=== block 1 ===
### Layout detail, block 1

Scale bar: 5 µm. Window x 12 to 32, y 56 to 76 µm. Cells in grey, sequential cells in the stronger grey; small squares are vias.
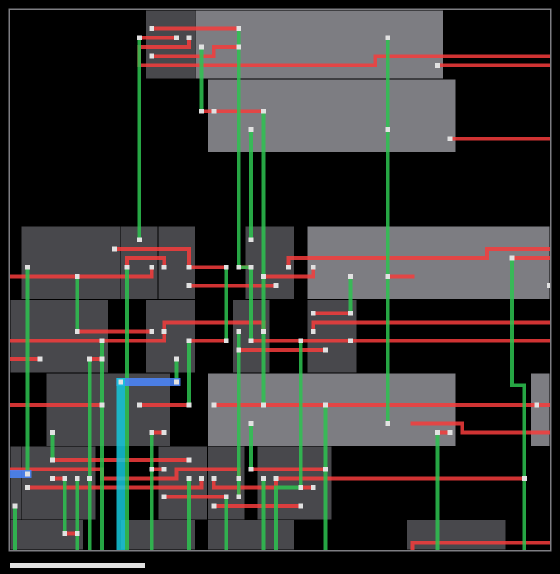

--- src/rtl/tick_timer_pkg.sv ---
// Shared types, BCD limits and the load legality check for the MM:SS tick timer.
package tick_timer_pkg;

  typedef enum logic [1:0] {
    IDLE  = 2'd0,
    RUN   = 2'd1,
    PAUSE = 2'd2,
    DONE  = 2'd3
  } state_t;

  localparam logic [3:0] BCD_DIGIT_MAX = 4'd9;
  localparam logic [3:0] SEC_TENS_MAX  = 4'd5;
  localparam logic [7:0] SEC_MAX_BIN   = 8'd59;

  // True when both digits are decimal and the pair does not exceed max_bin.
  function automatic logic bcd_legal(input logic [7:0] bcd, input logic [7:0] max_bin);
    logic [7:0] bin;
    bin = ({4'd0, bcd[7:4]} * 8'd10) + {4'd0, bcd[3:0]};
    return (bcd[7:4] <= BCD_DIGIT_MAX) && (bcd[3:0] <= BCD_DIGIT_MAX) && (bin <= max_bin);
  endfunction

endpackage

--- src/rtl/bcd_mod_counter.sv ---
// Two-digit BCD up/down counter, modulus MODULUS (2..100), with clear and parallel load.
module bcd_mod_counter
  import tick_timer_pkg::*;
#(
  parameter int unsigned MODULUS = 60
) (
  input  logic       src_clk,
  input  logic       rst_n,
  input  logic       clr,
  input  logic       load,
  input  logic [7:0] load_val,
  input  logic       inc,
  input  logic       dec,
  output logic [7:0] val,
  output logic       carry,
  output logic       borrow
);

  localparam logic [3:0] TOP_TENS = 4'((MODULUS - 1) / 10);
  localparam logic [3:0] TOP_ONES = 4'((MODULUS - 1) % 10);

  logic [3:0] tens_q, ones_q;
  logic [3:0] tens_d, ones_d;
  logic       at_top, at_zero;

  assign at_top  = (tens_q == TOP_TENS) && (ones_q == TOP_ONES);
  assign at_zero = (tens_q == 4'd0) && (ones_q == 4'd0);

  // Terminal flags: the next inc carries out / the next dec borrows out.
  assign carry  = at_top;
  assign borrow = at_zero;
  assign val    = {tens_q, ones_q};

  always_comb begin
    tens_d = tens_q;
    ones_d = ones_q;
    if (clr) begin
      tens_d = 4'd0;
      ones_d = 4'd0;
    end else if (load) begin
      tens_d = load_val[7:4];
      ones_d = load_val[3:0];
    end else if (inc) begin
      if (at_top) begin
        tens_d = 4'd0;
        ones_d = 4'd0;
      end else if (ones_q == BCD_DIGIT_MAX) begin
        tens_d = tens_q + 4'd1;
        ones_d = 4'd0;
      end else begin
        ones_d = ones_q + 4'd1;
      end
    end else if (dec) begin
      if (at_zero) begin
        tens_d = TOP_TENS;
        ones_d = TOP_ONES;
      end else if (ones_q == 4'd0) begin
        tens_d = tens_q - 4'd1;
        ones_d = BCD_DIGIT_MAX;
      end else begin
        ones_d = ones_q - 4'd1;
      end
    end
  end

  always_ff @(posedge src_clk or negedge rst_n) begin
    if (!rst_n) begin
      tens_q <= 4'd0;
      ones_q <= 4'd0;
    end else begin
      tens_q <= tens_d;
      ones_q <= ones_d;
    end
  end

endmodule

--- src/rtl/tick_bcd_timer.sv ---
// BCD MM:SS up/down timer stepped by rising edges of the generator tick.
// Define TICK_SYNC_EN to place a two-flop synchronizer ahead of the edge detector.
module tick_bcd_timer
  import tick_timer_pkg::*;
#(
  parameter int unsigned MAX_MIN = 59
) (
  input  logic       src_clk,
  input  logic       rst_n,
  input  logic       tick,
  input  logic       start,
  input  logic       stop,
  input  logic       clear,
  input  logic       load,
  input  logic       count_down,
  input  logic [7:0] load_min,
  input  logic [7:0] load_sec,
  output logic [7:0] min_bcd,
  output logic [7:0] sec_bcd,
  output logic       tick_en,
  output logic       running,
  output logic       done,
  output logic       load_err
);

  localparam logic [7:0] MAX_MIN_BIN = 8'(MAX_MIN);

  logic   tick_in, tick_q, tick_evt;
  state_t state_q, state_d;
  logic   dir_q, dir_d;
  logic   done_q, done_d;
  logic   load_err_q, load_err_d;
  logic   cnt_clr, cnt_load, sec_inc, sec_dec;
  logic   sec_carry, sec_borrow, min_carry, min_borrow;
  logic   load_ok, count_zero;

`ifdef TICK_SYNC_EN
  logic tick_p0, tick_p1;

  always_ff @(posedge src_clk or negedge rst_n) begin
    if (!rst_n) begin
      tick_p0 <= 1'b0;
      tick_p1 <= 1'b0;
    end else begin
      tick_p0 <= tick;
      tick_p1 <= tick_p0;
    end
  end

  assign tick_in = tick_p1;
`else
  assign tick_in = tick;
`endif

  // tick_q tracks in every state, so an edge seen while stopped never fires later.
  assign tick_evt   = tick_in & ~tick_q;
  assign count_zero = sec_borrow & min_borrow;
  assign load_ok    = bcd_legal(load_min, MAX_MIN_BIN) && bcd_legal(load_sec, SEC_MAX_BIN) &&
                      (load_sec[7:4] <= SEC_TENS_MAX);

  always_comb begin
    state_d    = state_q;
    dir_d      = dir_q;
    done_d     = 1'b0;
    load_err_d = 1'b0;
    cnt_clr    = 1'b0;
    cnt_load   = 1'b0;
    sec_inc    = 1'b0;
    sec_dec    = 1'b0;
    if (clear) begin
      state_d = IDLE;
      cnt_clr = 1'b1;
    end else if (load && (state_q != RUN)) begin
      if (load_ok) cnt_load = 1'b1;
      else         load_err_d = 1'b1;
    end else if (stop) begin
      if (state_q == RUN) state_d = PAUSE;
    end else if (start && ((state_q == IDLE) || (state_q == PAUSE))) begin
      dir_d = count_down;
      if (count_down && count_zero) begin
        state_d = DONE;
        done_d  = 1'b1;
      end else begin
        state_d = RUN;
      end
    end else if (tick_evt && (state_q == RUN)) begin
      if (dir_q) begin
        sec_dec = 1'b1;
        if (min_borrow && (sec_bcd == 8'h01)) begin
          state_d = DONE;
          done_d  = 1'b1;
        end
      end else if (sec_carry && min_carry) begin
        cnt_clr = 1'b1;
      end else begin
        sec_inc = 1'b1;
      end
    end
  end

  always_ff @(posedge src_clk or negedge rst_n) begin
    if (!rst_n) begin
      state_q    <= IDLE;
      dir_q      <= 1'b0;
      done_q     <= 1'b0;
      load_err_q <= 1'b0;
      tick_q     <= 1'b0;
    end else begin
      state_q    <= state_d;
      dir_q      <= dir_d;
      done_q     <= done_d;
      load_err_q <= load_err_d;
      tick_q     <= tick_in;
    end
  end

  bcd_mod_counter #(.MODULUS(60)) u_sec (
    .src_clk  (src_clk),
    .rst_n    (rst_n),
    .clr      (cnt_clr),
    .load     (cnt_load),
    .load_val (load_sec),
    .inc      (sec_inc),
    .dec      (sec_dec),
    .val      (sec_bcd),
    .carry    (sec_carry),
    .borrow   (sec_borrow)
  );

  bcd_mod_counter #(.MODULUS(MAX_MIN + 1)) u_min (
    .src_clk  (src_clk),
    .rst_n    (rst_n),
    .clr      (cnt_clr),
    .load     (cnt_load),
    .load_val (load_min),
    .inc      (sec_inc & sec_carry),
    .dec      (sec_dec & sec_borrow),
    .val      (min_bcd),
    .carry    (min_carry),
    .borrow   (min_borrow)
  );

  assign running  = (state_q == RUN);
  assign tick_en  = running;
  assign done     = done_q;
  assign load_err = load_err_q;

endmodule

--- config.mk ---
export PLATFORM = sky130hd
export DESIGN_NAME = tick_bcd_timer
export DESIGN_NICKNAME = d
export VERILOG_FILES = /design/src/rtl/tick_timer_pkg.sv /design/src/rtl/bcd_mod_counter.sv /design/src/rtl/tick_bcd_timer.sv
export SDC_FILE = /design/constraint.sdc
export NUM_CORES = 1
export LEC_CHECK = 0
export ABC_AREA = 0
export ABC_CLOCK_PERIOD_IN_PS = 7300
export CAP_MARGIN = 20
export CORE_MARGIN = 5
export CORE_UTILIZATION = 40
export CTS_CLUSTER_SIZE = 14
export DETAILED_ROUTE_END_ITERATION = 7
export SLEW_MARGIN = 20
export SYNTH_ARGS = -nofsm -noshare
export SYNTH_HDL_FRONTEND = slang
export SYNTH_SLANG_ARGS = --single-unit
export TNS_END_PERCENT = 1
--- constraint.sdc ---
create_clock -name src_clk -period 7.3 [get_ports src_clk]
set_input_delay 1.46 -clock src_clk [delete_from_list [all_inputs] [get_ports src_clk]]
set_output_delay 1.46 -clock src_clk [all_outputs]
set_load 0.01 [all_outputs]
=== block 2 ===
**src/rtl/calendar_date_counter_pkg.sv**
```systemverilog
// Shared types and constants for the BCD day/month calendar counter.
// Months and days are packed BCD: month = {tens, ones}, day = {tens[1:0], ones}.
package calendar_pkg;

  typedef logic [4:0] bcd_month_t;
  typedef logic [5:0] bcd_day_t;

  typedef struct packed {
    logic       month_t;
    logic [3:0] month_o;
    logic [1:0] day_t;
    logic [3:0] day_o;
  } bcd_date_t;

  typedef enum logic [1:0] {
    ACT_HOLD,
    ACT_ADVANCE,
    ACT_LOAD,
    ACT_REJECT
  } date_action_t;

  localparam bcd_month_t MONTH_JAN = 5'h01;
  localparam bcd_month_t MONTH_FEB = 5'h02;
  localparam bcd_month_t MONTH_APR = 5'h04;
  localparam bcd_month_t MONTH_JUN = 5'h06;
  localparam bcd_month_t MONTH_SEP = 5'h09;
  localparam bcd_month_t MONTH_NOV = 5'h11;
  localparam bcd_month_t MONTH_DEC = 5'h12;

  localparam bcd_day_t DAY_FIRST     = 6'h01;
  localparam bcd_day_t DAYS_31       = 6'h31;
  localparam bcd_day_t DAYS_30       = 6'h30;
  localparam bcd_day_t DAYS_FEB      = 6'h28;
  localparam bcd_day_t DAYS_FEB_LEAP = 6'h29;

  localparam bcd_date_t DATE_RESET = '{month_t: 1'b0, month_o: 4'd1,
                                       day_t: 2'd0, day_o: 4'd1};

  function automatic bcd_month_t date_month(input bcd_date_t d);
    return {d.month_t, d.month_o};
  endfunction

  function automatic bcd_day_t date_day(input bcd_date_t d);
    return {d.day_t, d.day_o};
  endfunction

  function automatic bcd_date_t make_date(input bcd_month_t m, input bcd_day_t d);
    bcd_date_t r;
    r.month_t = m[4];
    r.month_o = m[3:0];
    r.day_t   = d[5:4];
    r.day_o   = d[3:0];
    return r;
  endfunction

  // True for 01..09 and 10..12 with legal BCD ones digit.
  function automatic logic month_valid(input bcd_month_t m);
    return (!m[4] && (m[3:0] != 4'd0) && (m[3:0] <= 4'd9)) ||
           ( m[4] && (m[3:0] <= 4'd2));
  endfunction

  function automatic bcd_month_t bcd_inc_month(input bcd_month_t m);
    return (m[3:0] == 4'd9) ? 5'h10 : {m[4], m[3:0] + 4'd1};
  endfunction

  function automatic bcd_day_t bcd_inc_day(input bcd_day_t d);
    return (d[3:0] == 4'd9) ? {d[5:4] + 2'd1, 4'd0} : {d[5:4], d[3:0] + 4'd1};
  endfunction

endpackage

```
**src/rtl/calendar_date_counter_month_length_lut.sv**
```systemverilog
// Combinational month-length table: BCD month plus leap flag -> last day (BCD).
// Out-of-range month codes fall through to 31; callers validate the month separately.
module month_length_lut
  import calendar_pkg::*;
(
  input  bcd_month_t month,
  input  logic       is_leap,
  output bcd_day_t   last_day
);

  always_comb begin
    // NOTE: assigning a default before the case keeps every path driven, so no latch is inferred.
    last_day = DAYS_31;
    case (month)
      MONTH_FEB: last_day = is_leap ? DAYS_FEB_LEAP : DAYS_FEB;
      MONTH_APR,
      MONTH_JUN,
      MONTH_SEP,
      MONTH_NOV: last_day = DAYS_30;
      default:   last_day = DAYS_31;
    endcase
  end

endmodule

```
**src/rtl/calendar_date_counter.sv**
```systemverilog
// BCD day/month calendar: one day per enabled clock, validated loads, and a
// registered year-rollover pulse that clocks the external leap-year counter.
module calendar_date_counter
  import calendar_pkg::*;
#(
  parameter logic [1:0]  LEAP_CODE   = 2'b00,
  parameter int unsigned PULSE_WIDTH = 1
) (
  input  logic       clk,
  input  logic       rst,
  input  logic       en,
  input  logic [1:0] leap_q,
  input  logic       set,
  input  logic       set_month_t,
  input  logic [3:0] set_month_o,
  input  logic [1:0] set_day_t,
  input  logic [3:0] set_day_o,
  output logic       month_t,
  output logic [3:0] month_o,
  output logic [1:0] day_t,
  output logic [3:0] day_o,
  output logic       year_pulse,
  output logic       set_err
);

  localparam logic [3:0] PULSE_LOAD = 4'(PULSE_WIDTH);

  bcd_date_t    date_q;
  bcd_date_t    date_d;
  date_action_t action;
  logic         rollover;
  logic         is_leap;
  logic         load_ok;
  logic [3:0]   pulse_cnt;

  bcd_month_t   cur_month;
  bcd_day_t     cur_day;
  bcd_day_t     cur_last;
  bcd_month_t   set_month;
  bcd_day_t     set_day;
  bcd_day_t     set_last;

  assign is_leap   = (leap_q == LEAP_CODE);
  assign cur_month = date_month(date_q);
  assign cur_day   = date_day(date_q);
  assign set_month = {set_month_t, set_month_o};
  assign set_day   = {set_day_t, set_day_o};

  month_length_lut u_run_len (
    .month    (cur_month),
    .is_leap  (is_leap),
    .last_day (cur_last)
  );

  month_length_lut u_set_len (
    .month    (set_month),
    .is_leap  (is_leap),
    .last_day (set_last)
  );

  // BCD compares numerically once both digits are legal, so plain <= works.
  assign load_ok = month_valid(set_month) && (set_day_o <= 4'd9) &&
                   (set_day != 6'h00) && (set_day <= set_last);

  always_comb begin
    action = ACT_HOLD;
    if (set) begin
      action = load_ok ? ACT_LOAD : ACT_REJECT;
    end else if (en) begin
      action = ACT_ADVANCE;
    end
  end

  always_comb begin
    date_d   = date_q;
    rollover = 1'b0;
    case (action)
      ACT_LOAD: date_d = make_date(set_month, set_day);
      ACT_ADVANCE: begin
        if (cur_day != cur_last) begin
          date_d = make_date(cur_month, bcd_inc_day(cur_day));
        end else if (cur_month != MONTH_DEC) begin
          date_d = make_date(bcd_inc_month(cur_month), DAY_FIRST);
        end else begin
          date_d   = make_date(MONTH_JAN, DAY_FIRST);
          rollover = 1'b1;
        end
      end
      default: date_d = date_q;
    endcase
  end

  always_ff @(posedge clk or negedge rst) begin
    if (!rst) begin
      date_q     <= DATE_RESET;
      set_err    <= 1'b0;
      pulse_cnt  <= 4'd0;
      year_pulse <= 1'b0;
    end else begin
      // NOTE: non-blocking so every register updates from the pre-edge values.
      date_q  <= date_d;
      set_err <= (action == ACT_REJECT);
      // pulse_cnt holds the cycles still owed including the current one;
      // a rollover always restarts it.
      if (rollover) begin
        pulse_cnt  <= PULSE_LOAD;
        year_pulse <= 1'b1;
      end else begin
        if (pulse_cnt != 4'd0) begin
          pulse_cnt <= pulse_cnt - 4'd1;
        end
        year_pulse <= (pulse_cnt > 4'd1);
      end
    end
  end

  assign month_t = date_q.month_t;
  assign month_o = date_q.month_o;
  assign day_t   = date_q.day_t;
  assign day_o   = date_q.day_o;

endmodule

```
**config.mk**
```make
export PLATFORM = sky130hd
export DESIGN_NAME = calendar_date_counter
export DESIGN_NICKNAME = d
export VERILOG_FILES = /design/src/rtl/calendar_date_counter_pkg.sv /design/src/rtl/calendar_date_counter_month_length_lut.sv /design/src/rtl/calendar_date_counter.sv
export SDC_FILE = /design/constraint.sdc
export NUM_CORES = 1
export LEC_CHECK = 0
export CAP_MARGIN = 0
export CELL_PAD_IN_SITES_DETAIL_PLACEMENT = 1
export CELL_PAD_IN_SITES_GLOBAL_PLACEMENT = 2
export CORE_MARGIN = 8
export CORE_UTILIZATION = 28
export DETAILED_ROUTE_END_ITERATION = 10
export GPL_ROUTABILITY_DRIVEN = 1
export PLACE_DENSITY = 0.86
export SKIP_LAST_GASP = 1
export SYNTH_ARGS = -nofsm -noshare
export SYNTH_HDL_FRONTEND = slang
export SYNTH_SLANG_ARGS = --single-unit
```
**constraint.sdc**
```tcl
create_clock -name clk -period 1.8 [get_ports clk]
set_input_delay 0.45 -clock clk [delete_from_list [all_inputs] [get_ports clk]]
set_output_delay 0.45 -clock clk [all_outputs]
set_load 0.03 [all_outputs]
```
### Layout detail, block 2

Scale bar: 5 µm. Window x 12 to 32, y 56 to 76 µm. Cells in grey, sequential cells in the stronger grey; small squares are vias.
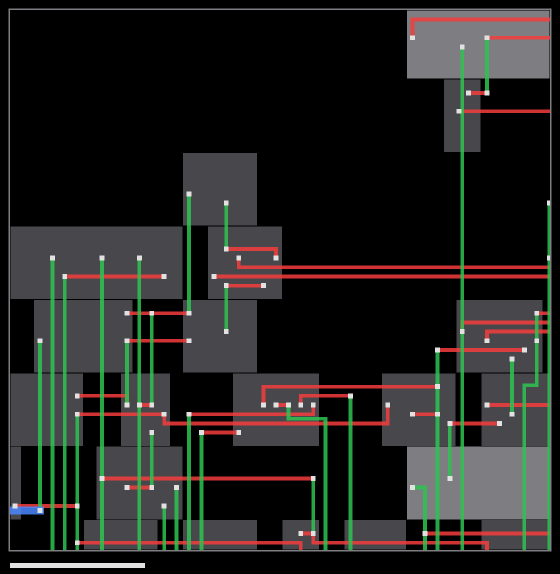
- metal 2: green
- metal 1: red
- metal 3: blue
- netlist names of flops here include: month_o (2)
- sequential cells in the window: 2
- most frequent: buf_4 (3), clkdlybuf4s15_1 (2)
- cells with their middle in the window: 15

==> changes_impl.md, block 2 <==
## Flow update

* Clk buf depth at 2
* Sw frac at 43.9%
* Initial DRC count at 44
* Final setup viols at 16
* Syn Nets at 183
* Leak Pwr at 0.995 nW
* Slew HR at 74.3%
* Post-synthesis register bit count at 17
* Setup crit start: set_month_o[0]
* Clk root buf: clkbuf_8
* Tapcells at 70
* Worst Max-Slew Pin Slew at just under 0.4 ns
* Die Y at 87.9 µm
* Status: finished, violations left
* Clk_skew at 0.000685 ns
* Top-area cell share at about a quarter
* Synthesized area at between 0.001 and 0.0015 mm²
* Inverters at 13
* Cell with the most instances after synthesis: dfrtp_1
* Setup ws final at -0.588 ns
* Reg-to-Reg End: day_o[0]
* Violated checks: negative setup slack
### Signal wires on met3, block 1

Scale bar: 20 µm.
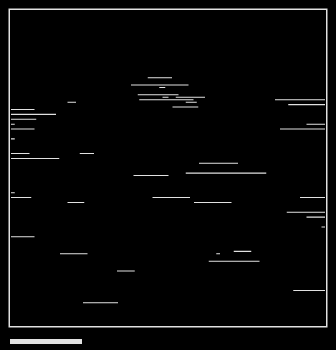
- nets with wire on the layer: 38
- longest straight run: 22.1 µm
- share of all routed wire: 4.7%
- wire length on this layer: 316 µm

About 'Layout detail' of block 1:
- metal 1: red
- metal 3: blue
- metal 2: green
- metal 4: cyan
- netlist names of flops here include: u_min.ones_q (3), u_min.tens_q (1)
- sequential cells in the window: 4
- cells with their middle in the window: 18
- most frequent: dfrtp_1 (4), a21oi_1 (3)

==> changes_impl.md, block 1 <==
## Flow update

* Post-layout period usage at around 69%
* Worst-skew pair later-pin latency at ~0.26 ns
* Slew HR at 29.0%
* Placed cells at 400
* Die X-Extent at 87.8 µm
* M1 wire length at 3210 µm
* Main flop type: dfrtp_1
* Seq_cells at 22
* WP depth at 12
* Initial DRC count at between 150 and 200
* Final ANT Viol Nets at 0
* Worst Hold End: state_q[1]
* Gr busiest metal: met2
* Synthesized area at 0.00242 mm²
* Hold Crit Class: reg2reg
* R2r startpoint: u_sec.ones_q[0]
* Status: finished clean
* Switching power at 0.0945 mW
* Yosys xor share at under 10%
* Tool warnings at 36
* Setup_tns at 0 ns
* Slew Viols, Final at 0
* Final core occ at around 50%
* Mux area share at about 2.1%
* Hold Startpoint: state_q[1]
* EDFF count, synth at 0
* Most frequent logic cells in the routed design: clkdlybuf4s50_1 (42), nand2_1 (27), a21oi_1 (26), ha_1 (25), dfrtp_1 (22)
* Cell Pwr Density at 102 mW/mm²
* Clk buf depth at 2
* Rows at 28
* # diodes at 0
* Flop pwr share at 44.0%
* CTS hold repair buffers at 0
* Combinational Power at 0.0881 mW
* Cell with the most instances after synthesis: nand2_1
* DP Wirelength at ~5200 µm
* Ys cells at between 200 and 300
* Leak Pwr at 1.17 nW
* Reg2reg path depth at 9
* Critical Path RT at 7.45 ns
* Clk root buf: clkbuf_8
* Internal power at 0.204 mW
* Inverters at 19

==> screenshots <==
Metal 1.
(a)
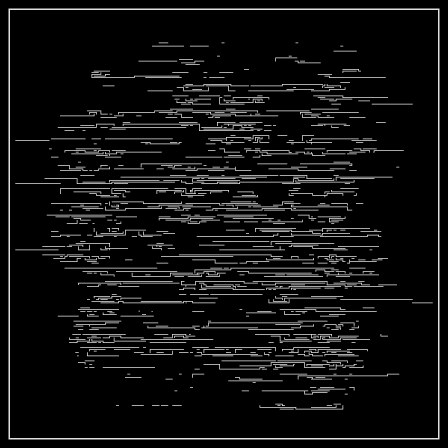
(b)
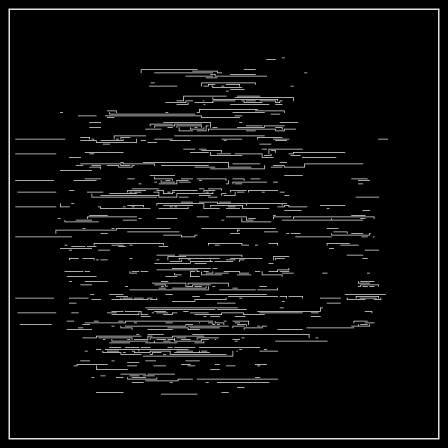
(a) comes from block 1.
(b) comes from block 2.

Key to (a):
- share of all routed wire: 48%
- nets with wire on the layer: 338
- wire length on this layer: 3210 µm
- main direction: horizontal
- longest straight run: 29.9 µm


=== block 3 ===
### Signal wires on met2, block 3

Scale bar: 20 µm.
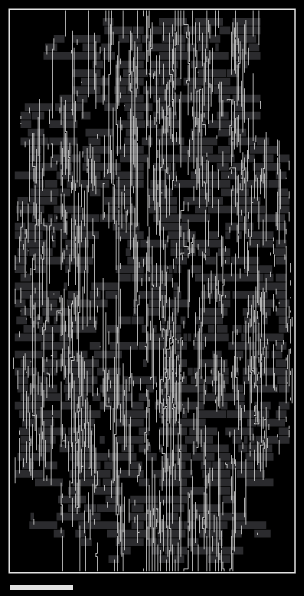

==> src/rtl/line_cmd_sequencer.sv <==
// Command front-end for the line engine: assembles color/endpoint operands from a
// 32-bit command stream and drives the engine's load/trigger strobes.
//
// state      | meaning
// -----------+-----------------------------------------------------------
// IDLE       | waiting for a command header
// GET_COLOR  | waiting for the SET_COLOR payload word
// GET_P0     | waiting for the LINE start-point word
// GET_P1     | waiting for the end-point word (LINE or LINETO)
// WAIT_LE    | operands complete, waiting for the engine to be ready
// SEND_COLOR | LE_color_valid strobe high
// SEND_P0    | LE_point0_valid strobe high
// SEND_P1    | LE_point1_valid strobe high
// TRIGGER    | LE_trigger pulse high
// HOLDOFF    | one dead cycle while the engine drops LE_ready
// WAIT_DONE  | waiting for the engine to finish the line

module line_cmd_sequencer #(
   parameter int CNT_WIDTH = 16
) (
   input  logic                 clk,
   input  logic                 rst,
   input  logic [31:0]          cmd_data,
   input  logic                 cmd_valid,
   output logic                 cmd_ready,
   input  logic                 LE_ready,
   output logic [31:0]          LE_color,
   output logic [19:0]          LE_point,
   output logic                 LE_color_valid,
   output logic                 LE_point0_valid,
   output logic                 LE_point1_valid,
   output logic                 LE_trigger,
   output logic                 seq_busy,
   output logic                 seq_error,
   output logic [CNT_WIDTH-1:0] lines_drawn
);

   localparam logic [3:0] S_IDLE       = 4'd0;
   localparam logic [3:0] S_GET_COLOR  = 4'd1;
   localparam logic [3:0] S_GET_P0     = 4'd2;
   localparam logic [3:0] S_GET_P1     = 4'd3;
   localparam logic [3:0] S_WAIT_LE    = 4'd4;
   localparam logic [3:0] S_SEND_COLOR = 4'd5;
   localparam logic [3:0] S_SEND_P0    = 4'd6;
   localparam logic [3:0] S_SEND_P1    = 4'd7;
   localparam logic [3:0] S_TRIGGER    = 4'd8;
   localparam logic [3:0] S_HOLDOFF    = 4'd9;
   localparam logic [3:0] S_WAIT_DONE  = 4'd10;

   localparam logic [7:0] OP_NOP       = 8'h00;
   localparam logic [7:0] OP_SET_COLOR = 8'h01;
   localparam logic [7:0] OP_LINE      = 8'h02;
   localparam logic [7:0] OP_LINETO    = 8'h03;

   logic [3:0]  state;
   logic [31:0] color;
   logic [19:0] p0;
   logic [19:0] p1;
   logic [19:0] last_end;
   logic [7:0]  opcode;

   assign opcode    = cmd_data[31:24];
   assign seq_busy  = (state != S_IDLE);
   assign cmd_ready = rst && ((state == S_IDLE) || (state == S_GET_COLOR) ||
                              (state == S_GET_P0) || (state == S_GET_P1));

   // Strobes are registered alongside the state, so each one is high exactly
   // while the FSM sits in the matching SEND_*/TRIGGER state.
   always_ff @(posedge clk or negedge rst) begin
      if (!rst) begin
         state           <= S_IDLE;
         color           <= '0;
         p0              <= '0;
         p1              <= '0;
         last_end        <= '0;
         LE_color        <= '0;
         LE_point        <= '0;
         LE_color_valid  <= 1'b0;
         LE_point0_valid <= 1'b0;
         LE_point1_valid <= 1'b0;
         LE_trigger      <= 1'b0;
         seq_error       <= 1'b0;
         lines_drawn     <= '0;
      end else begin
         LE_color_valid  <= 1'b0;
         LE_point0_valid <= 1'b0;
         LE_point1_valid <= 1'b0;
         LE_trigger      <= 1'b0;
         case (state)
            S_IDLE: begin
               if (cmd_valid) begin
                  case (opcode)
                     OP_NOP:       state <= S_IDLE;
                     OP_SET_COLOR: state <= S_GET_COLOR;
                     OP_LINE:      state <= S_GET_P0;
                     OP_LINETO: begin
                        p0    <= last_end;
                        state <= S_GET_P1;
                     end
                     default:      seq_error <= 1'b1;
                  endcase
               end
            end
            S_GET_COLOR: begin
               if (cmd_valid) begin
                  color <= cmd_data;
                  state <= S_IDLE;
               end
            end
            S_GET_P0: begin
               if (cmd_valid) begin
                  p0    <= cmd_data[19:0];
                  state <= S_GET_P1;
               end
            end
            S_GET_P1: begin
               if (cmd_valid) begin
                  p1    <= cmd_data[19:0];
                  state <= S_WAIT_LE;
               end
            end
            S_WAIT_LE: begin
               if (LE_ready) begin
                  LE_color       <= color;
                  LE_color_valid <= 1'b1;
                  state          <= S_SEND_COLOR;
               end
            end
            S_SEND_COLOR: begin
               LE_point        <= p0;
               LE_point0_valid <= 1'b1;
               state           <= S_SEND_P0;
            end
            S_SEND_P0: begin
               LE_point        <= p1;
               LE_point1_valid <= 1'b1;
               state           <= S_SEND_P1;
            end
            S_SEND_P1: begin
               LE_trigger <= 1'b1;
               last_end   <= p1;
               state      <= S_TRIGGER;
            end
            S_TRIGGER: state <= S_HOLDOFF;
            S_HOLDOFF: state <= S_WAIT_DONE;
            S_WAIT_DONE: begin
               if (LE_ready) begin
                  lines_drawn <= lines_drawn + CNT_WIDTH'(1);
                  state       <= S_IDLE;
               end
            end
            default: state <= S_IDLE;
         endcase
      end
   end

endmodule

==> config.mk <==
export PLATFORM = sky130hd
export DESIGN_NAME = line_cmd_sequencer
export DESIGN_NICKNAME = d
export VERILOG_FILES = /design/src/rtl/line_cmd_sequencer.sv
export SDC_FILE = /design/constraint.sdc
export NUM_CORES = 1
export LEC_CHECK = 0
export ABC_AREA = 0
export CORE_ASPECT_RATIO = 2
export CORE_UTILIZATION = 45
export CTS_CLUSTER_DIAMETER = 100
export DETAILED_ROUTE_END_ITERATION = 10
export GPL_TIMING_DRIVEN = 0
export PLACE_DENSITY_LB_ADDON = 0.25
export SYNTH_ARGS = -nofsm -noshare
export SYNTH_HDL_FRONTEND = slang
export SYNTH_SLANG_ARGS = --single-unit
==> constraint.sdc <==
create_clock -name clk -period 4.2 [get_ports clk]
set_input_delay 0.84 -clock clk [delete_from_list [all_inputs] [get_ports clk]]
set_output_delay 0.84 -clock clk [all_outputs]
set_load 0.005 [all_outputs]
=== block 4 ===
[config.mk]
export PLATFORM = sky130hd
export DESIGN_NAME = demux4_sched
export DESIGN_NICKNAME = d
export VERILOG_FILES = /design/src/rtl/demux4_sched.sv
export SDC_FILE = /design/constraint.sdc
export NUM_CORES = 1
export LEC_CHECK = 0
export CORE_ASPECT_RATIO = 0.75
export CORE_MARGIN = 2
export CORE_UTILIZATION = 35
export DETAILED_ROUTE_END_ITERATION = 8
export MAX_ROUTING_LAYER = met4
export PLACE_DENSITY = 0.77
export SLEW_MARGIN = 0
export SYNTH_ARGS = -nofsm -noshare
export SYNTH_HDL_FRONTEND = slang
export SYNTH_SLANG_ARGS = --single-unit
[constraint.sdc]
create_clock -name clk -period 2.4 [get_ports clk]
set_input_delay 0.36 -clock clk [delete_from_list [all_inputs] [get_ports clk]]
set_output_delay 0.36 -clock clk [all_outputs]
set_load 0.1 [all_outputs]
[src/rtl/demux4_sched.sv]
// ---------------------------------------------------------------------------
// demux4_sched
// Handshaked 1-to-4 stream scheduler. A one-entry holding register accepts
// items on a single valid/ready input and steers each one to exactly one of
// four consumers. The target is either an explicit select (fixed mode) or an
// internal round-robin pointer.
//
// Optional feature: define DEMUX4_SCHED_CNT_EN to add per-channel delivery
// counters on the deliv_cnt port (channel k at [k*CNT_W +: CNT_W]).
// ---------------------------------------------------------------------------
module demux4_sched #(
    parameter int WIDTH = 8,
    parameter int CNT_W = 16
) (
    input  logic               clk,
    input  logic               rst_n,
    input  logic [WIDTH-1:0]   in_data,
    input  logic               in_valid,
    output logic               in_ready,
    input  logic               mode,
    input  logic [1:0]         sel,
    output logic [WIDTH-1:0]   out_data,
    output logic [3:0]         out_valid,
    input  logic [3:0]         out_ready,
    output logic               busy
`ifdef DEMUX4_SCHED_CNT_EN
    ,
    output logic [4*CNT_W-1:0] deliv_cnt
`endif
);

    typedef enum logic [0:0] {
        ST_EMPTY = 1'b0,
        ST_FULL  = 1'b1
    } state_t;

    // Two-bit channel index to one-hot channel mask.
    function automatic logic [3:0] onehot4(input logic [1:0] idx);
        logic [3:0] res;
        case (idx)
            2'd0:    res = 4'b0001;
            2'd1:    res = 4'b0010;
            2'd2:    res = 4'b0100;
            2'd3:    res = 4'b1000;
            default: res = 4'b0000;
        endcase
        return res;
    endfunction

    state_t             state_q, state_d;
    logic [WIDTH-1:0]   data_q,  data_d;
    logic [1:0]         target_q, target_d;
    logic               mode_q,  mode_d;     // mode in force when the held item was captured
    logic [1:0]         rr_ptr_q, rr_ptr_d;
    logic [3:0]         out_valid_q, out_valid_d;
    logic               busy_q, busy_d;

    logic               deliver_s;
    logic               capture_s;
    logic               in_ready_s;

    // Handshake decode: delivery on the target channel, and capture of a new item.
    always_comb begin
        deliver_s  = 1'b0;
        in_ready_s = 1'b0;
        capture_s  = 1'b0;
        if (state_q == ST_FULL) begin
            deliver_s  = out_ready[target_q];
            in_ready_s = out_ready[target_q];
        end else begin
            deliver_s  = 1'b0;
            in_ready_s = 1'b1;
        end
        capture_s = in_valid && in_ready_s;
    end

    // Next-state logic for the EMPTY/FULL holding register.
    always_comb begin
        state_d = state_q;
        case (state_q)
            ST_EMPTY: begin
                if (capture_s) begin
                    state_d = ST_FULL;
                end else begin
                    state_d = ST_EMPTY;
                end
            end
            ST_FULL: begin
                if (deliver_s && !capture_s) begin
                    state_d = ST_EMPTY;
                end else begin
                    state_d = ST_FULL;
                end
            end
            default: state_d = ST_EMPTY;
        endcase
    end

    // State register.
    always_ff @(posedge clk or negedge rst_n) begin
        if (!rst_n) begin
            state_q <= ST_EMPTY;
        end else begin
            state_q <= state_d;
        end
    end

    // Datapath next values: pointer advances first so a same-edge capture sees it.
    always_comb begin
        rr_ptr_d = rr_ptr_q;
        data_d   = data_q;
        target_d = target_q;
        mode_d   = mode_q;
        if (deliver_s && mode_q) begin
            rr_ptr_d = target_q + 2'd1;
        end else begin
            rr_ptr_d = rr_ptr_q;
        end
        if (capture_s) begin
            data_d   = in_data;
            mode_d   = mode;
            if (mode) begin
                target_d = rr_ptr_d;
            end else begin
                target_d = sel;
            end
        end else begin
            data_d   = data_q;
            mode_d   = mode_q;
            target_d = target_q;
        end
    end

    // Output decode from next state so out_valid/busy leave flops directly.
    always_comb begin
        out_valid_d = 4'b0000;
        busy_d      = 1'b0;
        case (state_d)
            ST_EMPTY: begin
                out_valid_d = 4'b0000;
                busy_d      = 1'b0;
            end
            ST_FULL: begin
                out_valid_d = onehot4(target_d);
                busy_d      = 1'b1;
            end
            default: begin
                out_valid_d = 4'b0000;
                busy_d      = 1'b0;
            end
        endcase
    end

    // Holding register, target, pointer and registered handshake outputs.
    always_ff @(posedge clk or negedge rst_n) begin
        if (!rst_n) begin
            data_q      <= {WIDTH{1'b0}};
            target_q    <= 2'd0;
            mode_q      <= 1'b0;
            rr_ptr_q    <= 2'd0;
            out_valid_q <= 4'b0000;
            busy_q      <= 1'b0;
        end else begin
            data_q      <= data_d;
            target_q    <= target_d;
            mode_q      <= mode_d;
            rr_ptr_q    <= rr_ptr_d;
            out_valid_q <= out_valid_d;
            busy_q      <= busy_d;
        end
    end

    assign out_data  = data_q;
    assign out_valid = out_valid_q;
    assign busy      = busy_q;
    assign in_ready  = in_ready_s;

`ifdef DEMUX4_SCHED_CNT_EN
    logic [CNT_W-1:0] cnt_q [4];

    for (genvar k = 0; k < 4; k++) begin : g_cnt
        // Per-channel delivery counter, wraps naturally at all-ones.
        always_ff @(posedge clk or negedge rst_n) begin
            if (!rst_n) begin
                cnt_q[k] <= {CNT_W{1'b0}};
            end else if (deliver_s && (target_q == 2'(k))) begin
                cnt_q[k] <= cnt_q[k] + {{(CNT_W-1){1'b0}}, 1'b1};
            end else begin
                cnt_q[k] <= cnt_q[k];
            end
        end
        assign deliv_cnt[k*CNT_W +: CNT_W] = cnt_q[k];
    end
`endif

endmodule

=== block 5 ===
## src/rtl/mem_port_arbiter.sv

```systemverilog
// mem_port_arbiter: shares one single-ported 16-bit memory between the
// instruction-fetch port and the data (load/store) port. Data has strict
// priority in IDLE; an access in flight is never pre-empted. Byte loads are
// lane-selected and sign/zero-extended here. Bad data/fetch requests are
// answered without touching memory and set the sticky err flag.
//
// state   | meaning
// --------+------------------------------------------------------------
// S_IDLE  | sample requests, launch memory cycle or go straight to RESP
// S_FETCH | fetch cycle outstanding, waiting for mem_ack or timeout
// S_DATA  | data cycle outstanding, waiting for mem_ack or timeout
// S_RESP  | one-cycle ack pulse to the requester, requests not sampled
module mem_port_arbiter #(
   parameter int AW      = 16,
   parameter int TIMEOUT = 15
) (
   input  logic          clk,
   input  logic          rst_n,
   input  logic          if_req,
   input  logic [AW-1:0] if_addr,
   output logic [15:0]   if_rdata,
   output logic          if_ack,
   input  logic          dm_rd,
   input  logic          dm_wr,
   input  logic [AW-1:0] dm_addr,
   input  logic [15:0]   dm_wdata,
   input  logic [1:0]    dm_size,
   output logic [15:0]   dm_rdata,
   output logic          dm_ack,
   output logic          mem_req,
   output logic          mem_we,
   output logic [AW-2:0] mem_addr,
   output logic [1:0]    mem_be,
   output logic [15:0]   mem_wdata,
   input  logic [15:0]   mem_rdata,
   input  logic          mem_ack,
   output logic          stall_if,
   output logic          stall_mem,
   output logic          err
);

   typedef enum logic [1:0] {S_IDLE, S_FETCH, S_DATA, S_RESP} state_t;

   // Down-counter reload: reaching zero means TIMEOUT cycles spent waiting.
   localparam logic [7:0] C_TC_LOAD = 8'(TIMEOUT - 1);

   state_t      r_state;
   logic [7:0]  r_cnt;
   logic [1:0]  r_size;

   logic        w_dm_any;
   logic        w_dm_bad;
   logic [7:0]  w_byte;
   logic [15:0] w_load;

   assign w_dm_any  = dm_rd | dm_wr;
   assign w_dm_bad  = (dm_rd & dm_wr) | (dm_size == 2'b11) |
                      ((dm_size == 2'b00) & dm_addr[0]);
   assign stall_if  = if_req & ~if_ack;
   assign stall_mem = w_dm_any & ~dm_ack;

   // Load result formatting: byte lane follows the registered byte enable.
   always_comb begin
      w_byte = mem_be[1] ? mem_rdata[15:8] : mem_rdata[7:0];
      w_load = mem_rdata;
      if (r_size == 2'b10)
         w_load = {{8{w_byte[7]}}, w_byte};
      else if (r_size == 2'b01)
         w_load = {8'h00, w_byte};
   end

   // Arbitration FSM with registered memory-side and requester-side outputs.
   always_ff @(posedge clk or negedge rst_n) begin
      if (!rst_n) begin
         r_state   <= S_IDLE;
         r_cnt     <= '0;
         r_size    <= '0;
         if_rdata  <= '0;
         dm_rdata  <= '0;
         if_ack    <= 1'b0;
         dm_ack    <= 1'b0;
         mem_req   <= 1'b0;
         mem_we    <= 1'b0;
         mem_addr  <= '0;
         mem_be    <= '0;
         mem_wdata <= '0;
         err       <= 1'b0;
      end else begin
         case (r_state)
            S_IDLE: begin
               if (w_dm_any) begin
                  r_size <= dm_size;
                  if (w_dm_bad) begin
                     r_state  <= S_RESP;
                     dm_ack   <= 1'b1;
                     dm_rdata <= '0;
                     err      <= 1'b1;
                  end else begin
                     r_state  <= S_DATA;
                     r_cnt    <= C_TC_LOAD;
                     mem_req  <= 1'b1;
                     mem_we   <= dm_wr;
                     mem_addr <= dm_addr[AW-1:1];
                     if (dm_size == 2'b00) begin
                        mem_be    <= 2'b11;
                        mem_wdata <= dm_wdata;
                     end else begin
                        mem_be    <= dm_addr[0] ? 2'b10 : 2'b01;
                        mem_wdata <= {dm_wdata[7:0], dm_wdata[7:0]};
                     end
                  end
               end else if (if_req) begin
                  if (if_addr[0]) begin
                     r_state  <= S_RESP;
                     if_ack   <= 1'b1;
                     if_rdata <= '0;
                     err      <= 1'b1;
                  end else begin
                     r_state  <= S_FETCH;
                     r_cnt    <= C_TC_LOAD;
                     mem_req  <= 1'b1;
                     mem_we   <= 1'b0;
                     mem_addr <= if_addr[AW-1:1];
                     mem_be   <= 2'b11;
                  end
               end
            end
            S_FETCH, S_DATA: begin
               if (mem_ack || r_cnt == 8'd0) begin
                  r_state <= S_RESP;
                  mem_req <= 1'b0;
                  mem_we  <= 1'b0;
                  if (!mem_ack)
                     err <= 1'b1;
                  if (r_state == S_DATA) begin
                     dm_ack   <= 1'b1;
                     dm_rdata <= (mem_ack && !mem_we) ? w_load : 16'h0000;
                  end else begin
                     if_ack   <= 1'b1;
                     if_rdata <= mem_ack ? mem_rdata : 16'h0000;
                  end
               end else begin
                  r_cnt <= r_cnt - 8'd1;
               end
            end
            S_RESP: begin
               r_state <= S_IDLE;
               if_ack  <= 1'b0;
               dm_ack  <= 1'b0;
            end
            default: r_state <= S_IDLE;
         endcase
      end
   end

endmodule

```

## config.mk

```make
export PLATFORM = sky130hd
export DESIGN_NAME = mem_port_arbiter
export DESIGN_NICKNAME = d
export VERILOG_FILES = /design/src/rtl/mem_port_arbiter.sv
export SDC_FILE = /design/constraint.sdc
export NUM_CORES = 1
export LEC_CHECK = 0
export CAP_MARGIN = 10
export CORE_AREA = 2 2 95 97
export DETAILED_ROUTE_END_ITERATION = 7
export DIE_AREA = 0 0 97 99
export PLACE_DENSITY = 0.84
export SYNTH_ARGS = -nofsm -noshare
export SYNTH_HDL_FRONTEND = slang
export SYNTH_SLANG_ARGS = --single-unit
```

## constraint.sdc

```tcl
create_clock -name clk -period 4 [get_ports clk]
set_input_delay 0.8 -clock clk [delete_from_list [all_inputs] [get_ports clk]]
set_output_delay 0.8 -clock clk [all_outputs]
set_load 0.03 [all_outputs]
```

### Metal 1, block 5

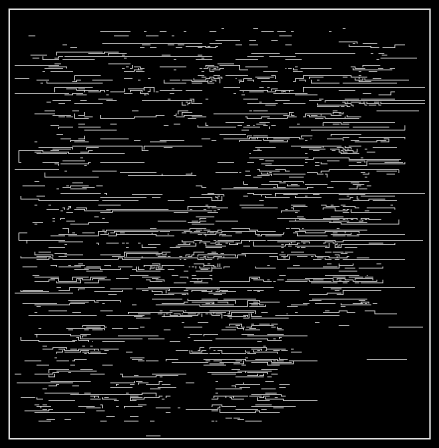
- main direction: horizontal
- nets with wire on the layer: 513
- longest straight run: 34.5 µm

==> changes_impl.md, block 5 <==
## Flow update

* Status: finished clean
* Clock buf count at 10
* Setup ws final at roughly 0.88 ns
* NonClk Buf Share at 25.6%
* Final cell count without fillers at 655
* Final core occ at 67.3%
* Slew HR at 26.3%
* Seq_cells at 82
* Clock tree from TritonCTS: yes
* Largest area class, layout: flip-flops and latches
* Logic share of the area at between 30% and 40%
* Final hold vios at 0
* Via count at around 3700
* Post-synthesis register bit count at slightly above 80
* Clock-cell share at 3.07%
* Core Region at 0.00855 mm²
* CP peak stage delay at around 0.70 ns
* Clock sink total at just over 80
* Inverters at 25
* Worst-skew pair later-pin latency at 0.35 ns
* Cell type with the largest total area: dfrtp_1
* H-tree depth at 3
* Routability cong. at 0.830
* Crit path max-delay family: buffers and inverters
* Die Area at 0.00960 mm²
* Unrepaired setup endpoints after global routing: false
* First-pass DRT Iterations at 5
* Tmin final at between 3 and 4 ns
* WP buf/inv at 2
* Top-area cell share at 50.2%
* Placed cells at roughly 640
* Slowest-stage cell, CP: clkdlybuf4s50_1
* Gr busiest metal: met2
* Die X-Extent at ~97 µm
* Clk_skew at 0.00690 ns
* Met3 Use GR at 5.60%
* Syn Nets at 488
* # diodes at 0
* Post_cts resized at 0
* GR Util met2 at 36.0%
* Fp util at between 40% and 50%
* EDFF count, synth at 0
* Mux area share at between 10% and 20%
* Syn_area_per_cell at about 10 µm²
* YS warnings at 0
* Ys cells at 409
* Tapcells at ~110
* Max Freq at ~320 MHz
* Number of fill cells at 648
* Synthesized area at 0.00408 mm²
* Synth top cells by count: dfrtp_1 (82), mux2i_1 (36), nand2_1 (36)
* Setup_tns at 0 ns
* Final setup viols at 0
* Total global routing overflow at 0
* Clk buf depth at 2
* Crit Path Max Fanout at 7
* Slew Viols, Final at 0
* Register area at 0.00205 mm²
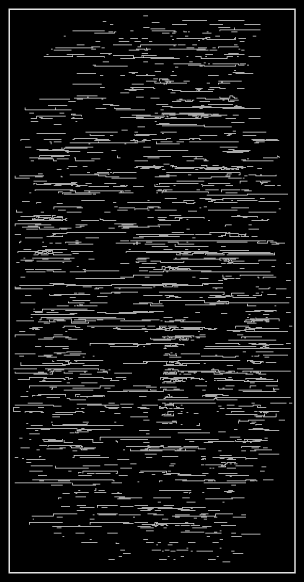
*Metal 1, block 3*
- nets with wire on the layer: 582
- longest straight run: 43.2 µm
- main direction: horizontal
- share of all routed wire: 40%

## Picture notes: 'Signal wires on met2' of block 3
- main direction: vertical
- longest straight run: 70.4 µm
- wire length on this layer: 8440 µm
- share of all routed wire: 55%
- nets with wire on the layer: 614

==> changes_impl.md, block 3 <==
## Flow update

* Tapcells at 198
* Hold WS at 0.378 ns
* Total global routing overflow at 0
* Post-layout period usage at 77.7%
* Dpl ws at 0.836 ns
* Buffers, non-clock at 135
* Cell with the most instances after synthesis: dfrtp_1
* Setup crit start: rst
* Netlist cell types at 42
* Final setup viols at 0
* Wire length per cell at 18.4 µm
* Critical Path RT at 3.36 ns
* Status: finished clean
* Mux area share at a little over a quarter
* GRT Util Overall at 20.3%
### Signal wires on met2, block 4

Scale bar: 20 µm.
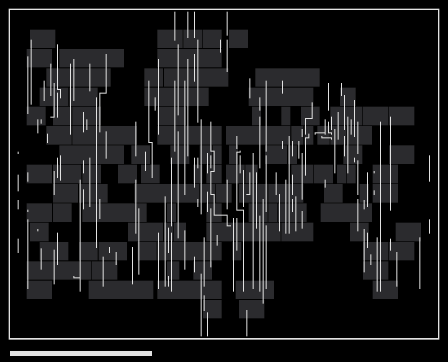
- share of all routed wire: 46%
- longest straight run: 23.8 µm
- nets with wire on the layer: 109
- wire length on this layer: 815 µm
- main direction: vertical

### Track usage over the die, block 4

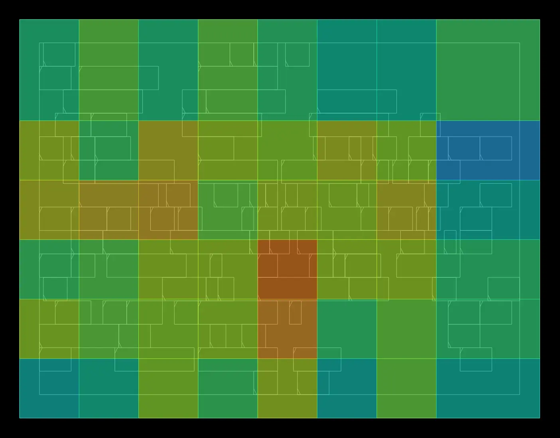
routing usage on met1: 19.3%
wire length per cell: 12.6 µm
GR Util met2: 23.9%
gr busiest metal: met2

==> changes_impl.md, block 4 <==
## Flow update

* Status: finished clean
* Tapcells at 34
* Met2 WL at 815 µm
* Max Freq at between 400 and 500 MHz
* R2r startpoint: target_q[1]
* Vias in the first global route at 677
* DR DRC count at 0
* Clock buf count at 4
* WP depth at 3
* Top comb family, area: multiplexers
* YS warnings at 0
* Mux area share at 15.6%
* Unrepaired setup endpoints after global routing: false
* Layout cells sized above 1 at between 30% and 40%
* WP buf/inv at 1
* Clk buf depth at 2
* Critical Path RT at roughly 2 ns
* Seq_cells at 18
* Simple Share, Synth at 14.3%
* Final hold vios at 0
* Crit path max-delay family: multiplexers
* Clk_skew at between 0.002 and 0.003 ns
* Port bufs at 31
* Synthesis-to-finish area growth at 47.2%
* Total global routing overflow at 0
* Register area at 454 µm²

==> layout pictures side by side <==
Signal wires on met3.
Scale bar: 20 µm.
image #1
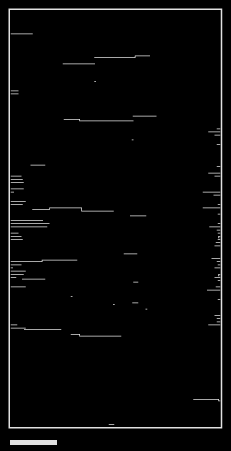
image #2
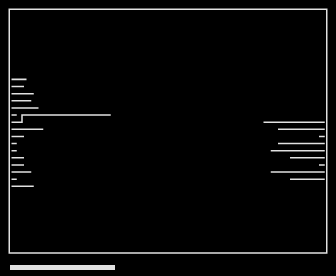
image #3
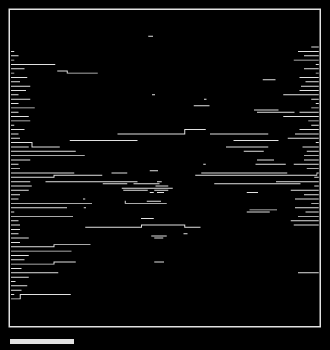
block 4: image #2
block 3: image #1
block 5: image #3
- smallest die: image #2


=== block 6 ===
### Signal wires on met3, block 6

Scale bar: 50 µm.
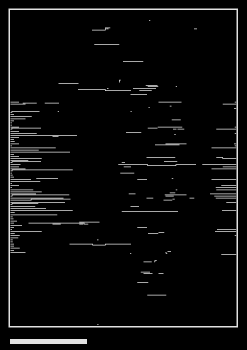

**config.mk**
```make
export PLATFORM = sky130hd
export DESIGN_NAME = periph_write_ctrl
export DESIGN_NICKNAME = d
export VERILOG_FILES = /design/src/rtl/periph_write_ctrl.sv
export SDC_FILE = /design/constraint.sdc
export NUM_CORES = 1
export LEC_CHECK = 0
export CAP_MARGIN = 30
export CORE_ASPECT_RATIO = 1.4
export CORE_UTILIZATION = 25
export CTS_CLUSTER_DIAMETER = 200
export CTS_CLUSTER_SIZE = 14
export DETAILED_ROUTE_END_ITERATION = 8
export GPL_ROUTABILITY_DRIVEN = 0
export HOLD_SLACK_MARGIN = 0.08
export SETUP_SLACK_MARGIN = 0.02
export SKIP_LAST_GASP = 1
export SLEW_MARGIN = 10
export SYNTH_ARGS = -nofsm -noshare
export SYNTH_HDL_FRONTEND = slang
export SYNTH_SLANG_ARGS = --single-unit
```
**constraint.sdc**
```tcl
create_clock -name clk -period 5.4 [get_ports clk]
set_clock_uncertainty 0.15 [all_clocks]
set_input_delay 0.81 -clock clk [delete_from_list [all_inputs] [get_ports clk]]
set_output_delay 0.81 -clock clk [all_outputs]
set_load 0.01 [all_outputs]
```
**src/rtl/periph_write_ctrl.sv**
```systemverilog
// Write-side bridge for the peripheral I/O window: store decode, writable
// registers, ADC start strobe and the prescaled down-counting timer.
module periph_write_ctrl #(
  parameter logic [31:0] BASE_ADDR = 32'h0000_2000,
  parameter int unsigned PRESCALE  = 100
) (
  input  logic        clk,
  input  logic        rst_n,
  input  logic        wr_en,
  input  logic [31:0] addr,
  input  logic [31:0] wr_data,
  input  logic        adc_busy,
  output logic        wr_ack,
  output logic        wr_err,
  output logic        adc_start,
  output logic        timer_irq,
  output logic [31:0] ADC_control,
  output logic [31:0] siete_segmentos,
  output logic [31:0] LEDs,
  output logic [31:0] Timer
);

  localparam int unsigned PW = (PRESCALE > 1) ? $clog2(PRESCALE) : 1;
  localparam logic [PW-1:0] PRESC_LAST = PW'(PRESCALE - 1);

  localparam logic [2:0] SLOT_ADC_CTRL = 3'd0;
  localparam logic [2:0] SLOT_SEG      = 3'd3;
  localparam logic [2:0] SLOT_LEDS     = 3'd4;
  localparam logic [2:0] SLOT_TIMER    = 3'd6;

  logic [31:0]   reload_q;
  logic [PW-1:0] presc_q;

  logic          wr_c;
  logic [2:0]    slot_c;
  logic          unused_addr_c;

  logic          ack_n, err_n, start_n, irq_n;
  logic [31:0]   adc_ctrl_n, seg_n, leds_n, reload_n, count_n;
  logic [PW-1:0] presc_n;

  // Byte lanes are ignored: full-word stores only.
  assign unused_addr_c = ^addr[1:0];
  assign wr_c          = wr_en && (addr[31:5] == BASE_ADDR[31:5]);
  assign slot_c        = addr[4:2];

  // Next-state: timer advance first, then a store may override it.
  always_comb begin
    ack_n      = 1'b0;
    err_n      = 1'b0;
    start_n    = 1'b0;
    irq_n      = 1'b0;
    adc_ctrl_n = ADC_control;
    seg_n      = siete_segmentos;
    leds_n     = LEDs;
    reload_n   = reload_q;
    count_n    = Timer;
    presc_n    = presc_q;

    if (reload_q != 32'd0) begin
      if (presc_q == PRESC_LAST) begin
        presc_n = '0;
        if (Timer > 32'd1) begin
          count_n = Timer - 32'd1;
        end else if (Timer == 32'd1) begin
          count_n = reload_q;
          irq_n   = 1'b1;
        end
      end else begin
        presc_n = presc_q + PW'(1);
      end
    end

    if (wr_c) begin
      case (slot_c)
        SLOT_ADC_CTRL: begin
          if (wr_data[0] && adc_busy) begin
            err_n = 1'b1;
          end else begin
            adc_ctrl_n = {wr_data[31:1], 1'b0};
            start_n    = wr_data[0];
            ack_n      = 1'b1;
          end
        end
        SLOT_SEG: begin
          seg_n = wr_data;
          ack_n = 1'b1;
        end
        SLOT_LEDS: begin
          leds_n = wr_data;
          ack_n  = 1'b1;
        end
        SLOT_TIMER: begin
          // A store on the expiry edge wins and suppresses the interrupt.
          reload_n = wr_data;
          count_n  = wr_data;
          presc_n  = '0;
          irq_n    = 1'b0;
          ack_n    = 1'b1;
        end
        default: err_n = 1'b1;
      endcase
    end
  end

  // State and output registers with synchronous active-low reset.
  always_ff @(posedge clk) begin
    if (!rst_n) begin
      wr_ack          <= 1'b0;
      wr_err          <= 1'b0;
      adc_start       <= 1'b0;
      timer_irq       <= 1'b0;
      ADC_control     <= 32'd0;
      siete_segmentos <= 32'd0;
      LEDs            <= 32'd0;
      Timer           <= 32'd0;
      reload_q        <= 32'd0;
      presc_q         <= '0;
    end else begin
      wr_ack          <= ack_n;
      wr_err          <= err_n;
      adc_start       <= start_n;
      timer_irq       <= irq_n;
      ADC_control     <= adc_ctrl_n;
      siete_segmentos <= seg_n;
      LEDs            <= leds_n;
      Timer           <= count_n;
      reload_q        <= reload_n;
      presc_q         <= presc_n;
    end
  end

endmodule

```
=== block 7 ===
[config.mk]
export PLATFORM = sky130hd
export DESIGN_NAME = rom_burst_reader_flat
export DESIGN_NICKNAME = d
export VERILOG_FILES = /design/src/rtl/rom_burst_reader_pkg.sv /design/src/rtl/rom_burst_reader_if.sv /design/src/rtl/rom_skid_fifo.sv /design/src/rtl/rom_burst_reader.sv /design/src/flat_wrapper.sv
export SDC_FILE = /design/constraint.sdc
export NUM_CORES = 1
export LEC_CHECK = 0
export CORE_ASPECT_RATIO = 1.1
export CORE_MARGIN = 2
export CORE_UTILIZATION = 47
export CTS_CLUSTER_DIAMETER = 30
export DETAILED_ROUTE_END_ITERATION = 12
export PLACE_DENSITY = 0.82
export SYNTH_ARGS = -nofsm -noshare
export SYNTH_HDL_FRONTEND = slang
export SYNTH_HIERARCHICAL = 1
export SYNTH_SLANG_ARGS = --single-unit
export TNS_END_PERCENT = 5
[constraint.sdc]
create_clock -name clk -period 4.03 [get_ports clk]
set_clock_uncertainty 0.05 [all_clocks]
set_input_delay 1.209 -clock clk [delete_from_list [all_inputs] [get_ports clk]]
set_output_delay 1.209 -clock clk [all_outputs]
set_load 0.05 [all_outputs]
[src/rtl/rom_burst_reader_pkg.sv]
// Shared constants, types and helpers for the ROM burst reader.
// The optional checksum output is enabled with the ROM_BURST_CHECKSUM_EN macro.
package rom_pkg;

  localparam int ADDR_W     = 6;
  localparam int DATA_W     = 8;
  localparam int ROM_DEPTH  = 64;
  localparam int FIFO_DEPTH = 2;

  // Longest burst. Longer requests are clamped to this so that no address is read twice.
  localparam logic [ADDR_W:0] LEN_MAX = ROM_DEPTH[ADDR_W:0];

  typedef enum logic [1:0] {
    IDLE  = 2'd0,
    READ  = 2'd1,
    DRAIN = 2'd2,
    DONE  = 2'd3
  } state_e;

  typedef struct packed {
    logic              last;
    logic [DATA_W-1:0] data;
  } fifo_word_t;

  function automatic logic [ADDR_W:0] clamp_len(input logic [ADDR_W:0] len);
    return (len > LEN_MAX) ? LEN_MAX : len;
  endfunction

endpackage

[src/rtl/rom_burst_reader_if.sv]
// Bundles the request, ROM and stream signals of the burst reader.
// The checksum signal is present only when ROM_BURST_CHECKSUM_EN is defined.
interface rom_burst_reader_if;
  import rom_pkg::*;

  logic              start;
  logic [ADDR_W-1:0] base_addr;
  logic [ADDR_W:0]   burst_len;
  logic              busy;
  logic              done;
  logic              rom_en;
  logic [ADDR_W-1:0] rom_add;
  logic [DATA_W-1:0] rom_data;
  logic              out_valid;
  logic              out_ready;
  logic [DATA_W-1:0] out_data;
  logic              out_last;
`ifdef ROM_BURST_CHECKSUM_EN
  logic [DATA_W-1:0] checksum;
`endif

  // The burst reader itself.
  modport master (
`ifdef ROM_BURST_CHECKSUM_EN
    output checksum,
`endif
    input  start, base_addr, burst_len, rom_data, out_ready,
    output busy, done, rom_en, rom_add, out_valid, out_data, out_last
  );

  // The requester, the ROM and the stream consumer.
  modport slave (
`ifdef ROM_BURST_CHECKSUM_EN
    input  checksum,
`endif
    output start, base_addr, burst_len, rom_data, out_ready,
    input  busy, done, rom_en, rom_add, out_valid, out_data, out_last
  );

endinterface

[src/rtl/rom_skid_fifo.sv]
// Two-entry capture buffer holding {last, data} words read back from the ROM.
// A push and a pop in the same cycle both take effect, so the count is unchanged.
module rom_skid_fifo
  import rom_pkg::*;
(
  input  logic       clk,
  input  logic       rst,
  input  logic       push_i,
  input  fifo_word_t push_word_i,
  input  logic       pop_i,
  output fifo_word_t head_o,
  output logic [1:0] count_o
);

  fifo_word_t mem_q [FIFO_DEPTH];
  logic       wr_ptr_q;
  logic       rd_ptr_q;
  logic [1:0] count_q;

  // Storage, pointers and occupancy. Storage is cleared so out_data resets to 0.
  always_ff @(posedge clk) begin
    if (rst) begin
      for (int i = 0; i < FIFO_DEPTH; i++) mem_q[i] <= '0;
      wr_ptr_q <= 1'b0;
      rd_ptr_q <= 1'b0;
      count_q  <= 2'd0;
    end else begin
      if (push_i) begin
        mem_q[wr_ptr_q] <= push_word_i;
        wr_ptr_q        <= ~wr_ptr_q;
      end
      if (pop_i) rd_ptr_q <= ~rd_ptr_q;
      count_q <= count_q + {1'b0, push_i} - {1'b0, pop_i};
    end
  end

  assign head_o  = mem_q[rd_ptr_q];
  assign count_o = count_q;

endmodule

[src/rtl/rom_burst_reader.sv]
// Sequences burst reads from the 64x8 synchronous ROM and presents the words as a
// valid/ready byte stream with a last marker. Reads are issued only while the
// capture buffer plus the word in flight leaves room, so backpressure never drops data.
// Defining ROM_BURST_CHECKSUM_EN adds an XOR checksum of the words transferred.
//
// state | meaning
// IDLE  | waiting for start with a non-zero length
// READ  | issuing ROM reads until the last address has been issued
// DRAIN | waiting for the last word to leave the stream
// DONE  | done pulse, then back to IDLE
module rom_burst_reader
  import rom_pkg::*;
(
  input logic              clk,
  input logic              rst,
  rom_burst_reader_if.master bus
);

  localparam logic [ADDR_W-1:0] ADDR_ONE = 1;
  localparam logic [ADDR_W:0]   LEN_ONE  = 1;

  state_e            state_q;
  logic [ADDR_W-1:0] addr_q;
  logic [ADDR_W:0]   remain_q;
  logic              inflight_q;
  logic              last_inflight_q;
  logic              busy_q;
  logic              done_q;

  fifo_word_t        head;
  fifo_word_t        push_word;
  logic [1:0]        fifo_count;
  logic              out_valid;
  logic              pop;
  logic [2:0]        occupancy;
  logic              issue;
  logic              accept;

  assign out_valid = (fifo_count != 2'd0);
  assign pop       = out_valid & bus.out_ready;
  // Words held or in flight after this cycle's pop; never negative since pop implies a held word.
  assign occupancy = {1'b0, fifo_count} + {2'b00, inflight_q} - {2'b00, pop};
  assign issue     = (state_q == READ) && (occupancy < 3'd2);
  assign accept    = (state_q == IDLE) && bus.start && (bus.burst_len != '0);
  assign push_word = {last_inflight_q, bus.rom_data};

  rom_skid_fifo u_fifo (
    .clk         (clk),
    .rst         (rst),
    .push_i      (inflight_q),
    .push_word_i (push_word),
    .pop_i       (pop),
    .head_o      (head),
    .count_o     (fifo_count)
  );

  // Burst FSM with address/length counters and in-flight tracking.
  always_ff @(posedge clk) begin
    if (rst) begin
      state_q         <= IDLE;
      addr_q          <= '0;
      remain_q        <= '0;
      inflight_q      <= 1'b0;
      last_inflight_q <= 1'b0;
      busy_q          <= 1'b0;
      done_q          <= 1'b0;
    end else begin
      inflight_q      <= issue;
      last_inflight_q <= issue && (remain_q == LEN_ONE);
      done_q          <= 1'b0;
      case (state_q)
        IDLE: begin
          if (accept) begin
            addr_q   <= bus.base_addr;
            remain_q <= clamp_len(bus.burst_len);
            busy_q   <= 1'b1;
            state_q  <= READ;
          end
        end
        READ: begin
          if (issue) begin
            addr_q   <= addr_q + ADDR_ONE;
            remain_q <= remain_q - LEN_ONE;
            if (remain_q == LEN_ONE) state_q <= DRAIN;
          end
        end
        DRAIN: begin
          if (pop && head.last) begin
            busy_q  <= 1'b0;
            done_q  <= 1'b1;
            state_q <= DONE;
          end
        end
        DONE: begin
          state_q <= IDLE;
        end
        default: state_q <= IDLE;
      endcase
    end
  end

`ifdef ROM_BURST_CHECKSUM_EN
  logic [DATA_W-1:0] chk_q;

  // Running XOR of transferred words, cleared when a burst is accepted.
  always_ff @(posedge clk) begin
    if (rst) begin
      chk_q <= '0;
    end else if (accept) begin
      chk_q <= '0;
    end else if (pop) begin
      chk_q <= chk_q ^ head.data;
    end
  end

  assign bus.checksum = chk_q;
`endif

  assign bus.busy      = busy_q;
  assign bus.done      = done_q;
  assign bus.rom_en    = issue;
  assign bus.rom_add   = addr_q;
  assign bus.out_valid = out_valid;
  assign bus.out_data  = head.data;
  assign bus.out_last  = head.last;

endmodule

[src/flat_wrapper.sv]
// flat-port wrapper written by rule: the top's interface ports become plain ports
module rom_burst_reader_flat import rom_pkg::*;
  (clk, rst, bus_start, bus_base_addr, bus_burst_len, bus_rom_data, bus_out_ready, bus_busy, bus_done, bus_rom_en, bus_rom_add, bus_out_valid, bus_out_data, bus_out_last);
  rom_burst_reader_if bus_i ();
  input logic clk;
  input logic rst;
  input wire logic [$bits(bus_i.start)-1:0] bus_start;
  input wire logic [$bits(bus_i.base_addr)-1:0] bus_base_addr;
  input wire logic [$bits(bus_i.burst_len)-1:0] bus_burst_len;
  input wire logic [$bits(bus_i.rom_data)-1:0] bus_rom_data;
  input wire logic [$bits(bus_i.out_ready)-1:0] bus_out_ready;
  output wire logic [$bits(bus_i.busy)-1:0] bus_busy;
  output wire logic [$bits(bus_i.done)-1:0] bus_done;
  output wire logic [$bits(bus_i.rom_en)-1:0] bus_rom_en;
  output wire logic [$bits(bus_i.rom_add)-1:0] bus_rom_add;
  output wire logic [$bits(bus_i.out_valid)-1:0] bus_out_valid;
  output wire logic [$bits(bus_i.out_data)-1:0] bus_out_data;
  output wire logic [$bits(bus_i.out_last)-1:0] bus_out_last;
  assign bus_i.start = bus_start;
  assign bus_i.base_addr = bus_base_addr;
  assign bus_i.burst_len = bus_burst_len;
  assign bus_i.rom_data = bus_rom_data;
  assign bus_i.out_ready = bus_out_ready;
  assign bus_busy = bus_i.busy;
  assign bus_done = bus_i.done;
  assign bus_rom_en = bus_i.rom_en;
  assign bus_rom_add = bus_i.rom_add;
  assign bus_out_valid = bus_i.out_valid;
  assign bus_out_data = bus_i.out_data;
  assign bus_out_last = bus_i.out_last;
  rom_burst_reader u_core (.clk(clk), .rst(rst), .bus(bus_i));
endmodule
=== block 8 ===
--- src/rtl/peripheral_uart_fifo.sv ---
// Memory-mapped 8N1 UART with TX/RX FIFOs, runtime baud divisor, sticky error flags and FIFO levels.
// Optional level interrupt when UART_FIFO_IRQ_EN is defined; otherwise irq is tied low.
module peripheral_uart_fifo #(
   parameter int CLK_FREQ = 25000000,
   parameter int BAUD     = 115200,
   parameter int TX_DEPTH = 16,
   parameter int RX_DEPTH = 16,
   parameter int DIV_W    = 16
) (
   input  logic        clk,
   input  logic        rst,
   input  logic [31:0] d_in,
   input  logic        cs,
   input  logic [4:0]  addr,
   input  logic        wr,
   input  logic        rd,
   output logic [31:0] d_out,
   output logic        uart_tx,
   input  logic        uart_rx,
   output logic        ledout,
   output logic        irq
);

   localparam int TX_AW = $clog2(TX_DEPTH);
   localparam int RX_AW = $clog2(RX_DEPTH);
   localparam logic [DIV_W-1:0] DIV_RST = DIV_W'(CLK_FREQ / BAUD);
   localparam logic [DIV_W-1:0] DIV_MIN = DIV_W'(4);

   localparam logic [4:0] A_DATA  = 5'h00;
   localparam logic [4:0] A_STAT  = 5'h04;
   localparam logic [4:0] A_DIV   = 5'h08;
   localparam logic [4:0] A_CTRL  = 5'h0C;
   localparam logic [4:0] A_LEVEL = 5'h10;

   typedef enum logic [1:0] {TX_IDLE, TX_START, TX_DATA, TX_STOP} tx_state_t;
   typedef enum logic [1:0] {RX_IDLE, RX_START, RX_DATA, RX_STOP} rx_state_t;

   // ---------------- bus decode and control registers ----------------
   logic             w_wr, w_rd, w_flush, w_stat_wr;
   logic [DIV_W-1:0] r_div, w_div_eff;
   logic [4:0]       r_ctrl;
   logic             r_tx_ovf, r_rx_ovr, r_frame_err;
   logic             w_unused_din;

   assign w_wr      = cs & wr;
   assign w_rd      = cs & rd;
   assign w_stat_wr = w_wr && (addr == A_STAT);
   assign w_flush   = w_wr && (addr == A_CTRL) && d_in[5];
   assign w_div_eff = (r_div < DIV_MIN) ? DIV_MIN : r_div;
   assign ledout    = r_ctrl[2];
   assign w_unused_din = ^d_in;

   // ---------------- TX FIFO ----------------
   logic [7:0]       r_tx_mem [TX_DEPTH];
   logic [TX_AW-1:0] r_tx_wp, r_tx_rp;
   logic [TX_AW:0]   r_tx_count;
   logic             w_tx_wr, w_tx_pop, w_tx_do_pop, w_tx_do_push;
   logic             w_tx_empty, w_tx_full, w_tx_ovf_set;
   logic [7:0]       w_tx_head;

   assign w_tx_wr      = w_wr && (addr == A_DATA);
   assign w_tx_empty   = (r_tx_count == '0);
   assign w_tx_full    = (r_tx_count == (TX_AW+1)'(TX_DEPTH));
   assign w_tx_head    = r_tx_mem[r_tx_rp];
   assign w_tx_do_pop  = w_tx_pop && !w_tx_empty;
   // A full FIFO still accepts a write when the engine pops in the same cycle.
   assign w_tx_do_push = w_tx_wr && (!w_tx_full || w_tx_do_pop);
   assign w_tx_ovf_set = w_tx_wr && w_tx_full && !w_tx_do_pop;

   always_ff @(posedge clk) begin
      if (w_tx_do_push) r_tx_mem[r_tx_wp] <= d_in[7:0];
   end

   always_ff @(posedge clk) begin
      if (rst || w_flush) begin
         r_tx_wp    <= '0;
         r_tx_rp    <= '0;
         r_tx_count <= '0;
      end else begin
         if (w_tx_do_push) r_tx_wp <= r_tx_wp + TX_AW'(1);
         if (w_tx_do_pop)  r_tx_rp <= r_tx_rp + TX_AW'(1);
         case ({w_tx_do_push, w_tx_do_pop})
            2'b10:   r_tx_count <= r_tx_count + (TX_AW+1)'(1);
            2'b01:   r_tx_count <= r_tx_count - (TX_AW+1)'(1);
            default: r_tx_count <= r_tx_count;
         endcase
      end
   end

   // ---------------- RX FIFO ----------------
   logic [7:0]       r_rx_mem [RX_DEPTH];
   logic [RX_AW-1:0] r_rx_wp, r_rx_rp;
   logic [RX_AW:0]   r_rx_count;
   logic             w_rx_push, w_rx_do_pop, w_rx_do_push;
   logic             w_rx_empty, w_rx_full, w_rx_ovr_set;
   logic [7:0]       w_rx_head;
   logic [7:0]       r_rx_shift;

   assign w_rx_empty   = (r_rx_count == '0);
   assign w_rx_full    = (r_rx_count == (RX_AW+1)'(RX_DEPTH));
   assign w_rx_head    = r_rx_mem[r_rx_rp];
   assign w_rx_do_pop  = w_rd && (addr == A_DATA) && !w_rx_empty;
   assign w_rx_do_push = w_rx_push && (!w_rx_full || w_rx_do_pop);
   assign w_rx_ovr_set = w_rx_push && w_rx_full && !w_rx_do_pop && !w_flush;

   always_ff @(posedge clk) begin
      if (w_rx_do_push) r_rx_mem[r_rx_wp] <= r_rx_shift;
   end

   always_ff @(posedge clk) begin
      if (rst || w_flush) begin
         r_rx_wp    <= '0;
         r_rx_rp    <= '0;
         r_rx_count <= '0;
      end else begin
         if (w_rx_do_push) r_rx_wp <= r_rx_wp + RX_AW'(1);
         if (w_rx_do_pop)  r_rx_rp <= r_rx_rp + RX_AW'(1);
         case ({w_rx_do_push, w_rx_do_pop})
            2'b10:   r_rx_count <= r_rx_count + (RX_AW+1)'(1);
            2'b01:   r_rx_count <= r_rx_count - (RX_AW+1)'(1);
            default: r_rx_count <= r_rx_count;
         endcase
      end
   end

   // ---------------- TX engine ----------------
   tx_state_t        r_tx_state, w_tx_state_nxt;
   logic [DIV_W-1:0] r_tx_cnt, w_tx_cnt_nxt, r_tx_div, w_tx_div_nxt;
   logic [2:0]       r_tx_bit, w_tx_bit_nxt;
   logic [7:0]       r_tx_shift, w_tx_shift_nxt;
   logic             r_uart_tx, w_tx_line_nxt, w_tx_bit_end, w_tx_busy;

   assign w_tx_busy = (r_tx_state != TX_IDLE);
   assign uart_tx   = r_uart_tx;

   always_comb begin
      w_tx_state_nxt = r_tx_state;
      w_tx_cnt_nxt   = r_tx_cnt + DIV_W'(1);
      w_tx_div_nxt   = r_tx_div;
      w_tx_bit_nxt   = r_tx_bit;
      w_tx_shift_nxt = r_tx_shift;
      w_tx_pop       = 1'b0;
      w_tx_line_nxt  = 1'b1;
      w_tx_bit_end   = (r_tx_cnt == r_tx_div - DIV_W'(1));
      case (r_tx_state)
         TX_IDLE: begin
            w_tx_cnt_nxt = '0;
            if (r_ctrl[0] && !w_tx_empty) begin
               w_tx_pop       = 1'b1;
               w_tx_state_nxt = TX_START;
               w_tx_shift_nxt = w_tx_head;
               w_tx_div_nxt   = w_div_eff;
               w_tx_bit_nxt   = '0;
            end
         end
         TX_START: if (w_tx_bit_end) begin
            w_tx_cnt_nxt   = '0;
            w_tx_state_nxt = TX_DATA;
         end
         TX_DATA: if (w_tx_bit_end) begin
            w_tx_cnt_nxt   = '0;
            w_tx_shift_nxt = {1'b1, r_tx_shift[7:1]};
            w_tx_bit_nxt   = r_tx_bit + 3'd1;
            if (r_tx_bit == 3'd7) w_tx_state_nxt = TX_STOP;
         end
         TX_STOP: if (w_tx_bit_end) begin
            w_tx_cnt_nxt   = '0;
            w_tx_state_nxt = TX_IDLE;
         end
         default: w_tx_state_nxt = TX_IDLE;
      endcase
      // The line is registered from the next state so it never glitches.
      case (w_tx_state_nxt)
         TX_START: w_tx_line_nxt = 1'b0;
         TX_DATA:  w_tx_line_nxt = w_tx_shift_nxt[0];
         default:  w_tx_line_nxt = 1'b1;
      endcase
   end

   always_ff @(posedge clk) begin
      if (rst) begin
         r_tx_state <= TX_IDLE;
         r_tx_cnt   <= '0;
         r_tx_div   <= DIV_MIN;
         r_tx_bit   <= '0;
         r_tx_shift <= '0;
         r_uart_tx  <= 1'b1;
      end else begin
         r_tx_state <= w_tx_state_nxt;
         r_tx_cnt   <= w_tx_cnt_nxt;
         r_tx_div   <= w_tx_div_nxt;
         r_tx_bit   <= w_tx_bit_nxt;
         r_tx_shift <= w_tx_shift_nxt;
         r_uart_tx  <= w_tx_line_nxt;
      end
   end

   // ---------------- RX engine ----------------
   rx_state_t        r_rx_state, w_rx_state_nxt;
   logic [DIV_W-1:0] r_rx_cnt, w_rx_cnt_nxt, r_rx_div, w_rx_div_nxt;
   logic [2:0]       r_rx_bit, w_rx_bit_nxt;
   logic [7:0]       w_rx_shift_nxt;
   logic             r_rx_s1, r_rx_s2, r_rx_prev, w_rx_fall, w_rx_ferr_set, w_rx_full_bit;

   assign w_rx_fall     = r_rx_prev & ~r_rx_s2;
   assign w_rx_full_bit = (r_rx_cnt == r_rx_div - DIV_W'(1));

   always_comb begin
      w_rx_state_nxt = r_rx_state;
      w_rx_cnt_nxt   = r_rx_cnt + DIV_W'(1);
      w_rx_div_nxt   = r_rx_div;
      w_rx_bit_nxt   = r_rx_bit;
      w_rx_shift_nxt = r_rx_shift;
      w_rx_push      = 1'b0;
      w_rx_ferr_set  = 1'b0;
      case (r_rx_state)
         RX_IDLE: begin
            w_rx_cnt_nxt = '0;
            if (r_ctrl[1] && w_rx_fall) begin
               w_rx_state_nxt = RX_START;
               w_rx_div_nxt   = w_div_eff;
            end
         end
         // Mid-start sample; a line already back high was only a glitch.
         RX_START: if (r_rx_cnt == (r_rx_div >> 1) - DIV_W'(1)) begin
            w_rx_cnt_nxt = '0;
            w_rx_bit_nxt = '0;
            w_rx_state_nxt = r_rx_s2 ? RX_IDLE : RX_DATA;
         end
         RX_DATA: if (w_rx_full_bit) begin
            w_rx_cnt_nxt   = '0;
            w_rx_shift_nxt = {r_rx_s2, r_rx_shift[7:1]};
            w_rx_bit_nxt   = r_rx_bit + 3'd1;
            if (r_rx_bit == 3'd7) w_rx_state_nxt = RX_STOP;
         end
         RX_STOP: if (w_rx_full_bit) begin
            w_rx_cnt_nxt   = '0;
            w_rx_state_nxt = RX_IDLE;
            w_rx_push      = r_rx_s2;
            w_rx_ferr_set  = ~r_rx_s2;
         end
         default: w_rx_state_nxt = RX_IDLE;
      endcase
   end

   always_ff @(posedge clk) begin
      if (rst) begin
         r_rx_s1    <= 1'b1;
         r_rx_s2    <= 1'b1;
         r_rx_prev  <= 1'b1;
         r_rx_state <= RX_IDLE;
         r_rx_cnt   <= '0;
         r_rx_div   <= DIV_MIN;
         r_rx_bit   <= '0;
         r_rx_shift <= '0;
      end else begin
         r_rx_s1    <= uart_rx;
         r_rx_s2    <= r_rx_s1;
         r_rx_prev  <= r_rx_s2;
         r_rx_state <= w_rx_state_nxt;
         r_rx_cnt   <= w_rx_cnt_nxt;
         r_rx_div   <= w_rx_div_nxt;
         r_rx_bit   <= w_rx_bit_nxt;
         r_rx_shift <= w_rx_shift_nxt;
      end
   end

   // ---------------- registers and sticky flags ----------------
   always_ff @(posedge clk) begin
      if (rst) begin
         r_ctrl      <= 5'h03;
         r_div       <= DIV_RST;
         r_tx_ovf    <= 1'b0;
         r_rx_ovr    <= 1'b0;
         r_frame_err <= 1'b0;
      end else begin
         if (w_wr && (addr == A_DIV))  r_div  <= d_in[DIV_W-1:0];
         if (w_wr && (addr == A_CTRL)) r_ctrl <= d_in[4:0];
         // Clearing wins over a set arriving in the same cycle.
         if (w_stat_wr && d_in[7])  r_tx_ovf <= 1'b0;
         else if (w_tx_ovf_set)     r_tx_ovf <= 1'b1;
         if (w_stat_wr && d_in[6])  r_rx_ovr <= 1'b0;
         else if (w_rx_ovr_set)     r_rx_ovr <= 1'b1;
         if (w_stat_wr && d_in[5])  r_frame_err <= 1'b0;
         else if (w_rx_ferr_set)    r_frame_err <= 1'b1;
      end
   end

   always_comb begin
      d_out = '0;
      if (cs) begin
         case (addr)
            A_DATA:  d_out = {24'b0, (w_rx_empty ? 8'h00 : w_rx_head)};
            A_STAT:  d_out = {24'b0, r_tx_ovf, r_rx_ovr, r_frame_err, w_tx_full,
                              w_tx_empty, w_rx_full, !w_rx_empty, w_tx_busy};
            A_DIV:   d_out = 32'(r_div);
            A_CTRL:  d_out = {27'b0, r_ctrl};
            A_LEVEL: d_out = {16'(r_rx_count), 16'(r_tx_count)};
            default: d_out = '0;
         endcase
      end
   end

`ifdef UART_FIFO_IRQ_EN
   logic r_irq;
   always_ff @(posedge clk) begin
      if (rst) r_irq <= 1'b0;
      else     r_irq <= (r_ctrl[3] & !w_rx_empty) | (r_ctrl[4] & w_tx_empty & ~w_tx_busy)
                        | r_rx_ovr | r_frame_err;
   end
   assign irq = r_irq;
`else
   assign irq = 1'b0;
`endif

endmodule

--- config.mk ---
export PLATFORM = sky130hd
export DESIGN_NAME = peripheral_uart_fifo
export DESIGN_NICKNAME = d
export VERILOG_FILES = /design/src/rtl/peripheral_uart_fifo.sv
export SDC_FILE = /design/constraint.sdc
export NUM_CORES = 1
export LEC_CHECK = 0
export ABC_CLOCK_PERIOD_IN_PS = 4800
export CAP_MARGIN = 40
export CORE_MARGIN = 8
export CORE_UTILIZATION = 55
export DETAILED_ROUTE_END_ITERATION = 16
export PLACE_DENSITY = 0.73
export REMOVE_ABC_BUFFERS = 1
export SYNTH_ARGS = -nofsm -noshare
export SYNTH_HDL_FRONTEND = slang
export SYNTH_SLANG_ARGS = --single-unit
--- constraint.sdc ---
create_clock -name clk -period 4.8 [get_ports clk]
set_input_delay 0.48 -clock clk [delete_from_list [all_inputs] [get_ports clk]]
set_output_delay 0.48 -clock clk [all_outputs]
set_load 0.1 [all_outputs]
=== block 9 ===
[config.mk]
export PLATFORM = sky130hd
export DESIGN_NAME = phase_accumulator_bank
export DESIGN_NICKNAME = d
export VERILOG_FILES = /design/src/rtl/phase_accumulator_bank.sv
export SDC_FILE = /design/constraint.sdc
export NUM_CORES = 2
export LEC_CHECK = 0
export CORE_MARGIN = 1.5
export CORE_UTILIZATION = 36
export CTS_CLUSTER_SIZE = 8
export DETAILED_ROUTE_END_ITERATION = 7
export PLACE_DENSITY_LB_ADDON = 0.1
export SLEW_MARGIN = 30
export SYNTH_ARGS = -nofsm -noshare
export SYNTH_HDL_FRONTEND = slang
export SYNTH_SLANG_ARGS = --single-unit
[constraint.sdc]
create_clock -name clk_in -period 37.3 [get_ports clk_in]
set_input_delay 5.595 -clock clk_in [delete_from_list [all_inputs] [get_ports clk_in]]
set_output_delay 5.595 -clock clk_in [all_outputs]
set_load 0.01 [all_outputs]
[src/rtl/phase_accumulator_bank.sv]
// Eight-voice NCO bank: one shared adder sweeps the voices one per clock after
// each sample tick, then publishes all phases and the gate snapshot together.
module phase_accumulator_bank #(
   parameter int NUM_VOICES  = 8,
   parameter int PHASE_WIDTH = 32
) (
   input  logic                                   clk_in,
   input  logic                                   rst_in,
   input  logic                                   sample_tick_in,
   input  logic [NUM_VOICES-1:0]                  gate_in,
   input  logic                                   incr_wr_in,
   input  logic [2:0]                             incr_sel_in,
   input  logic [PHASE_WIDTH-1:0]                 incr_data_in,
   output logic [NUM_VOICES-1:0][PHASE_WIDTH-1:0] phase_out,
   output logic [NUM_VOICES-1:0]                  gate_out,
   output logic                                   phase_valid_out,
   output logic                                   busy_out,
   output logic                                   overrun_out
);

   typedef enum logic [1:0] {IDLE = 2'd0, SWEEP = 2'd1, PUBLISH = 2'd2} state_t;

   state_t                 state_reg, state_next;
   logic [2:0]             ptr_reg, ptr_next;
   logic [NUM_VOICES-1:0]  gate_snap_reg;
   logic [NUM_VOICES-1:0]  prev_gate_reg;
   logic [PHASE_WIDTH-1:0] incr_reg  [NUM_VOICES];
   logic [PHASE_WIDTH-1:0] phase_reg [NUM_VOICES];
   logic                   busy_reg, valid_reg, overrun_reg;

   logic [NUM_VOICES-1:0]  incr_we;
   logic [NUM_VOICES-1:0]  sweep_hit;
   logic                   sweep_gate;
   logic [PHASE_WIDTH-1:0] sweep_sum, sweep_phase_next;

   genvar gi;
   generate
      for (gi = 0; gi < NUM_VOICES; gi++) begin : g_voice
         assign incr_we[gi]   = incr_wr_in && (incr_sel_in == 3'(gi));
         assign sweep_hit[gi] = (state_reg == SWEEP) && (ptr_reg == 3'(gi));
      end
   endgenerate

   always_comb begin
      state_next = state_reg;
      ptr_next   = ptr_reg;
      case (state_reg)
         IDLE: begin
            if (sample_tick_in) begin
               state_next = SWEEP;
               ptr_next   = 3'd0;
            end
         end
         SWEEP: begin
            ptr_next = ptr_reg + 3'd1;
            if (ptr_reg == 3'd7) state_next = PUBLISH;
         end
         PUBLISH: state_next = IDLE;
         default: state_next = IDLE;
      endcase
   end

   // Shared adder; a note-on edge or a closed gate forces the phase to zero.
   always_comb begin
      sweep_gate       = gate_snap_reg[ptr_reg];
      sweep_sum        = phase_reg[ptr_reg] + incr_reg[ptr_reg];
      sweep_phase_next = (sweep_gate && prev_gate_reg[ptr_reg]) ? sweep_sum : '0;
   end

   always_ff @(posedge clk_in or posedge rst_in) begin
      if (rst_in) begin
         state_reg     <= IDLE;
         ptr_reg       <= 3'd0;
         gate_snap_reg <= '0;
         gate_out      <= '0;
         busy_reg      <= 1'b0;
         valid_reg     <= 1'b0;
         overrun_reg   <= 1'b0;
      end else begin
         state_reg <= state_next;
         ptr_reg   <= ptr_next;
         busy_reg  <= (state_reg != IDLE);
         valid_reg <= (state_reg == PUBLISH);
         if (state_reg == IDLE && sample_tick_in) gate_snap_reg <= gate_in;
         if (state_reg != IDLE && sample_tick_in) overrun_reg <= 1'b1;
         if (state_reg == PUBLISH) gate_out <= gate_snap_reg;
      end
   end

   always_ff @(posedge clk_in or posedge rst_in) begin
      if (rst_in) begin
         prev_gate_reg <= '0;
         phase_out     <= '0;
         for (int i = 0; i < NUM_VOICES; i++) begin
            incr_reg[i]  <= '0;
            phase_reg[i] <= '0;
         end
      end else begin
         for (int i = 0; i < NUM_VOICES; i++) begin
            // A write landing on the voice being swept only affects later ticks.
            if (incr_we[i]) incr_reg[i] <= incr_data_in;
            if (sweep_hit[i]) begin
               phase_reg[i]     <= sweep_phase_next;
               prev_gate_reg[i] <= sweep_gate;
            end
            if (state_reg == PUBLISH) phase_out[i] <= phase_reg[i];
         end
      end
   end

   assign busy_out        = busy_reg;
   assign phase_valid_out = valid_reg;
   assign overrun_out     = overrun_reg;

endmodule

### Layout detail, block 7

Scale bar: 5 µm. Window x 8 to 28, y 48 to 68 µm. Cells in grey, sequential cells in the stronger grey; small squares are vias.
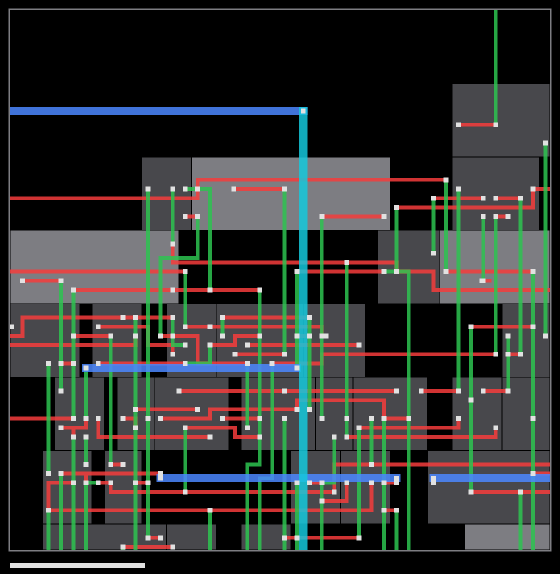
- metal 3: blue
- metal 1: red
- metal 2: green
- metal 4: cyan
- netlist names of flops here include: u_core/bus.rom_add (3)
- sequential cells in the window: 3
- most frequent: nand3_1 (3), a21oi_1 (3), dfxtp_1 (3)
- cells with their middle in the window: 25

==> changes_impl.md, block 7 <==
## Flow update

* CTS hold repair buffers at 0
* Number of fill cells at 386
* Internal power at 1.33 mW
* Slew Viols, Final at 0
* Critical Path RT at between 2 and 3 ns
* I/O pin count at about 44
* Final cell count without fillers at 337
* Combinational Power at 1.36 mW
* DR DRC count at 0
* Wire length per cell at 15.3 µm
* Seq. pwr at a little under 0.7 mW
* Initial DRC count at 109
* Logic share of the area at around two fifths
* CP Capture Type: output pin
* Top cell by count, worst path: nand2b_4
* Hold-critical path depth at 2
* Core Region at 0.00472 mm²
* Largest area class, layout: logic gates
* Clock buf count at 6
* Top comb family, area: simple AND/OR/NAND/NOR gates
* Inverters at 13
* Tmin final at between 3 and 4 ns
* Setup ws final at just under 0.07 ns
* Slew HR at between 50% and 60%
* Post-synthesis register bit count at 42
* Finished Cell Area at 0.00302 mm²
* Final setup viols at 0
* Async set or reset register ratio after synthesis at 0%
* Cell Pwr Density at 782 mW/mm²
* CP Capture Point: bus_rom_en
* Clock Power Share at between 10% and 20%
* Ys cells at about 230
* Via count at 1924
* Total power at 2.36 mW
* Synthesized area at 0.00233 mm²
* Setup crit start: bus_out_ready
* Hold Startpoint: u_core/bus.busy
* Status: finished clean
* Flop pwr share at 28.5%
* Reg-to-Reg End: u_core/remain_q[1]
* Final net count at about 320
* Die Y at 77.8 µm
* Final ANT Viol Nets at 0
* Postcts setup bufs at 2
* Simple Share, Synth at roughly a fifth
* WP buf/inv at 3
* Cell area leaders: edfxtp_1 (23%), dfxtp_1 (21%), ha_1 (4.8%), nor2_1 (4.7%), mux2_2 (4.4%)
* Seq_cells at 42
* Clock tree from TritonCTS: yes
* Final core occ at roughly 64%
* GR Util met2 at 35.5%
* Syn_area_per_cell at 10.3 µm²
* Reg2reg path depth at 11
* Worst Hold End: u_core/bus.busy
* Clk buf depth at 2
* Worst Setup Start Kind: primary input
* Flop share of the area at 33.8%
* Top register by number of flip-flops: u_core/u_fifo/mem_q
* Mux area share at 4.78%
* Yosys xor share at under 10%
* Fp util at 49.3%
* #MultiIn Comb at 163
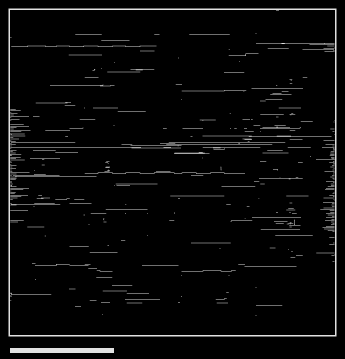
*Signal wires on met3, block 9*
Scale bar: 100 µm.
- longest straight run: 126 µm
- share of all routed wire: 4.4%
- main direction: horizontal
- nets with wire on the layer: 248
- wire length on this layer: 4550 µm

==> changes_impl.md, block 9 <==
## Flow update

* Status: finished clean
* Inverters at 16
* Final net count at 2968
* Layout cells sized above 1 at 29.8%
* Adder share at 1.39%
* Worst Max-Slew Pin Slew at ~0.94 ns
* Met3 Use GR at 3.62%
* Number of fill cells at a little under 9000
* Via count at roughly 22000
* Cell type with the largest total area: dfrtp_1
* Switching power at 1.40 mW
* Setup CP Type: in2async
* Placed Area at approximately 0.04 mm²
* Clock net power at 0.891 mW
* Post-synthesis register bit count at 800
* Worst Setup Start Kind: primary input
* Post_cts resized at 0
* Netlist cell types at 61
* Unrepaired setup endpoints after global routing: false
* Ys cells at 2576
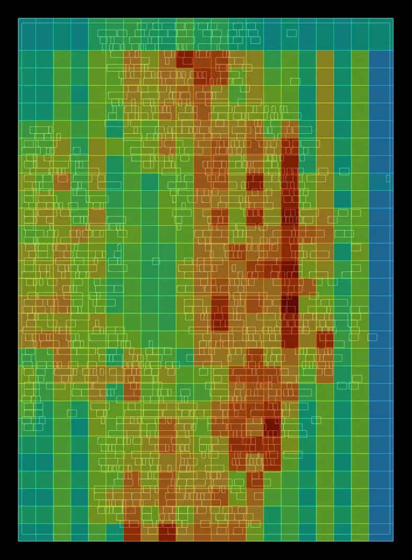
*Track usage over the die, block 6*
gr busiest metal: met2
GR Util met2: 29.1%
met3 Use GR: 4.61%

About 'Signal wires on met3' of block 6:
- share of all routed wire: 6.5%
- longest straight run: 43.0 µm
- nets with wire on the layer: 139

==> changes_impl.md, block 6 <==
## Flow update

* Clock-cell share at 5.61%
* NonClk Buf Share at 20.1%
* CP peak stage delay at 0.87 ns
* Logic share of the area at a little over a third
* YS warnings at 0
* Setup CP Type: in2reg
* Cell Pwr Density at ~250 mW/mm²
* Yosys xor share at 2.13%
* Final net count at 1124
* Main flop type: dfxtp_1
* Final setup viols at 0
* R2r startpoint: Timer[26]
* Seq/Total Area, Yosys at 45.9%
* Reg2reg path depth at 6
* Internal power at 2.01 mW
* H-tree depth at 4
* Async set or reset register ratio after synthesis at 0%
* Total of max-cap violations at 0
* Clk root buf: clkbuf_16
* Synth Instances at 889
* Synthesized area at ~0.0074 mm²
* Seq. pwr at around 1.3 mW
* Placed Area at 0.00967 mm²
* DR WL met3 at 1680 µm
* Slowest-stage cell, CP: and3_2
* DP Wirelength at about 19000 µm
* Vias/cell at between 4 and 5
* Worst Hold End: ADC_control[22]
* Top power group: registers
* Clock Power Share at 47.1%
* Max Freq at 294 MHz
* Top layer in use: met4
* CTS Buf Count at 17
* Clock buf count at 20
* Inverters at 9
* Syn_area_per_cell at about 8.3 µm²
* Fp util at 25.4%
* Synth top cells by count: nand2_1 (244), dfxtp_1 (170), a21boi_0 (95)
* Clock net power at 1.22 mW
* Post-synthesis register bit count at 170
* Synthesis area per yosys at 0.00742 mm²
* Die X-Extent at 148 µm
* Die Y at ~200 µm
* First-pass DRT Iterations at 5
* #MultiIn Comb at ~650
* Clock sink total at 170
* Cell area leaders: dfxtp_1 (46%), nand2_1 (12%), a21boi_0 (9.6%), clkbuf_1 (2.6%), a22o_1 (2.6%)
* Tapcells at 380
* MI comb area at 0.00371 mm²
* Worst-skew pair later-pin latency at 0.42 ns
* Status: finished clean
* Setup ws final at 2.00 ns
* Tmin final at 3.40 ns
* Flop pwr share at around 50%
* Clk buf depth at 2
* Rows at approximately 74
* Most numerous logic cell after layout: nand2_1
* Placed cells at 1413
* Tool warnings at 29
* I/O pin count at 200
* Flop share of the area at 33.2%
* Layout cells sized above 1 at 5.73%
* Final cell count without fillers at 1444
* Register area at about 0.0034 mm²
* Total global routing overflow at 0
* Die Area at roughly 0.03 mm²
* Number of fill cells at between 3000 and 4000
* Unrepaired setup endpoints after global routing: false
* Post-layout period usage at 62.9%
* Final ANT Viol Nets at 0
### Signal wires on met3, block 8

Scale bar: 50 µm.
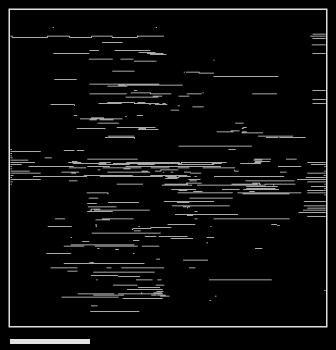
- nets with wire on the layer: 192
- wire length on this layer: 3540 µm
- share of all routed wire: 9.0%
- main direction: horizontal

### Metal 1, block 8

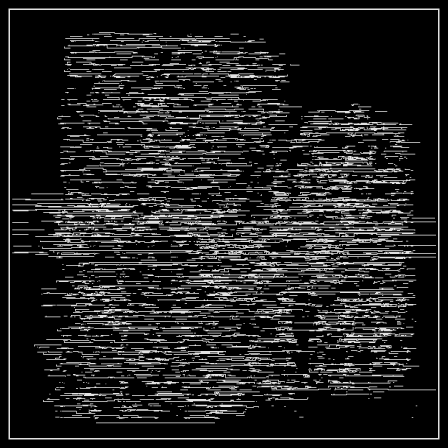
- main direction: horizontal
- wire length on this layer: 17100 µm
- nets with wire on the layer: 1447
- share of all routed wire: 43%
- longest straight run: 66.2 µm

==> changes_impl.md, block 8 <==
## Flow update

* Netlist cell types at 74
* M1 wire length at 17100 µm
* Top layer in use: met4
* NonClk Buf Share at 3.83%
* Hold Startpoint: rst
* Placed Area at 0.0191 mm²
* Peak supply drop at 0.252 mV
* Initial DRC count at 1059
* Initial antenna violation count at 0
* Die Y at 198 µm
* Cell chain of the critical path: inv_1, ha_1, nor3b_1, a22oi_1, nor4_1, o2111ai_1, or4_4, a21oi_2, nand2_1, nor3_1, buf_4
* Logic share of the area at 33.8%
* Flop pwr share at a little under half
* Clock tree from TritonCTS: yes
* Inverters at 25
* Setup_tns at 0 ns
* Combinational share of power at 15.8%
* Met2 WL at 18100 µm
* EDFF count, synth at between 200 and 300
* Clk buf depth at 3
* Total of max-cap violations at 0
* Synth top cells by count: edfxtp_1 (256), dfxtp_1 (152), nand2_1 (152)
* GR Util met2 at 31.8%
* Async set or reset register ratio after synthesis at 0%
* Cell with the most instances after synthesis: edfxtp_1
* Routing usage on met1 at 28.7%
* Worst Hold End: r_tx_shift[4]
* Hold Crit Class: in2reg
* Seq. pwr at approximately 3.9 mW
* CP Capture Point: r_rx_mem[0][7]
* Clock transition at path regs at 0.06 ns
* Die X-Extent at slightly below 200 µm
* Final net count at 1553
* Seq/Total Area, Yosys at 59.2%
* Final ANT Viol Nets at 0
* #MultiIn Comb at 918
* CP Capture Type: flip-flop
* Port bufs at 49
* DR WL met3 at ~3500 µm
* # diodes at 0
* First-pass DRT Iterations at 6
* Final setup viols at 0
* Register area at between 0.01 and 0.015 mm²
* Dpl ws at 0.833 ns
* Main flop type: edfxtp_1
* Status: finished clean
* I/O pin count at 78
* Clock sink total at 408
* Top Registers: r_rx_mem x128, r_tx_mem x128
* Simple Share, Synth at 13.2%
* Post_cts resized at 0
* Final core occ at 63.0%
* Adder share at 1.95%
* Tmin final at 4.05 ns
* Combinational Power at 1.36 mW
* Met3 Use GR at under 10%
* YS warnings at 0
* CP peak stage delay at between 0.6 and 0.7 ns
* Flop share of the area at 52.4%
* Sw frac at around a quarter
* Total global routing overflow at 0
* R2r startpoint: r_rx_div[1]

==> layout pictures side by side <==
Signal wires on met2.
shot_01.png
Scale bar: 20 µm.
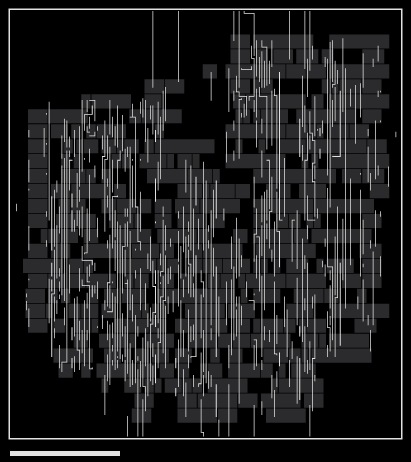
shot_02.png
Scale bar: 100 µm.
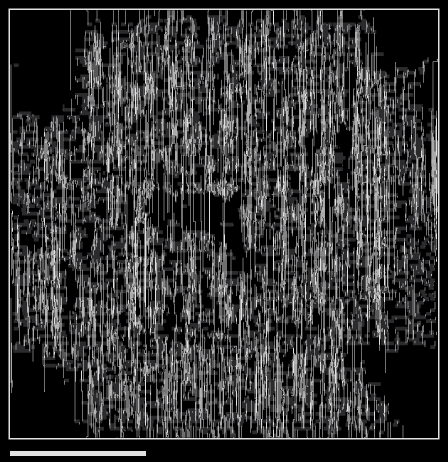
shot_03.png
Scale bar: 50 µm.
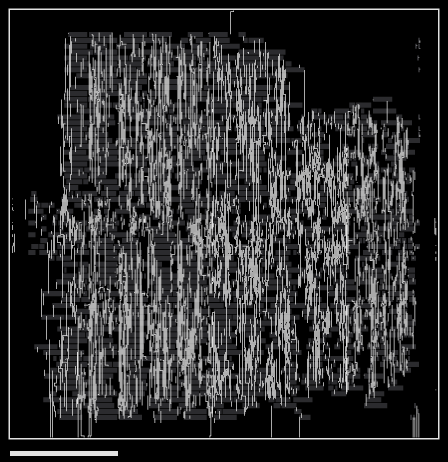
shot_04.png
Scale bar: 50 µm.
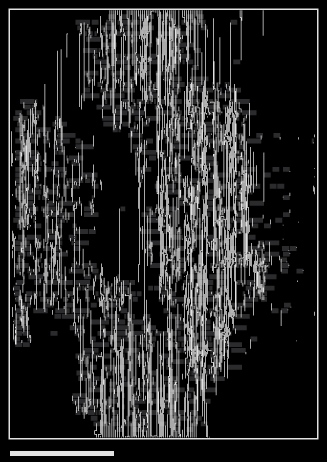
shot_03.png comes from block 8.
shot_04.png comes from block 6.
shot_02.png comes from block 9.
shot_01.png comes from block 7.
The one with the smallest die is shot_01.png.
The one with the largest die is shot_02.png.



## Gallery

Track usage over the die.
picture 1
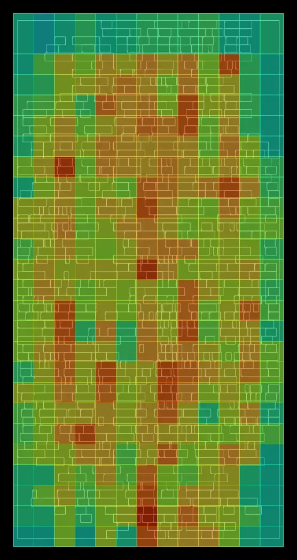
picture 2
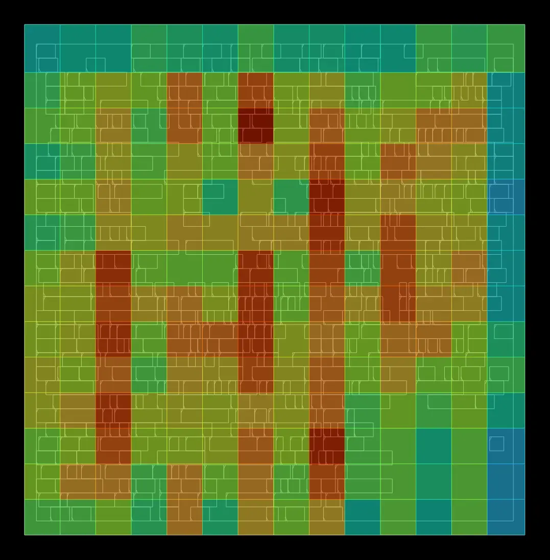
picture 3
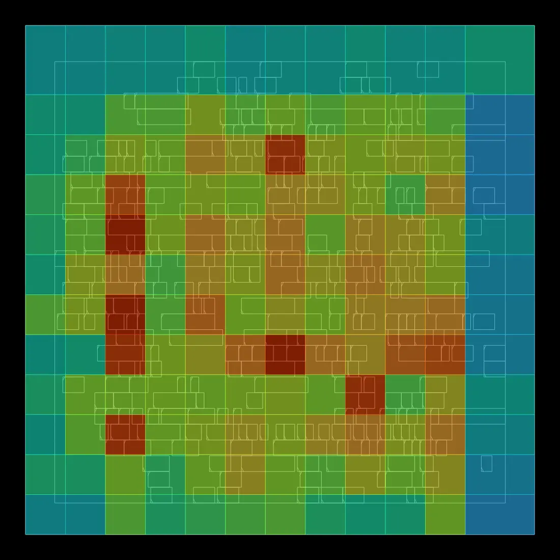
picture 4
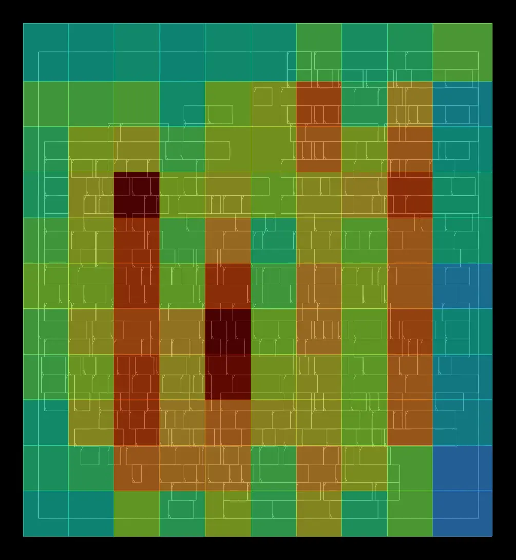
picture 5
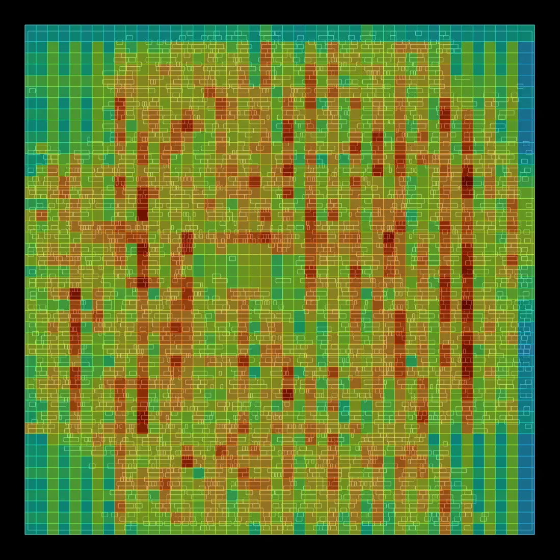
picture 6
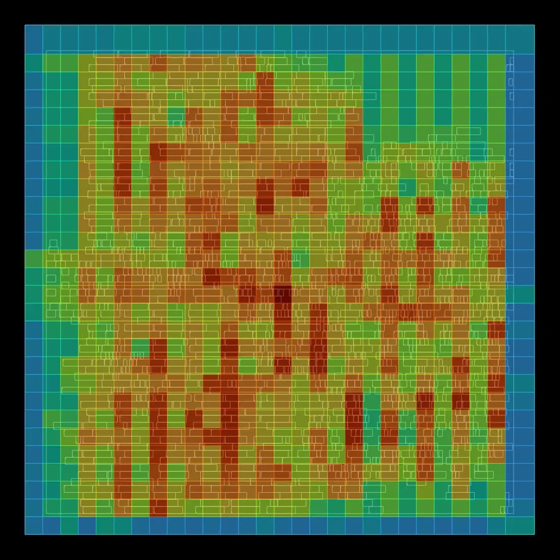
- picture 1 = block 3
- picture 3 = block 1
- picture 6 = block 8
- picture 4 = block 7
- picture 5 = block 9
- picture 2 = block 5
- most wire per cell: picture 5


## Gallery

M4 wires.
panel A
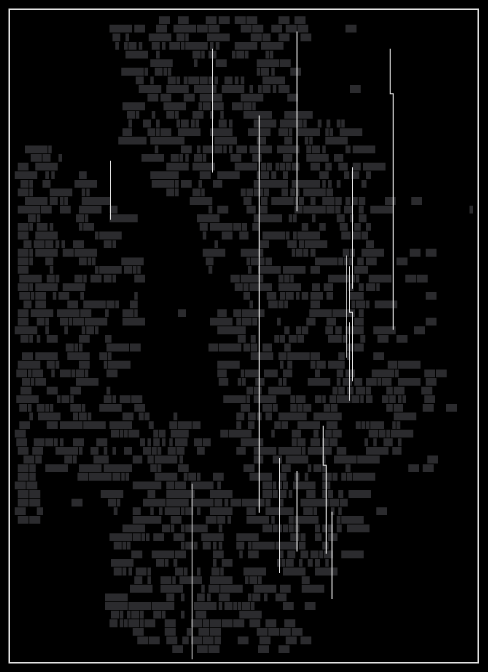
panel B
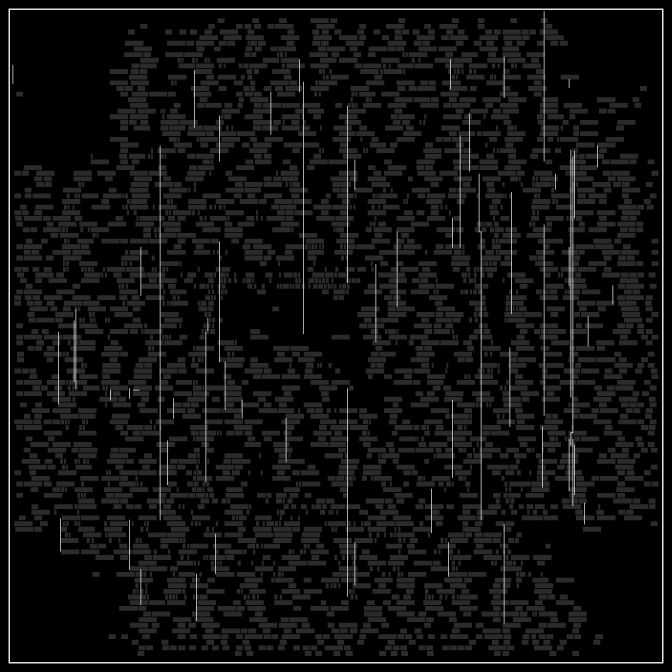
panel C
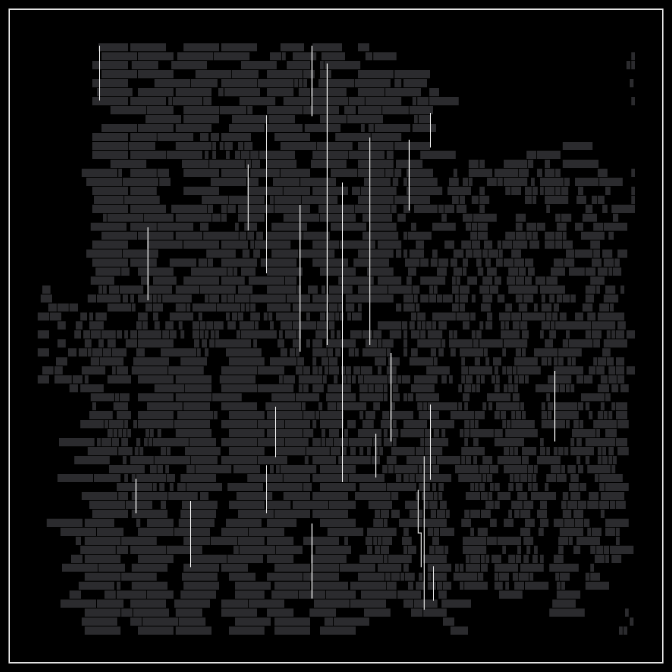
panel D
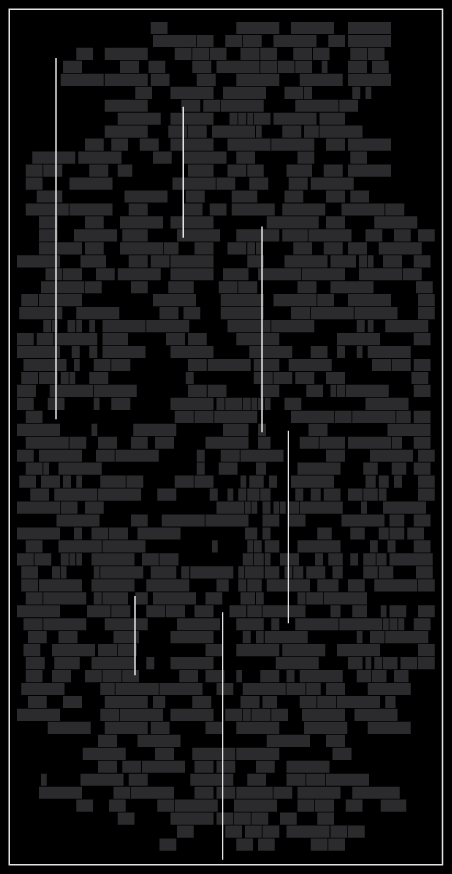
Panel C comes from block 8.
Panel D comes from block 3.
Panel A comes from block 6.
Panel B comes from block 9.

Power figures rest on the tool's default switching activity, not on a simulated workload.
